=== design 1 ===
design_1/clock_map.png
Bar = 50 um.
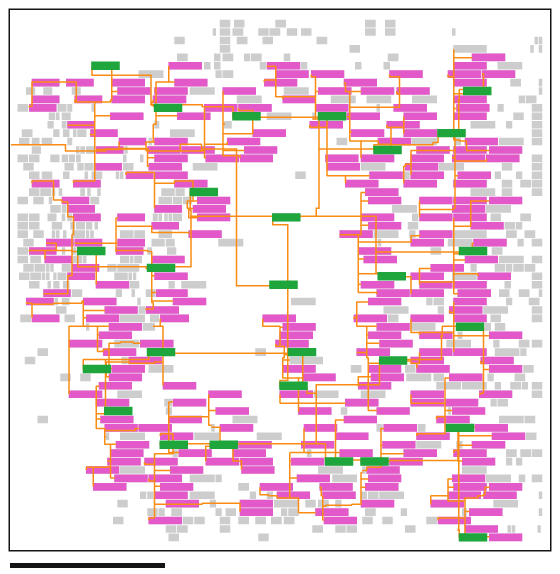

### config.mk
export PLATFORM = sky130hd
export DESIGN_NAME = packet_ejector
export DESIGN_NICKNAME = d
export VERILOG_FILES = /design/src/rtl/packet_ejector.sv
export SDC_FILE = /design/constraint.sdc
export NUM_CORES = 1
export LEC_CHECK = 0
export ABC_CLOCK_PERIOD_IN_PS = 6970
export CAP_MARGIN = 20
export CORE_MARGIN = 2
export CORE_UTILIZATION = 35
export DETAILED_ROUTE_END_ITERATION = 7
export SLEW_MARGIN = 20
export SYNTH_ARGS = -nofsm -noshare
export SYNTH_HDL_FRONTEND = slang
export SYNTH_SLANG_ARGS = --single-unit
### constraint.sdc
create_clock -name clk -period 6.97 [get_ports clk]
set_input_delay 1.0455 -clock clk [delete_from_list [all_inputs] [get_ports clk]]
set_output_delay 1.0455 -clock clk [all_outputs]
set_load 0.03 [all_outputs]
### src/rtl/packet_ejector.sv
// packet_ejector: sink endpoint for a PE local port.
// Accepts router packets over Req/Gnt/Full, buffers them in a first-word
// fall-through FIFO, and presents them to the PE with valid/ready.
// Keeps receive statistics.
// Optional macro SEQ_CHECK_EN adds per-source PacketID sequence checking.
module packet_ejector #(
  parameter logic [5:0] ModuleID    = 6'b001_001,
  parameter int         packetwidth = 56,
  parameter int         DEPTH       = 4,
  parameter int         PTR_W       = 2
) (
  input  logic                   clk,
  input  logic                   reset,
  input  logic                   ReqUpStr,
  input  logic [packetwidth-1:0] PacketIn,
  output logic                   GntUpStr,
  output logic                   UpStrFull,
  output logic                   pkt_valid,
  input  logic                   pkt_ready,
  output logic [packetwidth-1:0] pkt_data,
  output logic [5:0]             pkt_src,
  output logic [9:0]             pkt_id,
  output logic [15:0]            rx_count,
  output logic [5:0]             last_src,
  output logic [5:0]             my_id,
  output logic [7:0]             seq_err_count
);

  typedef enum logic [1:0] {
    IDLE     = 2'b00,
    GRANT    = 2'b01,
    ACK_WAIT = 2'b10
  } state_t;

  localparam logic [PTR_W:0]   DEPTH_C = (PTR_W+1)'(DEPTH);
  localparam logic [PTR_W:0]   CNT_ONE = (PTR_W+1)'(1);
  localparam logic [PTR_W-1:0] PTR_ONE = PTR_W'(1);

  state_t                 state_r;
  state_t                 state_nxt_s;
  logic                   push_s;
  logic                   pop_s;
  logic                   full_s;
  logic                   nonempty_s;
  logic                   gnt_nxt_s;
  logic                   gnt_r;
  logic [packetwidth-1:0] mem_r [DEPTH];
  logic [PTR_W-1:0]       wr_ptr_r;
  logic [PTR_W-1:0]       rd_ptr_r;
  logic [PTR_W:0]         count_r;
  logic [packetwidth-1:0] head_s;
  logic [15:0]            rx_count_r;
  logic [5:0]             last_src_r;

  assign full_s     = (count_r == DEPTH_C);
  assign nonempty_s = (count_r != {(PTR_W+1){1'b0}});
  // A pop needs a valid head; a pop while full never frees room for a push on the same edge.
  assign pop_s      = nonempty_s && pkt_ready;

  // Next-state logic: capture only from IDLE with room, grant for one cycle, then wait for the request to drop.
  always_comb begin
    state_nxt_s = state_r;
    push_s      = 1'b0;
    gnt_nxt_s   = 1'b0;
    case (state_r)
      IDLE: begin
        if (ReqUpStr && !full_s) begin
          push_s      = 1'b1;
          gnt_nxt_s   = 1'b1;
          state_nxt_s = GRANT;
        end else begin
          state_nxt_s = IDLE;
        end
      end
      GRANT: begin
        state_nxt_s = ACK_WAIT;
      end
      ACK_WAIT: begin
        if (ReqUpStr) begin
          state_nxt_s = ACK_WAIT;
        end else begin
          state_nxt_s = IDLE;
        end
      end
      default: begin
        state_nxt_s = IDLE;
      end
    endcase
  end

  // State register and registered grant pulse.
  always_ff @(posedge clk or negedge reset) begin
    if (!reset) begin
      state_r <= IDLE;
      gnt_r   <= 1'b0;
    end else begin
      state_r <= state_nxt_s;
      gnt_r   <= gnt_nxt_s;
    end
  end

  // FIFO storage; contents are don't-care until written, so no reset needed.
  always_ff @(posedge clk) begin
    if (push_s) begin
      mem_r[wr_ptr_r] <= PacketIn;
    end
  end

  // FIFO pointers and occupancy; pointers wrap naturally modulo DEPTH.
  always_ff @(posedge clk or negedge reset) begin
    if (!reset) begin
      wr_ptr_r <= {PTR_W{1'b0}};
      rd_ptr_r <= {PTR_W{1'b0}};
      count_r  <= {(PTR_W+1){1'b0}};
    end else begin
      if (push_s) begin
        wr_ptr_r <= wr_ptr_r + PTR_ONE;
      end
      if (pop_s) begin
        rd_ptr_r <= rd_ptr_r + PTR_ONE;
      end
      case ({push_s, pop_s})
        2'b10:   count_r <= count_r + CNT_ONE;
        2'b01:   count_r <= count_r - CNT_ONE;
        default: count_r <= count_r;
      endcase
    end
  end

  // Receive statistics updated on every accepted packet.
  always_ff @(posedge clk or negedge reset) begin
    if (!reset) begin
      rx_count_r <= 16'd0;
      last_src_r <= 6'd0;
    end else if (push_s) begin
      rx_count_r <= rx_count_r + 16'd1;
      last_src_r <= PacketIn[15:10];
    end
  end

`ifdef SEQ_CHECK_EN
  logic [9:0]  exp_id_r [64];
  logic [63:0] seen_r;
  logic [7:0]  seq_err_r;
  logic [5:0]  in_src_s;
  logic [9:0]  in_id_s;

  assign in_src_s = PacketIn[15:10];
  assign in_id_s  = PacketIn[25:16];

  // Per-source sequence tracking; the first packet from a source only seeds the table.
  always_ff @(posedge clk or negedge reset) begin
    if (!reset) begin
      for (int i = 0; i < 64; i++) begin
        exp_id_r[i] <= 10'd0;
      end
      seen_r    <= 64'd0;
      seq_err_r <= 8'd0;
    end else if (push_s) begin
      if (seen_r[in_src_s] && (in_id_s != exp_id_r[in_src_s]) && (seq_err_r != 8'hFF)) begin
        seq_err_r <= seq_err_r + 8'd1;
      end
      exp_id_r[in_src_s] <= in_id_s + 10'd1;
      seen_r[in_src_s]   <= 1'b1;
    end
  end

  assign seq_err_count = seq_err_r;
`else
  assign seq_err_count = 8'd0;
`endif

  assign head_s    = nonempty_s ? mem_r[rd_ptr_r] : {packetwidth{1'b0}};
  assign GntUpStr  = gnt_r;
  assign UpStrFull = full_s;
  assign pkt_valid = nonempty_s;
  assign pkt_data  = head_s;
  assign pkt_src   = head_s[15:10];
  assign pkt_id    = head_s[25:16];
  assign rx_count  = rx_count_r;
  assign last_src  = last_src_r;
  assign my_id     = ModuleID;

endmodule

=== design 2 ===
**src/rtl/cmdsend_pkg.sv**
```systemverilog
// cmdsend_pkg: constants and types shared by the command-channel transmitter and
// its receiver. It holds the protocol constants, the frame field offsets, the FSM
// state encoding and the accept-time snapshot record.
// Build option: CMDSEND_IPCSUM_EN (see cmdsend.sv) enables the IPv4 header checksum.
package cmdsend_pkg;

  localparam logic [15:0] CMD_UDP_PORT = 16'd3776;
  localparam logic [15:0] ETHTYPE_IPV4 = 16'h0800;
  localparam logic [15:0] IPV4_VER_IHL = 16'h4500;
  localparam logic [15:0] IPV4_TOT_LEN = 16'h002E;
  localparam logic [15:0] UDP_LEN      = 16'h001A;
  localparam logic [7:0]  IPPROTO_UDP  = 8'h11;

  localparam int CMD_FRAME_LEN = 60;
  localparam int OFF_CSUM      = 24;
  localparam int OFF_MAGIC     = 42;
  localparam int OFF_PAYLOAD   = 46;
  localparam int OFF_MODE      = 50;

  // IPv4 header = 10 words starting at frame word 7 (byte 14)
  localparam int CSUM_WORDS    = 10;
  localparam int CSUM_FIRST_W  = OFF_CSUM / 2 - 5;

  localparam logic [8:0] DELIM = 9'h000;

  typedef enum logic [2:0] {
    ST_INIT = 3'd0,
    ST_IDLE = 3'd1,
    ST_CSUM = 3'd2,
    ST_SEND = 3'd3,
    ST_GAP  = 3'd4
  } state_t;

  typedef struct packed {
    logic [15:0] fwd;
    logic        mode;
  } cmd_snap_t;

endpackage

```
**src/rtl/cmdsend_csum.sv**
```systemverilog
// cmdsend_csum: ones'-complement header checksum accumulator.
// Ports:
//   sys_clk, sys_rst  clock, synchronous active-high reset
//   clr               zero the accumulator (takes priority over vld/fold)
//   vld, word         add a 16-bit header word
//   fold              add the carry nibble back into the low 16 bits
//   sum               inverted low 16 bits = checksum once folding is done
// The 20-bit width covers ten words of 16'hFFFF. Two folds always settle:
// the first leaves at most one carry, and the second absorbs it.
module cmdsend_csum (
  input  logic        sys_clk,
  input  logic        sys_rst,
  input  logic        clr,
  input  logic        vld,
  input  logic [15:0] word,
  input  logic        fold,
  output logic [15:0] sum
);

  logic [19:0] acc;

  always_ff @(posedge sys_clk) begin
    if (sys_rst || clr)
      acc <= '0;
    else if (vld)
      acc <= acc + {4'h0, word};
    else if (fold)
      acc <= {4'h0, acc[15:0]} + {16'h0, acc[19:16]};
  end

  assign sum = ~acc[15:0];

endmodule

```
**src/rtl/cmdsend.sv**
```systemverilog
// cmdsend: command-packet transmitter. On cmd_req it builds one 60-byte
// Ethernet/IPv4/UDP frame and streams it into a 9-bit TX FIFO. It then writes
// a 9'h000 delimiter word.
// Ports:
//   sys_clk, sys_rst     clock, synchronous active-high reset
//   cmd_req              start request, sampled only in IDLE
//   cmd_fwd_port, cmd_mode  payload fields, captured when a request is accepted
//   cmd_busy             high in every state except IDLE
//   cmd_done             one-cycle pulse after the delimiter word is written
//   tx_din               {frame flag, data byte}
//   tx_full, tx_wr_en    FIFO handshake; a word is written when tx_wr_en=1
// Build option CMDSEND_IPCSUM_EN: adds a CSUM phase (10 sum cycles + 2 fold cycles)
// and fills in the IPv4 checksum. Without it, bytes 24-25 are 0x0000.
module cmdsend
  import cmdsend_pkg::*;
#(
  parameter logic [31:0] MAGIC_CODE = 32'hC0C0C0CC,
  parameter logic [47:0] DST_MAC    = 48'hFFFFFFFFFFFF,
  parameter logic [47:0] SRC_MAC    = 48'h001122334455,
  parameter logic [31:0] SRC_IP     = 32'h0A000001,
  parameter logic [31:0] DST_IP     = 32'h0A0000FF,
  parameter logic [15:0] UDP_SPORT  = 16'd3776,
  parameter logic [7:0]  TTL        = 8'h40
) (
  input  logic        sys_clk,
  input  logic        sys_rst,
  input  logic        cmd_req,
  input  logic [15:0] cmd_fwd_port,
  input  logic        cmd_mode,
  output logic        cmd_busy,
  output logic        cmd_done,
  output logic [8:0]  tx_din,
  input  logic        tx_full,
  output logic        tx_wr_en
);

  state_t      state;
  logic [5:0]  byte_cnt;
  logic        pend;       // tx_din holds a word that still has to be written
  logic [15:0] ip_id;
  cmd_snap_t   snap;
  logic [15:0] csum_val;
  logic [7:0]  nxt_byte;
  logic        wr;

  // 16-bit frame word at word index w (frame byte 2*w is the high byte)
  function automatic logic [15:0] word_at(input logic [4:0] w, input logic [15:0] ck,
                                          input logic [15:0] id, input cmd_snap_t s);
    logic [15:0] r;
    r = 16'h0000;
    case (w)
      5'd0:  r = DST_MAC[47:32];
      5'd1:  r = DST_MAC[31:16];
      5'd2:  r = DST_MAC[15:0];
      5'd3:  r = SRC_MAC[47:32];
      5'd4:  r = SRC_MAC[31:16];
      5'd5:  r = SRC_MAC[15:0];
      5'd6:  r = ETHTYPE_IPV4;
      5'd7:  r = IPV4_VER_IHL;
      5'd8:  r = IPV4_TOT_LEN;
      5'd9:  r = id;
      5'd11: r = {TTL, IPPROTO_UDP};
      5'd12: r = ck;
      5'd13: r = SRC_IP[31:16];
      5'd14: r = SRC_IP[15:0];
      5'd15: r = DST_IP[31:16];
      5'd16: r = DST_IP[15:0];
      5'd17: r = UDP_SPORT;
      5'd18: r = CMD_UDP_PORT;
      5'd19: r = UDP_LEN;
      5'd21: r = MAGIC_CODE[31:16];
      5'd22: r = MAGIC_CODE[15:0];
      5'd23: r = {4'h0, s.fwd[3:0], 4'h0, s.fwd[7:4]};
      5'd24: r = {4'h0, s.fwd[11:8], 4'h0, s.fwd[15:12]};
      5'd25: r = {7'b0, s.mode, 8'h00};
      default: r = 16'h0000;  // flags/frag, UDP csum, padding
    endcase
    return r;
  endfunction

  function automatic logic [7:0] frame_byte(input logic [5:0] idx, input logic [15:0] ck,
                                            input logic [15:0] id, input cmd_snap_t s);
    logic [15:0] w;
    w = word_at(idx[5:1], ck, id, s);
    return idx[0] ? w[7:0] : w[15:8];
  endfunction

  // Gating with tx_full here keeps writes off a full FIFO without a cycle of delay.
  assign tx_wr_en = pend & ~tx_full;
  assign wr       = tx_wr_en;

  always_comb nxt_byte = frame_byte(byte_cnt + 6'd1, csum_val, ip_id, snap);

`ifdef CMDSEND_IPCSUM_EN
  logic [3:0]  csum_cnt;
  logic [15:0] csum_word;

  assign csum_word = word_at(5'(CSUM_FIRST_W) + {1'b0, csum_cnt}, 16'h0000, ip_id, snap);

  cmdsend_csum u_csum (
    .sys_clk (sys_clk),
    .sys_rst (sys_rst),
    .clr     (state == ST_IDLE && cmd_req),
    .vld     (state == ST_CSUM && csum_cnt <  4'(CSUM_WORDS)),
    .word    (csum_word),
    .fold    (state == ST_CSUM && csum_cnt >= 4'(CSUM_WORDS)),
    .sum     (csum_val)
  );
`else
  assign csum_val = 16'h0000;
`endif

  always_ff @(posedge sys_clk) begin
    if (sys_rst) begin
      state    <= ST_INIT;
      pend     <= 1'b0;
      tx_din   <= 9'h000;
      cmd_done <= 1'b0;
      cmd_busy <= 1'b1;
      ip_id    <= 16'h0000;
      snap     <= '0;
      byte_cnt <= 6'd0;
`ifdef CMDSEND_IPCSUM_EN
      csum_cnt <= 4'd0;
`endif
    end else begin
      cmd_done <= 1'b0;
      case (state)
        // A delimiter closes off any partial frame a reset left in the FIFO.
        ST_INIT: begin
          if (!pend) begin
            pend   <= 1'b1;
            tx_din <= DELIM;
          end else if (wr) begin
            pend     <= 1'b0;
            cmd_busy <= 1'b0;
            state    <= ST_IDLE;
          end
        end
        ST_IDLE: begin
          if (cmd_req) begin
            snap     <= '{fwd: cmd_fwd_port, mode: cmd_mode};
            cmd_busy <= 1'b1;
            byte_cnt <= 6'd0;
`ifdef CMDSEND_IPCSUM_EN
            csum_cnt <= 4'd0;
            state    <= ST_CSUM;
`else
            pend     <= 1'b1;
            tx_din   <= {1'b1, frame_byte(6'd0, csum_val, ip_id, snap)};
            state    <= ST_SEND;
`endif
          end
        end
`ifdef CMDSEND_IPCSUM_EN
        ST_CSUM: begin
          csum_cnt <= csum_cnt + 4'd1;
          if (csum_cnt == 4'(CSUM_WORDS + 1)) begin
            pend   <= 1'b1;
            tx_din <= {1'b1, frame_byte(6'd0, csum_val, ip_id, snap)};
            state  <= ST_SEND;
          end
        end
`endif
        ST_SEND: begin
          if (wr) begin
            if (byte_cnt == 6'(CMD_FRAME_LEN - 1)) begin
              tx_din <= DELIM;
              state  <= ST_GAP;
            end else begin
              byte_cnt <= byte_cnt + 6'd1;
              tx_din   <= {1'b1, nxt_byte};
            end
          end
        end
        ST_GAP: begin
          if (wr) begin
            pend     <= 1'b0;
            cmd_done <= 1'b1;
            cmd_busy <= 1'b0;
            ip_id    <= ip_id + 16'd1;
            state    <= ST_IDLE;
          end
        end
        default: state <= ST_INIT;
      endcase
    end
  end

endmodule

```
**config.mk**
```make
export PLATFORM = sky130hd
export DESIGN_NAME = cmdsend
export DESIGN_NICKNAME = d
export VERILOG_FILES = /design/src/rtl/cmdsend_pkg.sv /design/src/rtl/cmdsend_csum.sv /design/src/rtl/cmdsend.sv
export SDC_FILE = /design/constraint.sdc
export NUM_CORES = 1
export LEC_CHECK = 0
export ABC_CLOCK_PERIOD_IN_PS = 2300
export CORE_MARGIN = 5
export CORE_UTILIZATION = 40
export CTS_CLUSTER_DIAMETER = 150
export DETAILED_ROUTE_END_ITERATION = 8
export PLACE_DENSITY = 0.57
export RECOVER_POWER = 25
export SETUP_SLACK_MARGIN = 0.1
export SYNTH_ARGS = -nofsm -noshare
export SYNTH_HDL_FRONTEND = slang
export SYNTH_SLANG_ARGS = --single-unit
```
**constraint.sdc**
```tcl
create_clock -name sys_clk -period 2.3 [get_ports sys_clk]
set_clock_uncertainty 0.1 [all_clocks]
set_input_delay 0.23 -clock sys_clk [delete_from_list [all_inputs] [get_ports sys_clk]]
set_output_delay 0.23 -clock sys_clk [all_outputs]
set_load 0.02 [all_outputs]
```

## Gallery

Sequential cells grouped by signal name.
Other sequential cells in the stronger gray, the rest of the logic in the fainter gray.
image #1
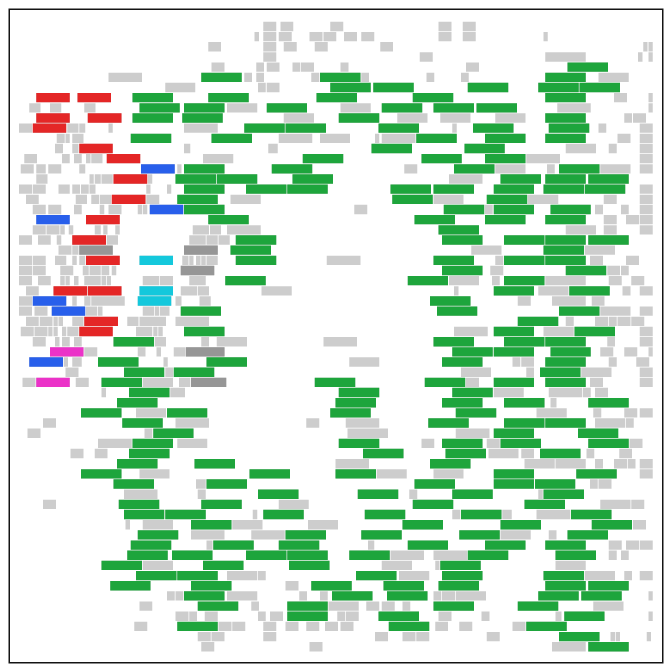
image #2
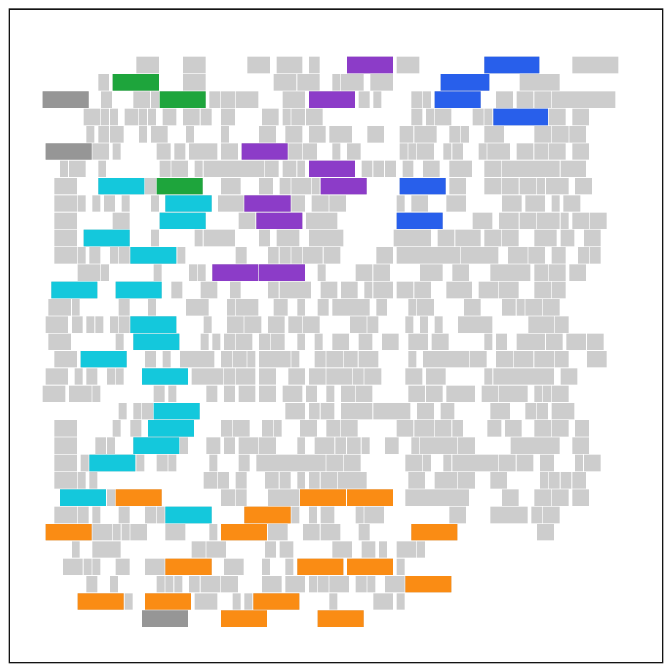
Image #1 is design 1.
Image #2 is design 2.
Of these, most sequential cells: image #1

Key to image #2:
| netlist name | color | sequential cells |
|---|---|---|
| `tx_din` | purple | 9 |
| `ip_id` | orange | 16 |
| `state` | green | 3 |
| `snap` | cyan | 17 |
| `byte_cnt` | blue | 6 |
not colored: 3

design_2/met4.png
Cells faint in the background.
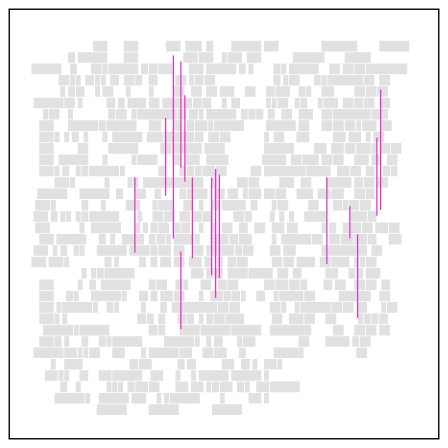
wire length on this layer: 335 um
nets with wire on the layer: 14
share of all routed wire: 3.0%

design_2/clock_map.png
Bar = 20 um.
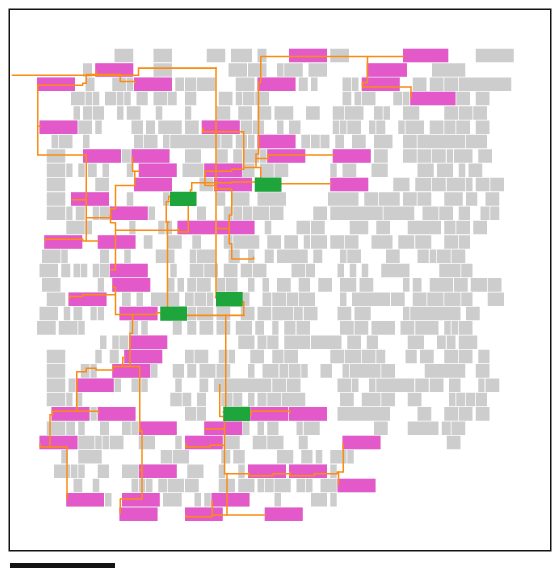
[cells driving clock nets] green | count: 5
[clock wires] orange | length: 686 um
[flip-flops] magenta | count: 54
routed clock nets: 6

==> impl_metrics.ini, design 2 <==
; flow metrics
[status]
status = finished with violations
violations = setup timing

[finish]
post-route-cell-area_sq_um = 4851
clock_cell_area_share = 0.02192
instances_no_fill = 668

[sta]
unrepaired_setup_endpoints_after_global_routing = yes
timing.slew.headroom = 0.5316
fin_ws_ns = -0.1877
final-setup-viol-count = 8

[hold_path]
worstHoldEndpoint = byte_cnt[4]

[worst_setup_path]
worst_r2r_startpoint = byte_cnt[1]
crit_path_top_delay_cell = sky130_fd_sc_hd__dfxtp_4
crit_path_end = tx_din[0]
critical_path_required_ns = 2.39

[power]
irDropWorstVdd_v = 0.0003158

[placed_design]
globalplace.congestion = 0.9464

[synth]
yosys.area.top_type_share = 0.3159
yosys_register_bits = 54

[die]
core.rowCount = 33

[route]
drt-total-wl_um = 11200
firstDrtPassIters = 5

[grt]
antenna_found_initial = 0
design_1/final_congestion.png
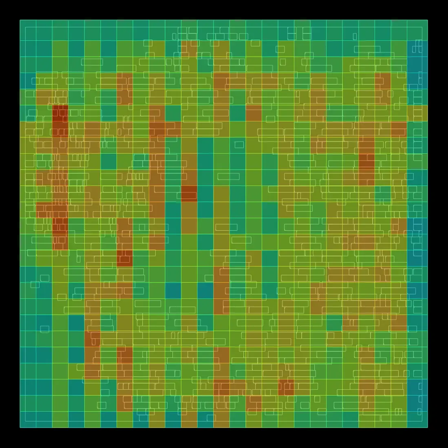
Global Route met3 Usage: 0.03062
most congested layer reported by global routing: met2
wire length per cell: 18.91 um

About design_1/clock_map.png:
[cells driving clock nets] green | count: 27
[clock wires] orange | length: 2910 um
[flip-flops] magenta | count: 256
flops lie: all over the die
routed clock nets: 28
reported clock group power: 1.39 mW
clock network fraction of total power: 0.229
worst-skew pair later-pin latency: 0.52 ns
final clock skew: 0.008852 ns

==> impl_metrics.ini, design 1 <==
; flow metrics
[status]
status = completed

[grt]
total_congestion_overflow = 0
antenna_found_initial = 0
grtUsageMet1 = 0.1806

[power]
p_per_area_nw_per_um2 = 473.7
share_comb_of_total_power = 0.422
irDropWorstVdd_v = 0.0003076
seq_power_mw = 2.11
p_total_mw = 6.050

[finish]
area.share.sequential = 0.5897
buffer_area_frac = 0.1240
num-multi-input-gates = 218
largestClassByArea = registers
final_core_util = 0.4462
largest_register_ffs = 224
number_of_sequential_cells_in_the_layout = 256

[die]
taps = 384
io_pins = 171
die_w_um = 174.4

[worst_setup_path]
worst-path-stages = 4
end_of_the_worst_register_to_register_path = mem_r[3][32]
worst_path_bufs_invs = 2

[sta]
totalNegativeSetupSlack_ns = 0
final_max_slew_viol_count = 0
timing.final.crit_share = 0.6412
fmax_ghz = 0.2237

[run]
timing.max_cap.violations = 0

[synth]
yosys_area_sq_um = 10160
yosys_warnings = 0
synth.cells.most_frequent = sky130_fd_sc_hd__edfxtp_1, sky130_fd_sc_hd__and2_1, sky130_fd_sc_hd__mux4_2
yosys.area.top_type_share = 0.6618
synthesis.instances = 522
post_synth.cell_area_avg_sq_um = 19.47

[clocking]
clkTransAtPathRegs_ns = 0.06
cts_htree_levels = 1

[placed_design]
dp_hpwl_um = 11920

[route]
drt-vias-per-instance = 4.688
remaining_drc_errors = 0

=== design 3 ===
### config.mk
export PLATFORM = sky130hd
export DESIGN_NAME = apb_bridge_core_flat
export DESIGN_NICKNAME = d
export VERILOG_FILES = /design/src/rtl/apb_bridge_core_if.sv /design/src/rtl/apb_bridge_core.sv /design/src/flat_wrapper.sv
export SDC_FILE = /design/constraint.sdc
export NUM_CORES = 1
export LEC_CHECK = 0
export CAP_MARGIN = 30
export CORE_AREA = 2 2 145 147
export DETAILED_ROUTE_END_ITERATION = 10
export DIE_AREA = 0 0 147 149
export GPL_ROUTABILITY_DRIVEN = 0
export PLACE_DENSITY = 0.66
export SYNTH_ARGS = -nofsm -noshare
export SYNTH_HDL_FRONTEND = slang
export SYNTH_SLANG_ARGS = --single-unit
### constraint.sdc
create_clock -name clk -period 1.65 [get_ports clk]
set_input_delay 0.2475 -clock clk [delete_from_list [all_inputs] [get_ports clk]]
set_output_delay 0.2475 -clock clk [all_outputs]
set_load 0.05 [all_outputs]
### src/rtl/apb_bridge_core_if.sv
// rtl/apb_bridge_core_if.sv - AXI4-Lite and APB4 signal bundle for apb_bridge_core
interface apb_bridge_core_if #(
    parameter int DATAWIDTH = 32,
    parameter int ADDRWIDTH = 32,
    parameter int NSLAVES   = 4
) ();
    logic [ADDRWIDTH-1:0]         awaddr;
    logic [2:0]                   awprot;
    logic                         awvalid;
    logic                         awready;
    logic [DATAWIDTH-1:0]         wdata;
    logic [DATAWIDTH/8-1:0]       wstrb;
    logic                         wvalid;
    logic                         wready;
    logic [1:0]                   bresp;
    logic                         bvalid;
    logic                         bready;
    logic [ADDRWIDTH-1:0]         araddr;
    logic [2:0]                   arprot;
    logic                         arvalid;
    logic                         arready;
    logic [DATAWIDTH-1:0]         rdata;
    logic [1:0]                   rresp;
    logic                         rvalid;
    logic                         rready;
    logic [ADDRWIDTH-1:0]         paddr;
    logic [2:0]                   pprot;
    logic                         pwrite;
    logic [DATAWIDTH-1:0]         pwdata;
    logic [DATAWIDTH/8-1:0]       pstrb;
    logic [NSLAVES-1:0]           psel;
    logic                         penable;
    logic [NSLAVES*DATAWIDTH-1:0] prdata;
    logic [NSLAVES-1:0]           pready;
    logic [NSLAVES-1:0]           pslverr;

    // Bridge view: AXI4-Lite completer on one side, APB4 requester on the other
    modport slave (
        input  awaddr, awprot, awvalid, output awready,
        input  wdata, wstrb, wvalid, output wready,
        output bresp, bvalid, input bready,
        input  araddr, arprot, arvalid, output arready,
        output rdata, rresp, rvalid, input rready,
        output paddr, pprot, pwrite, pwdata, pstrb, psel, penable,
        input  prdata, pready, pslverr
    );

    // Environment view: AXI4-Lite requester and the APB completers
    modport master (
        output awaddr, awprot, awvalid, input awready,
        output wdata, wstrb, wvalid, input wready,
        input  bresp, bvalid, output bready,
        output araddr, arprot, arvalid, input arready,
        input  rdata, rresp, rvalid, output rready,
        input  paddr, pprot, pwrite, pwdata, pstrb, psel, penable,
        output prdata, pready, pslverr
    );
endinterface

### src/rtl/apb_bridge_core.sv
// rtl/apb_bridge_core.sv - single-outstanding AXI4-Lite to APB4 bridge, optional APB_TIMEOUT_EN
module apb_bridge_core #(
    parameter int DATAWIDTH = 32,
    parameter int ADDRWIDTH = 32,
    parameter int NSLAVES   = 4,
    parameter int SLV_LSB   = 12,
    parameter int TIMEOUT   = 16
) (
    input logic              clk,
    input logic              rst,
    apb_bridge_core_if.slave bus
);
    localparam int IDXW = (NSLAVES > 1) ? $clog2(NSLAVES) : 1;
    localparam logic [IDXW:0] NS_L = (IDXW+1)'(NSLAVES);

    typedef enum logic [1:0] {S_IDLE, S_SETUP, S_ACCESS, S_RESP} state_t;

    state_t                  r_state;
    state_t                  w_state_nx;
    logic                    r_last_wr;
    logic                    r_is_wr;
    logic [ADDRWIDTH-1:0]    r_paddr;
    logic [2:0]              r_pprot;
    logic                    r_pwrite;
    logic [DATAWIDTH-1:0]    r_pwdata;
    logic [DATAWIDTH/8-1:0]  r_pstrb;
    logic [NSLAVES-1:0]      r_psel;
    logic                    r_penable;
    logic [DATAWIDTH-1:0]    r_rdata;
    logic [1:0]              r_bresp;
    logic [1:0]              r_rresp;
    logic                    r_bvalid;
    logic                    r_rvalid;

    logic                    w_idle;
    logic                    w_wr_cand;
    logic                    w_rd_cand;
    logic                    w_grant_wr;
    logic                    w_grant_rd;
    logic                    w_grant;
    logic [ADDRWIDTH-1:0]    w_addr;
    logic [IDXW-1:0]         w_idx;
    logic                    w_decerr;
    logic [NSLAVES-1:0]      w_sel_dec;
    logic                    w_pready;
    logic                    w_pslverr;
    logic [DATAWIDTH-1:0]    w_prdata;
    logic [1:0]              w_acc_resp;
    logic                    w_resp_ack;
    logic                    w_timeout;

    // Grants are only offered from IDLE and never while reset is held
    assign w_idle     = (r_state == S_IDLE) && rst;
    assign w_wr_cand  = bus.awvalid && bus.wvalid;
    assign w_rd_cand  = bus.arvalid;
    assign w_grant_wr = w_idle && w_wr_cand && (!w_rd_cand || !r_last_wr);
    assign w_grant_rd = w_idle && w_rd_cand && (!w_wr_cand || r_last_wr);
    assign w_grant    = w_grant_wr || w_grant_rd;
    assign w_addr     = w_grant_wr ? bus.awaddr : bus.araddr;

    generate
        if (NSLAVES > 1) begin : g_idx
            assign w_idx = w_addr[SLV_LSB +: IDXW];
        end else begin : g_idx_single
            assign w_idx = '0;
        end
    endgenerate

    assign w_decerr = ({1'b0, w_idx} >= NS_L);

    // One-hot decode of the slave index for the SETUP-phase select
    always_comb begin
        w_sel_dec = '0;
        for (int i = 0; i < NSLAVES; i++) begin
            if (int'(w_idx) == i) begin
                w_sel_dec[i] = 1'b1;
            end
        end
    end

    // Only the selected completer's response lines are observed
    always_comb begin
        w_pready  = 1'b0;
        w_pslverr = 1'b0;
        w_prdata  = '0;
        for (int i = 0; i < NSLAVES; i++) begin
            if (r_psel[i]) begin
                w_pready  = w_pready  | bus.pready[i];
                w_pslverr = w_pslverr | bus.pslverr[i];
                w_prdata  = w_prdata  | bus.prdata[i*DATAWIDTH +: DATAWIDTH];
            end
        end
    end

    assign w_acc_resp = (w_pready && !w_pslverr) ? 2'b00 : 2'b10;
    assign w_resp_ack = r_is_wr ? (r_bvalid && bus.bready) : (r_rvalid && bus.rready);

`ifdef APB_TIMEOUT_EN
    localparam int CW = ($clog2(TIMEOUT + 1) > 8) ? $clog2(TIMEOUT + 1) : 8;
    logic [CW-1:0] r_cnt;

    // pready takes priority over an expiring count in the same cycle
    assign w_timeout = (r_state == S_ACCESS) && !w_pready && (r_cnt == CW'(TIMEOUT - 1));

    // Count ACCESS cycles spent waiting for pready
    always_ff @(posedge clk or negedge rst) begin
        if (!rst) begin
            r_cnt <= '0;
        end else if (r_state == S_SETUP) begin
            r_cnt <= '0;
        end else if (r_state == S_ACCESS && !w_pready) begin
            r_cnt <= r_cnt + 1'b1;
        end
    end
`else
    assign w_timeout = 1'b0;
`endif

    // State register
    always_ff @(posedge clk or negedge rst) begin
        if (!rst) begin
            r_state <= S_IDLE;
        end else begin
            r_state <= w_state_nx;
        end
    end

    // Next-state decode
    always_comb begin
        w_state_nx = r_state;
        case (r_state)
            S_IDLE:   if (w_grant) w_state_nx = w_decerr ? S_RESP : S_SETUP;
            S_SETUP:  w_state_nx = S_ACCESS;
            S_ACCESS: if (w_pready || w_timeout) w_state_nx = S_RESP;
            S_RESP:   if (w_resp_ack) w_state_nx = S_IDLE;
            default:  w_state_nx = S_IDLE;
        endcase
    end

    // Transfer capture, APB phase control and AXI response registers
    always_ff @(posedge clk or negedge rst) begin
        if (!rst) begin
            r_last_wr <= 1'b0;
            r_is_wr   <= 1'b0;
            r_paddr   <= '0;
            r_pprot   <= '0;
            r_pwrite  <= 1'b0;
            r_pwdata  <= '0;
            r_pstrb   <= '0;
            r_psel    <= '0;
            r_penable <= 1'b0;
            r_rdata   <= '0;
            r_bresp   <= '0;
            r_rresp   <= '0;
            r_bvalid  <= 1'b0;
            r_rvalid  <= 1'b0;
        end else begin
            case (r_state)
                S_IDLE: begin
                    if (w_grant) begin
                        r_is_wr   <= w_grant_wr;
                        r_last_wr <= w_grant_wr;
                        r_pwrite  <= w_grant_wr;
                        r_paddr   <= w_addr;
                        r_pprot   <= w_grant_wr ? bus.awprot : bus.arprot;
                        if (w_grant_wr) begin
                            r_pwdata <= bus.wdata;
                            r_pstrb  <= bus.wstrb;
                        end else begin
                            r_pstrb  <= '0;
                        end
                        if (w_decerr) begin
                            if (w_grant_wr) begin
                                r_bvalid <= 1'b1;
                                r_bresp  <= 2'b11;
                            end else begin
                                r_rvalid <= 1'b1;
                                r_rresp  <= 2'b11;
                                r_rdata  <= '0;
                            end
                        end else begin
                            r_psel <= w_sel_dec;
                        end
                    end
                end
                S_SETUP: begin
                    r_penable <= 1'b1;
                end
                S_ACCESS: begin
                    if (w_pready || w_timeout) begin
                        r_psel    <= '0;
                        r_penable <= 1'b0;
                        if (r_is_wr) begin
                            r_bvalid <= 1'b1;
                            r_bresp  <= w_acc_resp;
                        end else begin
                            r_rvalid <= 1'b1;
                            r_rresp  <= w_acc_resp;
                            r_rdata  <= w_pready ? w_prdata : '0;
                        end
                    end
                end
                S_RESP: begin
                    if (w_resp_ack) begin
                        r_bvalid <= 1'b0;
                        r_rvalid <= 1'b0;
                    end
                end
                default: ;
            endcase
        end
    end

    assign bus.awready = w_grant_wr;
    assign bus.wready  = w_grant_wr;
    assign bus.arready = w_grant_rd;
    assign bus.bresp   = r_bresp;
    assign bus.bvalid  = r_bvalid;
    assign bus.rdata   = r_rdata;
    assign bus.rresp   = r_rresp;
    assign bus.rvalid  = r_rvalid;
    assign bus.paddr   = r_paddr;
    assign bus.pprot   = r_pprot;
    assign bus.pwrite  = r_pwrite;
    assign bus.pwdata  = r_pwdata;
    assign bus.pstrb   = r_pstrb;
    assign bus.psel    = r_psel;
    assign bus.penable = r_penable;
endmodule
### src/flat_wrapper.sv
// flat-port wrapper written by rule: the top's interface ports become plain ports
module apb_bridge_core_flat 
#(
    parameter int DATAWIDTH = 32,
    parameter int ADDRWIDTH = 32,
    parameter int NSLAVES   = 4,
    parameter int SLV_LSB   = 12,
    parameter int TIMEOUT   = 16
)
  (clk, rst, bus_awaddr, bus_awprot, bus_awvalid, bus_awready, bus_wdata, bus_wstrb, bus_wvalid, bus_wready, bus_bresp, bus_bvalid, bus_bready, bus_araddr, bus_arprot, bus_arvalid, bus_arready, bus_rdata, bus_rresp, bus_rvalid, bus_rready, bus_paddr, bus_pprot, bus_pwrite, bus_pwdata, bus_pstrb, bus_psel, bus_penable, bus_prdata, bus_pready, bus_pslverr);
  apb_bridge_core_if #(.DATAWIDTH(DATAWIDTH), .ADDRWIDTH(ADDRWIDTH), .NSLAVES(NSLAVES)) bus_i ();
  input logic clk;
  input logic rst;
  input wire logic [$bits(bus_i.awaddr)-1:0] bus_awaddr;
  input wire logic [$bits(bus_i.awprot)-1:0] bus_awprot;
  input wire logic [$bits(bus_i.awvalid)-1:0] bus_awvalid;
  output wire logic [$bits(bus_i.awready)-1:0] bus_awready;
  input wire logic [$bits(bus_i.wdata)-1:0] bus_wdata;
  input wire logic [$bits(bus_i.wstrb)-1:0] bus_wstrb;
  input wire logic [$bits(bus_i.wvalid)-1:0] bus_wvalid;
  output wire logic [$bits(bus_i.wready)-1:0] bus_wready;
  output wire logic [$bits(bus_i.bresp)-1:0] bus_bresp;
  output wire logic [$bits(bus_i.bvalid)-1:0] bus_bvalid;
  input wire logic [$bits(bus_i.bready)-1:0] bus_bready;
  input wire logic [$bits(bus_i.araddr)-1:0] bus_araddr;
  input wire logic [$bits(bus_i.arprot)-1:0] bus_arprot;
  input wire logic [$bits(bus_i.arvalid)-1:0] bus_arvalid;
  output wire logic [$bits(bus_i.arready)-1:0] bus_arready;
  output wire logic [$bits(bus_i.rdata)-1:0] bus_rdata;
  output wire logic [$bits(bus_i.rresp)-1:0] bus_rresp;
  output wire logic [$bits(bus_i.rvalid)-1:0] bus_rvalid;
  input wire logic [$bits(bus_i.rready)-1:0] bus_rready;
  output wire logic [$bits(bus_i.paddr)-1:0] bus_paddr;
  output wire logic [$bits(bus_i.pprot)-1:0] bus_pprot;
  output wire logic [$bits(bus_i.pwrite)-1:0] bus_pwrite;
  output wire logic [$bits(bus_i.pwdata)-1:0] bus_pwdata;
  output wire logic [$bits(bus_i.pstrb)-1:0] bus_pstrb;
  output wire logic [$bits(bus_i.psel)-1:0] bus_psel;
  output wire logic [$bits(bus_i.penable)-1:0] bus_penable;
  input wire logic [$bits(bus_i.prdata)-1:0] bus_prdata;
  input wire logic [$bits(bus_i.pready)-1:0] bus_pready;
  input wire logic [$bits(bus_i.pslverr)-1:0] bus_pslverr;
  assign bus_i.awaddr = bus_awaddr;
  assign bus_i.awprot = bus_awprot;
  assign bus_i.awvalid = bus_awvalid;
  assign bus_awready = bus_i.awready;
  assign bus_i.wdata = bus_wdata;
  assign bus_i.wstrb = bus_wstrb;
  assign bus_i.wvalid = bus_wvalid;
  assign bus_wready = bus_i.wready;
  assign bus_bresp = bus_i.bresp;
  assign bus_bvalid = bus_i.bvalid;
  assign bus_i.bready = bus_bready;
  assign bus_i.araddr = bus_araddr;
  assign bus_i.arprot = bus_arprot;
  assign bus_i.arvalid = bus_arvalid;
  assign bus_arready = bus_i.arready;
  assign bus_rdata = bus_i.rdata;
  assign bus_rresp = bus_i.rresp;
  assign bus_rvalid = bus_i.rvalid;
  assign bus_i.rready = bus_rready;
  assign bus_paddr = bus_i.paddr;
  assign bus_pprot = bus_i.pprot;
  assign bus_pwrite = bus_i.pwrite;
  assign bus_pwdata = bus_i.pwdata;
  assign bus_pstrb = bus_i.pstrb;
  assign bus_psel = bus_i.psel;
  assign bus_penable = bus_i.penable;
  assign bus_i.prdata = bus_prdata;
  assign bus_i.pready = bus_pready;
  assign bus_i.pslverr = bus_pslverr;
  apb_bridge_core #(.DATAWIDTH(DATAWIDTH), .ADDRWIDTH(ADDRWIDTH), .NSLAVES(NSLAVES), .SLV_LSB(SLV_LSB), .TIMEOUT(TIMEOUT)) u_core (.clk(clk), .rst(rst), .bus(bus_i));
endmodule
=== design 4 ===
===== config.mk =====
export PLATFORM = sky130hd
export DESIGN_NAME = rfifo_cmd_seq
export DESIGN_NICKNAME = d
export VERILOG_FILES = /design/src/rtl/rfifo_cmd_seq.sv
export SDC_FILE = /design/constraint.sdc
export NUM_CORES = 1
export LEC_CHECK = 0
export ABC_AREA = 1
export CAP_MARGIN = 20
export CORE_UTILIZATION = 46
export DETAILED_ROUTE_END_ITERATION = 10
export PLACE_DENSITY = 0.82
export SLEW_MARGIN = 10
export SYNTH_ARGS = -nofsm -noshare
export SYNTH_HDL_FRONTEND = slang
export SYNTH_SLANG_ARGS = --single-unit

===== constraint.sdc =====
create_clock -name rclk -period 2.8 [get_ports rclk]
set_clock_uncertainty 0.2 [all_clocks]
set_input_delay 0.42 -clock rclk [delete_from_list [all_inputs] [get_ports rclk]]
set_output_delay 0.42 -clock rclk [all_outputs]
set_load 0.03 [all_outputs]

===== src/rtl/rfifo_cmd_seq.sv =====
// Read-side command sequencer: drains header/data packets from the async command FIFO
// and issues them as single-beat request/grant bus transfers.
module rfifo_cmd_seq #(
    parameter int DATA_WIDTH = 32,
    parameter int ADDR_WIDTH = 32
) (
    input  logic                  rclk,
    input  logic                  r_rst,
    input  logic                  empty,
    input  logic [DATA_WIDTH-1:0] rdata,
    output logic                  rinc,
    output logic                  bus_req,
    output logic                  bus_wen,
    output logic [ADDR_WIDTH-1:0] bus_addr,
    output logic [DATA_WIDTH-1:0] bus_wdata,
    input  logic                  bus_gnt,
    input  logic                  abort,
    output logic                  busy,
    output logic                  err,
    input  logic                  err_clr
);

    typedef enum logic [1:0] {
        S_IDLE  = 2'd0,
        S_RD    = 2'd1,
        S_WR    = 2'd2,
        S_FLUSH = 2'd3
    } state_t;

    localparam logic [1:0] OP_RD  = 2'b00;
    localparam logic [1:0] OP_WRI = 2'b01;
    localparam logic [1:0] OP_WRF = 2'b10;

    state_t      state_q, state_d;
    logic [1:0]  op_q, op_d;
    logic [23:0] addr_q, addr_d;
    logic [6:0]  beats_q, beats_d;
    logic        err_q, err_d;

    logic [1:0]  hdr_op_s;
    logic [5:0]  hdr_len_s;
    logic [23:0] hdr_addr_s;
    logic        rinc_s;
    logic        req_s;
    logic        accept_s;

    assign hdr_op_s   = rdata[31:30];
    assign hdr_len_s  = rdata[29:24];
    assign hdr_addr_s = rdata[23:0];

    // Reset must never pop the FIFO or present a request, even from a live WR state.
    assign rinc     = rinc_s & ~r_rst;
    assign bus_req  = req_s & ~r_rst;
    assign accept_s = req_s & bus_gnt;
    assign busy     = (state_q != S_IDLE);
    assign err      = err_q;

    // State and datapath registers.
    always_ff @(posedge rclk) begin
        if (r_rst) begin
            state_q <= S_IDLE;
            op_q    <= 2'b00;
            addr_q  <= 24'd0;
            beats_q <= 7'd0;
            err_q   <= 1'b0;
        end else begin
            state_q <= state_d;
            op_q    <= op_d;
            addr_q  <= addr_d;
            beats_q <= beats_d;
            err_q   <= err_d;
        end
    end

    // Next-state and counter update.
    always_comb begin
        state_d = state_q;
        op_d    = op_q;
        addr_d  = addr_q;
        beats_d = beats_q;
        if (err_clr) begin
            err_d = 1'b0;
        end else begin
            err_d = err_q;
        end
        case (state_q)
            S_IDLE: begin
                if (!empty) begin
                    op_d    = hdr_op_s;
                    beats_d = {1'b0, hdr_len_s} + 7'd1;
                    addr_d  = hdr_addr_s;
                    case (hdr_op_s)
                        OP_RD:          state_d = S_RD;
                        OP_WRI, OP_WRF: state_d = S_WR;
                        default: begin
                            state_d = S_IDLE;
                            err_d   = 1'b1;
                        end
                    endcase
                end else begin
                    state_d = S_IDLE;
                end
            end
            S_RD: begin
                if (bus_gnt) begin
                    beats_d = beats_q - 7'd1;
                    addr_d  = addr_q + 24'd1;
                end else begin
                    beats_d = beats_q;
                end
                if ((bus_gnt && (beats_q == 7'd1)) || abort) begin
                    state_d = S_IDLE;
                end else begin
                    state_d = S_RD;
                end
            end
            S_WR: begin
                if (accept_s) begin
                    beats_d = beats_q - 7'd1;
                    if (op_q == OP_WRI) begin
                        addr_d = addr_q + 24'd1;
                    end else begin
                        addr_d = addr_q;
                    end
                end else begin
                    beats_d = beats_q;
                end
                // A grant in the abort cycle still counts; flush only what is left.
                if (beats_d == 7'd0) begin
                    state_d = S_IDLE;
                end else if (abort) begin
                    state_d = S_FLUSH;
                end else begin
                    state_d = S_WR;
                end
            end
            S_FLUSH: begin
                if (rinc_s) begin
                    beats_d = beats_q - 7'd1;
                    if (beats_q == 7'd1) begin
                        state_d = S_IDLE;
                    end else begin
                        state_d = S_FLUSH;
                    end
                end else begin
                    state_d = S_FLUSH;
                end
            end
            default: state_d = S_IDLE;
        endcase
    end

    // Bus and FIFO handshake outputs.
    always_comb begin
        rinc_s    = 1'b0;
        req_s     = 1'b0;
        bus_wen   = 1'b0;
        bus_wdata = '0;
        case (state_q)
            S_IDLE:  rinc_s = !empty;
            S_RD:    req_s = 1'b1;
            S_WR: begin
                req_s     = !empty;
                bus_wen   = 1'b1;
                bus_wdata = rdata;
                rinc_s    = !empty & bus_gnt;
            end
            S_FLUSH: rinc_s = !empty;
            default: rinc_s = 1'b0;
        endcase
    end

    // Word address widened to a byte address with zero upper bits.
    always_comb begin
        bus_addr       = '0;
        bus_addr[25:0] = {addr_q, 2'b00};
    end

endmodule


=== design 5 ===
[src/rtl/master_fsm.sv]
// -----------------------------------------------------------------------------
// master_fsm
//   Byte FIFO feeding a req/ack master handshake. Bytes pushed with wr_en are
//   queued. The FIFO head is presented on data and offered to the slave by
//   raising req. A slave ack pops the head. The master then waits in RELEASE
//   until ack drops before offering the next byte. If no ack arrives within
//   TIMEOUT cycles, the block parks in ERR until reset.
//
// Parameters
//   DEPTH    FIFO entries, 2..8
//   TIMEOUT  maximum cycles req is held high awaiting ack, 2..255
//
// Ports
//   clk      rising-edge clock
//   rst_n    asynchronous active-low reset
//   wr_en    push wr_data into the FIFO (dropped when full)
//   wr_data  byte to enqueue
//   ack      acknowledge from the slave
//   req      registered request to the slave, high only in SEND
//   data     FIFO head byte
//   full     count equals DEPTH
//   count    number of occupied entries
//   busy     FSM is not IDLE
//   done     one-cycle pulse when the FIFO has drained after a release
//   err      handshake timeout (held until reset)
// -----------------------------------------------------------------------------
module master_fsm #(
    parameter int DEPTH   = 4,
    parameter int TIMEOUT = 16
) (
    input  logic       clk,
    input  logic       rst_n,
    input  logic       wr_en,
    input  logic [7:0] wr_data,
    input  logic       ack,
    output logic       req,
    output logic [7:0] data,
    output logic       full,
    output logic [3:0] count,
    output logic       busy,
    output logic       done,
    output logic       err
);

    localparam int              PTR_W      = $clog2(DEPTH);
    localparam logic [PTR_W-1:0] PTR_LAST  = PTR_W'(DEPTH - 1);
    localparam logic [7:0]      WAIT_LAST  = 8'(TIMEOUT - 1);
    localparam logic [3:0]      COUNT_FULL = 4'(DEPTH);

    typedef enum logic [1:0] {
        IDLE    = 2'd0,
        SEND    = 2'd1,
        RELEASE = 2'd2,
        ERR     = 2'd3
    } state_t;

    state_t           state;
    state_t           state_nxt;
    logic [7:0]       mem [DEPTH];
    logic [PTR_W-1:0] wr_ptr;
    logic [PTR_W-1:0] rd_ptr;
    logic [7:0]       wait_cnt;
    logic             push;
    logic             pop;

    // Circular pointer advance: DEPTH need not be a power of two.
    function automatic logic [PTR_W-1:0] ptr_inc(input logic [PTR_W-1:0] p);
        return (p == PTR_LAST) ? '0 : p + 1'b1;
    endfunction

    // A write while full is dropped. A pop happens only on an acked SEND cycle.
    assign push = wr_en && !full;
    assign pop  = (state == SEND) && ack;

    // The head entry cannot be overwritten while it is offered. In SEND the
    // FIFO holds at least one entry, so wr_ptr != rd_ptr unless full, and
    // writes are dropped when full.
    assign data = mem[rd_ptr];

    // ------------------------------------------------------------------ state
    // NOTE: sequential state uses non-blocking (<=) assignments so every flop
    // samples pre-edge values; blocking (=) here would create order-dependent
    // simulation races.
    always_ff @(posedge clk or negedge rst_n) begin
        if (!rst_n) begin
            state <= IDLE;
        end else begin
            state <= state_nxt;
        end
    end

    // ------------------------------------------------------------- next state
    always_comb begin
        // NOTE: default assignment first, so every path assigns state_nxt and
        // no latch is inferred.
        state_nxt = state;
        case (state)
            IDLE: begin
                if (count != 4'd0) begin
                    state_nxt = SEND;
                end
            end
            SEND: begin
                if (ack) begin
                    state_nxt = RELEASE;
                end else if (wait_cnt == WAIT_LAST) begin
                    state_nxt = ERR;
                end
            end
            RELEASE: begin
                if (!ack) begin
                    state_nxt = IDLE;
                end
            end
            ERR:     state_nxt = ERR;
            default: state_nxt = IDLE;
        endcase
    end

    // ---------------------------------------------------------------- outputs
    always_comb begin
        busy = (state != IDLE);
        err  = (state == ERR);
        full = (count == COUNT_FULL);
    end

    // req is registered from the next state, so it is high exactly while the
    // FSM sits in SEND and never glitches on state decode.
    // done fires after a RELEASE->IDLE edge taken with the FIFO empty.
    always_ff @(posedge clk or negedge rst_n) begin
        if (!rst_n) begin
            req  <= 1'b0;
            done <= 1'b0;
        end else begin
            req  <= (state_nxt == SEND);
            done <= (state == RELEASE) && !ack && (count == 4'd0);
        end
    end

    // Wait counter: zero outside SEND, so it is clear on every SEND entry.
    // It counts un-acked SEND cycles.
    always_ff @(posedge clk or negedge rst_n) begin
        if (!rst_n) begin
            wait_cnt <= 8'd0;
        end else if ((state == SEND) && !ack) begin
            wait_cnt <= wait_cnt + 8'd1;
        end else begin
            wait_cnt <= 8'd0;
        end
    end

    // ------------------------------------------------------------------- FIFO
    // NOTE: the storage array is reset because its contents must read 0x00
    // after reset. This rules out mapping it onto a RAM macro.
    always_ff @(posedge clk or negedge rst_n) begin
        if (!rst_n) begin
            for (int i = 0; i < DEPTH; i++) begin
                mem[i] <= 8'h00;
            end
        end else if (push) begin
            mem[wr_ptr] <= wr_data;
        end
    end

    always_ff @(posedge clk or negedge rst_n) begin
        if (!rst_n) begin
            wr_ptr <= '0;
            rd_ptr <= '0;
            count  <= 4'd0;
        end else begin
            if (push) begin
                wr_ptr <= ptr_inc(wr_ptr);
            end
            if (pop) begin
                rd_ptr <= ptr_inc(rd_ptr);
            end
            // Push and pop on the same edge leave count unchanged.
            if (push && !pop) begin
                count <= count + 4'd1;
            end else if (pop && !push) begin
                count <= count - 4'd1;
            end
        end
    end

endmodule

[config.mk]
export PLATFORM = sky130hd
export DESIGN_NAME = master_fsm
export DESIGN_NICKNAME = d
export VERILOG_FILES = /design/src/rtl/master_fsm.sv
export SDC_FILE = /design/constraint.sdc
export NUM_CORES = 1
export LEC_CHECK = 0
export CAP_MARGIN = 0
export CORE_MARGIN = 10
export CORE_UTILIZATION = 55
export CTS_CLUSTER_SIZE = 30
export DETAILED_ROUTE_END_ITERATION = 12
export MAX_ROUTING_LAYER = met4
export PLACE_DENSITY = 0.78
export SLEW_MARGIN = 5
export SYNTH_ARGS = -nofsm -noshare
export SYNTH_HDL_FRONTEND = slang
export SYNTH_SLANG_ARGS = --single-unit
[constraint.sdc]
create_clock -name clk -period 3.05 [get_ports clk]
set_input_delay 0.61 -clock clk [delete_from_list [all_inputs] [get_ports clk]]
set_output_delay 0.61 -clock clk [all_outputs]
set_load 0.03 [all_outputs]
=== design 6 ===
## src/rtl/instr_fetch_unit.sv

```systemverilog
// Multicycle instruction fetch stage.
// Holds the PC and fetches one 32-bit word per instruction over a req/ack
// memory port. The fetched word is latched in the instruction register (IR).
// When the instruction retires, the next PC is computed from branch/jump/zero.
//
// Ports:
//   clk, rst_n   : clock (rising edge), asynchronous active-low reset
//   imem_req     : instruction read request (registered)
//   imem_addr    : read address, equal to the PC and held while imem_req=1
//   imem_rdata   : read data, valid together with imem_ack
//   imem_ack     : read complete; only looked at while imem_req=1
//   instr_done   : one-cycle retire pulse from the datapath
//   branch, jump : control-unit decisions, sampled with instr_done
//   zero         : ALU zero flag, sampled with instr_done
//   instr        : IR contents
//   op_out       : IR[31:26], the opcode
//   func_out     : IR[5:0], the funct field
//   instr_valid  : IR holds a fetched instruction that has not retired yet
//   pc_out       : address of the instruction in IR
//   pc_plus4     : pc_out + 4, modulo 2^32
//   fetch_err    : sticky ack-timeout fault, cleared only by reset
module instr_fetch_unit #(
  parameter logic [31:0] RESET_PC    = 32'h0000_0000,
  parameter int unsigned ACK_TIMEOUT = 16
) (
  input  logic        clk,
  input  logic        rst_n,
  output logic        imem_req,
  output logic [31:0] imem_addr,
  input  logic [31:0] imem_rdata,
  input  logic        imem_ack,
  input  logic        instr_done,
  input  logic        branch,
  input  logic        jump,
  input  logic        zero,
  output logic [31:0] instr,
  output logic [5:0]  op_out,
  output logic [5:0]  func_out,
  output logic        instr_valid,
  output logic [31:0] pc_out,
  output logic [31:0] pc_plus4,
  output logic        fetch_err
);

  localparam int unsigned CNT_W = (ACK_TIMEOUT < 2) ? 1 : $clog2(ACK_TIMEOUT + 1);

  typedef enum logic [1:0] {
    FETCH = 2'd0,
    HOLD  = 2'd1,
    FAULT = 2'd2
  } state_e;

  state_e             state_q, state_d;
  logic [31:0]        pc_q, pc_d;
  logic [31:0]        pc_plus4_q;
  logic [31:0]        ir_q, ir_d;
  logic               req_q, req_d;
  logic               valid_q, valid_d;
  logic               err_q, err_d;
  logic [CNT_W-1:0]   cnt_q, cnt_d;

  logic [31:0]        jump_target;
  logic [31:0]        branch_target;

  // Retire-time targets, formed from the registered PC+4 and IR.
  assign jump_target   = {pc_plus4_q[31:28], ir_q[25:0], 2'b00};
  assign branch_target = pc_plus4_q + {{14{ir_q[15]}}, ir_q[15:0], 2'b00};

  // State and output registers.
  always_ff @(posedge clk or negedge rst_n) begin
    if (!rst_n) begin
      state_q    <= FETCH;
      pc_q       <= RESET_PC;
      pc_plus4_q <= RESET_PC + 32'd4;
      ir_q       <= '0;
      req_q      <= 1'b0;
      valid_q    <= 1'b0;
      err_q      <= 1'b0;
      cnt_q      <= '0;
    end else begin
      state_q    <= state_d;
      pc_q       <= pc_d;
      pc_plus4_q <= pc_d + 32'd4;
      ir_q       <= ir_d;
      req_q      <= req_d;
      valid_q    <= valid_d;
      err_q      <= err_d;
      cnt_q      <= cnt_d;
    end
  end

  // Next-state and next-output logic.
  always_comb begin
    state_d = state_q;
    pc_d    = pc_q;
    ir_d    = ir_q;
    req_d   = req_q;
    valid_d = valid_q;
    err_d   = err_q;
    cnt_d   = cnt_q;

    unique case (state_q)
      FETCH: begin
        if (!req_q) begin
          // First cycle after reset release: raise the request.
          req_d = 1'b1;
          cnt_d = '0;
        end else if (imem_ack) begin
          ir_d    = imem_rdata;
          valid_d = 1'b1;
          req_d   = 1'b0;
          state_d = HOLD;
        end else if (cnt_q == CNT_W'(ACK_TIMEOUT - 1)) begin
          // This is the ACK_TIMEOUT-th request cycle without an ack.
          err_d   = 1'b1;
          req_d   = 1'b0;
          state_d = FAULT;
        end else begin
          cnt_d = CNT_W'(cnt_q + 1'b1);
        end
      end

      HOLD: begin
        valid_d = 1'b1;
        if (instr_done) begin
          if (jump) begin
            pc_d = jump_target;
          end else if (branch && zero) begin
            pc_d = branch_target;
          end else begin
            pc_d = pc_plus4_q;
          end
          valid_d = 1'b0;
          req_d   = 1'b1;
          cnt_d   = '0;
          state_d = FETCH;
        end
      end

      FAULT: begin
        req_d   = 1'b0;
        valid_d = 1'b0;
        err_d   = 1'b1;
      end

      default: begin
        state_d = FETCH;
        req_d   = 1'b0;
        valid_d = 1'b0;
        cnt_d   = '0;
      end
    endcase
  end

  assign imem_req    = req_q;
  assign imem_addr   = pc_q;
  assign instr       = ir_q;
  assign op_out      = ir_q[31:26];
  assign func_out    = ir_q[5:0];
  assign instr_valid = valid_q;
  assign pc_out      = pc_q;
  assign pc_plus4    = pc_plus4_q;
  assign fetch_err   = err_q;

endmodule

```

## config.mk

```make
export PLATFORM = sky130hd
export DESIGN_NAME = instr_fetch_unit
export DESIGN_NICKNAME = d
export VERILOG_FILES = /design/src/rtl/instr_fetch_unit.sv
export SDC_FILE = /design/constraint.sdc
export NUM_CORES = 1
export LEC_CHECK = 0
export CAP_MARGIN = 10
export CORE_UTILIZATION = 53
export DETAILED_ROUTE_END_ITERATION = 8
export GPL_TIMING_DRIVEN = 1
export PLACE_DENSITY_LB_ADDON = 0.25
export RECOVER_POWER = 100
export SYNTH_ARGS = -nofsm -noshare
export SYNTH_HDL_FRONTEND = slang
export SYNTH_SLANG_ARGS = --single-unit
```

## constraint.sdc

```tcl
create_clock -name clk -period 6.9 [get_ports clk]
set_clock_uncertainty 0.1 [all_clocks]
set_input_delay 1.38 -clock clk [delete_from_list [all_inputs] [get_ports clk]]
set_output_delay 1.38 -clock clk [all_outputs]
set_load 0.05 [all_outputs]
```

design_3/met4.png
Cells faint in the background.
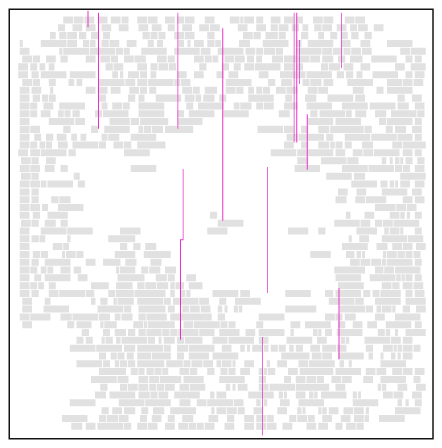
longest straight run: 66.6 um
share of all routed wire: 2.0%
wire length on this layer: 457 um
nets with wire on the layer: 9
main direction: vertical
post-detailed-routing wire length: 22510 um
total vias in the final route: 5696

design_3/clock_map.png
Bar = 50 um.
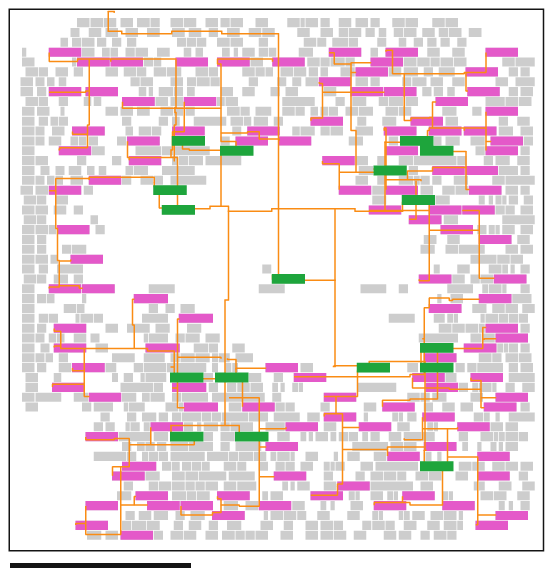
[clock wires] orange | length: 1930 um
[flip-flops] magenta | count: 115
[cells driving clock nets] green | count: 17
routed clock nets: 18

==> impl_metrics.ini, design 3 <==
; flow metrics
[clocking]
cts_tree = done
post_cts_setup_buffer_count = 13
tritoncts.num_buffers = 17
holdBufCountCts = 2

[finish]
area.share.sequential = 0.2622
clock_cell_area_share = 0.05856
number_of_sequential_cells_in_the_layout = 115
final-comb-area_sq_um = 2668
sequential_cell_area_sq_um = 2885
layout.non_clock_inverters = 5
num-multi-input-gates = 328
numnets_final = 1158

[sta]
fin_ws_ns = -0.2974
final-setup-viol-count = 85
clock-skew-final_ns = 0.008358
period_minus_slack_ns = 1.947
totalNegativeSetupSlack_ns = -13.87

[synth]
yosys.area.top_type_share = 0.5234
flip_flops_with_a_built_in_enable = 0
adder_and_majority_gate_portion_of_the_synthesized_area = 0.009103
synth-main-ff-cell = sky130_fd_sc_hd__dfrtp_1
synth.cells.most_frequent = sky130_fd_sc_hd__dfrtp_1, sky130_fd_sc_hd__a22oi_1, sky130_fd_sc_hd__mux2_2
mux_share = 0.1495

[die]
taps = 275
die_w_um = 147
core.rowCount = 53
initial_utilization = 0.2674

[worst_setup_path]
timing.critical_path.mode_cell = sky130_fd_sc_hd__buf_12
critPathMaxFanout = 4
end_of_the_worst_register_to_register_path = u_core.bus.psel[2]
worst_path_bufs_invs = 4
critPathKind = register to primary output
worst_r2r_startpoint = u_core.r_state[0]
critPathMaxStageDelay_ns = 0.39
crit_path_top_delay_cell = sky130_fd_sc_hd__dfrtp_1
worst-r2r-cell-count = 8
worst-path-stages = 7
critical_path.cell_chain = inv_2, ha_4, nand4_1, a21oi_4, buf_12, buf_12, buf_12

[grt]
total_congestion_overflow = 0
groute.layer.met2.usage = 0.3263

[route]
met3RoutedLength_um = 1710
antenna_left = 0
drt-met1-wl_um = 9048
top_layer = met4

[status]
status = finished with violations
violations = setup timing

[placed_design]
placedCellCount = 1127
dp_hpwl_um = 15130
port-buffer-count = 364

[run]
stage_log_warnings = 32
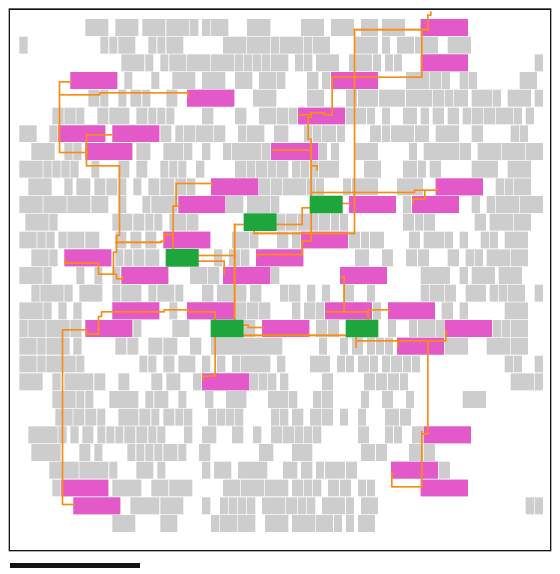
design_4/clock_map.png
Bar = 20 um.
[flip-flops] magenta | count: 36
[cells driving clock nets] green | count: 5
[clock wires] orange | length: 501 um
flops lie: all over the die
routed clock nets: 6
worst-skew pair later-pin latency: 0.29 ns

==> impl_metrics.ini, design 4 <==
; flow metrics
[finish]
layout.non_clock_inverters = 75
fill_cells = 568
max_flop_register = addr_q
signal_buffers = 105
post_route_cells_drive_above_1_share = 0.1282
lay_top_cells = sky130_fd_sc_hd__nand2_1, sky130_fd_sc_hd__inv_1, sky130_fd_sc_hd__clkdlybuf4s50_1
largestRegisters = addr_q (24), beats_q (7)
area.share.combinational = 0.4667
num-multi-input-gates = 361
instances_no_fill = 662
layout.cells.most_common = sky130_fd_sc_hd__nand2_1
final-comb-area_sq_um = 1883
area.share.sequential = 0.1786
largestClassByArea = logic gates
number_of_sequential_cells_in_the_layout = 36

[synth]
synth.cells.most_frequent = sky130_fd_sc_hd__nand2_1, sky130_fd_sc_hd__inv_1, sky130_fd_sc_hd__nor2_1
yosys_warnings = 0
mux_share = 0
post_synth.cell_area_avg_sq_um = 6.109
synth.largest_area_cell = sky130_fd_sc_hd__dfxtp_1
netlist.top_cell.by_instances = sky130_fd_sc_hd__nand2_1
synth.cell_area_sq_um = 3012
area_leaders = sky130_fd_sc_hd__dfxtp_1, sky130_fd_sc_hd__nand2_1, sky130_fd_sc_hd__inv_1
synth-simple-area-share = 0.3220
netlist-cell-type-count = 39

[die]
taps = 77
core_region_area_sq_um = 6350
die_h_um = 82.92
initial_utilization = 0.4743
core.rowCount = 29

[route]
met3RoutedLength_um = 439
dr_total_vias = 3450
routedWlPerCell_um = 12.76

[hold_path]
worst_hold_path.num_cells = 2
worstHoldEndpoint = err
timing.hold.worst.class = register to register

[sta]
unrepaired_setup_endpoints_after_global_routing = no
period_minus_slack_ns = 2.486
fin_ws_ns = 0.3143
timing.final.crit_share = 0.8878
final_hold_viol_count = 0
final-setup-viol-count = 0

[run]
stage_log_warnings = 34
timing.max_cap.violations = 0

[clocking]
tritoncts.num_buffers = 5
cts_resized = 0
cts_tree = done
cts.sinks = 36
cts_htree_levels = 2
post_cts_setup_buffer_count = 0
root_buffer = sky130_fd_sc_hd__clkbuf_8

[grt]
antenna_found_initial = 0
total_routing_usage_gr = 0.2489
groute.layer.met3.usage = 0.03777
grtUsageMet1 = 0.3261
grt_pass1_wl_um = 14490
groute.layer.met2.usage = 0.4344

[placed_design]
dp_hpwl_um = 6446
post_detailed_placement_cell_area_sq_um = 3928

[status]
status = completed

[worst_setup_path]
timing.critical_path.mode_cell = sky130_fd_sc_hd__inv_1
critical_path_required_ns = 2.18
critPathKind = register to primary output
timing.critical_path.max_delay_family = buffers and inverters
critical_path.cell_chain = inv_1, ha_1, inv_1, clkdlybuf4s50_1
worst-r2r-cell-count = 12
type_of_element_capturing_the_critical_path = primary output

[power]
design_6/pins.png
Pins as bars across the die edge, other pins in gray.
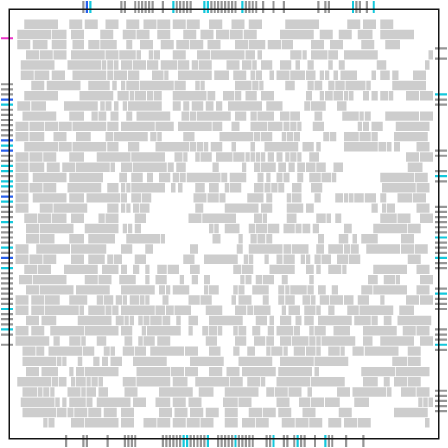
| port | color | pins | direction | edge |
|---|---|---|---|---|
| `clk` | magenta | 1 | input | left |
| `instr` | cyan | 32 | output | 12 left, 7 bottom, 7 top, 6 right |
| `op_out` | blue | 6 | output | 5 left, 1 top |
all pins by edge: 52 left, 48 bottom, 44 top, 38 right
chip height: 113.9 um
number of input and output port buffers inserted: 175
Horiz. Die Dim: 113.9 um

==> impl_metrics.ini, design 6 <==
; flow metrics
[worst_setup_path]
r2r_setup_slack_ns = 2.06
worst_r2r_startpoint = instr[0]
worst-r2r-cell-count = 13

[hold_path]
worst_hold_path.num_cells = 1

[status]
status = finished with violations
violations = capacitance limit, slew limit

[sta]
final_max_slew_viol_count = 138
timing.slew.headroom = -0.9840

[synth]
ys_top_logic_family = AND-OR/OR-AND gates
area_leaders = sky130_fd_sc_hd__dfrtp_1, sky130_fd_sc_hd__ha_1, sky130_fd_sc_hd__buf_4
xor_area_frac = 0.06575
yosys_area_sq_um = 6641

[clocking]
cts_htree_levels = 3
clock_path_buffers = 2

[run]
timing.max_cap.violations = 3

[finish]
clockBufferCount = 11
number_of_diodes = 0
layout.non_clock_inverters = 19

[die]
taps = 168

[placed_design]
post_detailed_placement_cell_area_sq_um = 8187
design_5/metal_stack.png
Bar = 20 um.
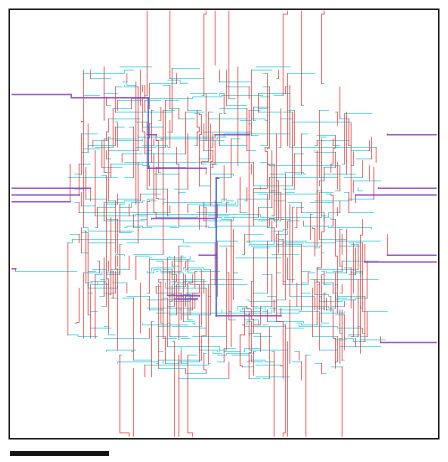
| layer | color | wire length |
|---|---|---|
| met2 | red | 2580 um |
| met4 | blue | 42.2 um |
| met1 | cyan | 1890 um |
| met3 | purple | 205 um |
wire length per cell: 17.56 um
total vias in the final route: 1538
post-detailed-routing wire length: 4724 um
Total Routing Usage GR: 0.1340

==> impl_metrics.ini, design 5 <==
; flow metrics
[status]
status = completed

[synth]
synthesis.instances = 180
post_synth.cell_area_avg_sq_um = 13.65
ys_top_logic_family = multiplexers
synth.cells.most_frequent = sky130_fd_sc_hd__dfrtp_1, sky130_fd_sc_hd__mux2_2, sky130_fd_sc_hd__nand2_1
synth-seq-area-share = 0.5295

[worst_setup_path]
critPathMaxStageDelay_ns = 0.62
type_of_element_capturing_the_critical_path = primary output
worst-r2r-cell-count = 8
crit_path_end = data[1]
worst-path-stages = 3
cp_data_arrival_time_ns = 2.17
setup.worst_path.start_class = register
r2r_setup_slack_ns = 0.52

[sta]
totalNegativeSetupSlack_ns = 0
fmax_ghz = 0.3603
clock-skew-final_ns = 0.004895
fin_ws_ns = 0.2744

[finish]
area.share.combinational = 0.3892
post-route-cell-area_sq_um = 2909
numnets_final = 238
area.share.sequential = 0.4473

[die]
core_region_area_sq_um = 4354

[route]
antenna_left = 0
drt-vias-per-instance = 5.717
top_layer = met4

[placed_design]
placedCellCount = 261

[hold_path]
worst_hold_path.num_cells = 1

[clocking]
clock_path_buffers = 2

[grt]
grtUsageMet1 = 0.1491

[run]
timing.max_cap.violations = 0


==> layout pictures side by side <==
Track usage over the die.
picture 1
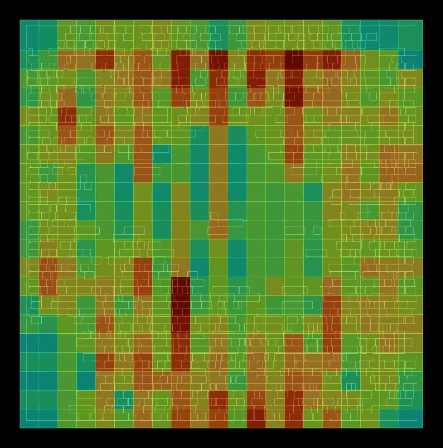
picture 2
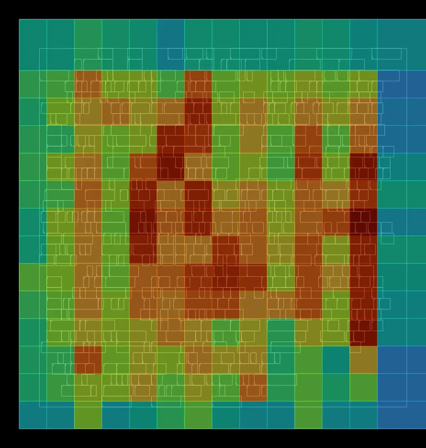
picture 3
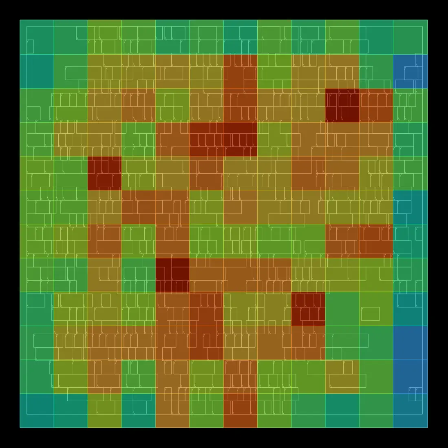
picture 4
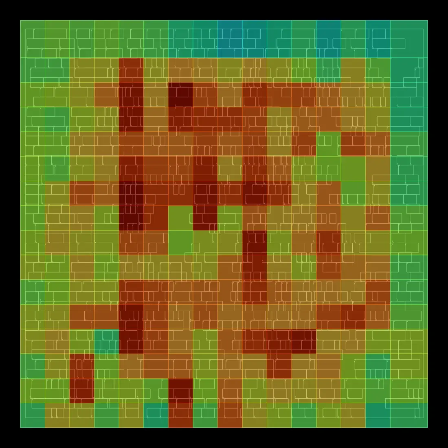
picture 5
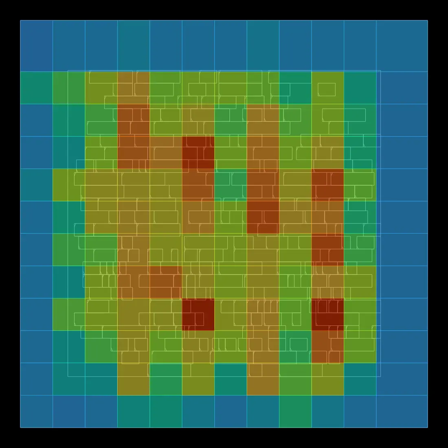
picture 1: design 3
picture 4: design 6
picture 2: design 2
picture 5: design 5
picture 3: design 4


==> layout pictures side by side <==
Sequential cells grouped by signal name.
Other sequential cells in the stronger gray, the rest of the logic in the fainter gray.
(a)
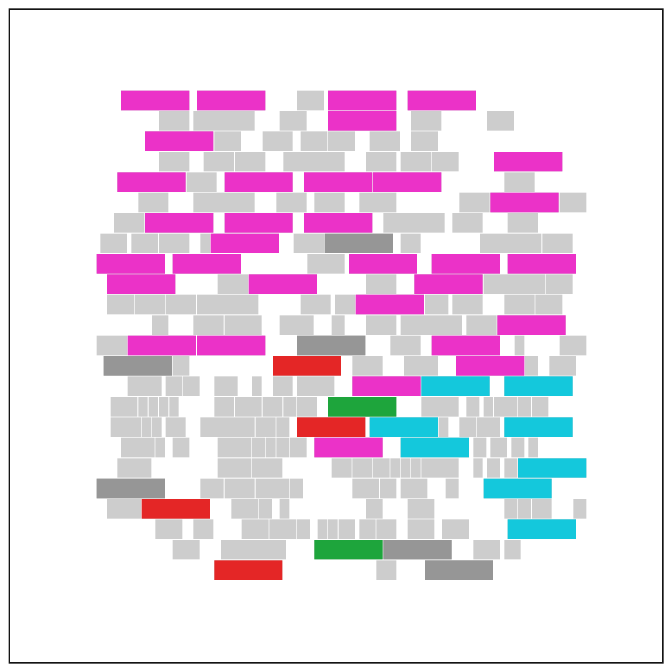
(b)
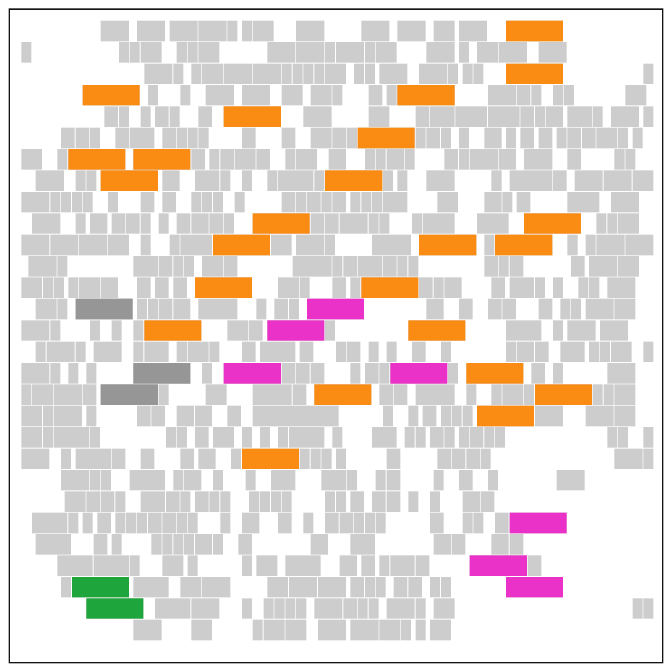
(c)
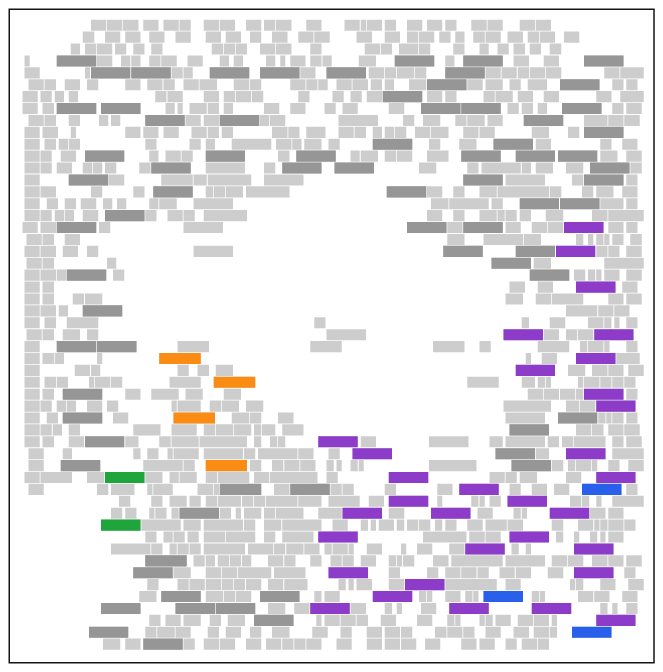
(d)
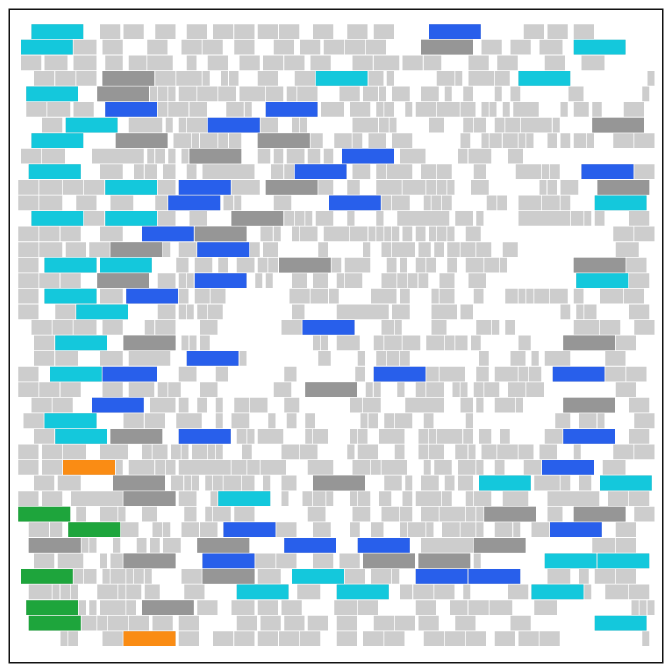
- fewest sequential cells: (b)
- most cells: (c)
| from | picture |
|---|---|
| design 6 | (d) |
| design 3 | (c) |
| design 5 | (a) |
| design 4 | (b) |

Power figures rest on the tool's default switching activity, not on a simulated workload.
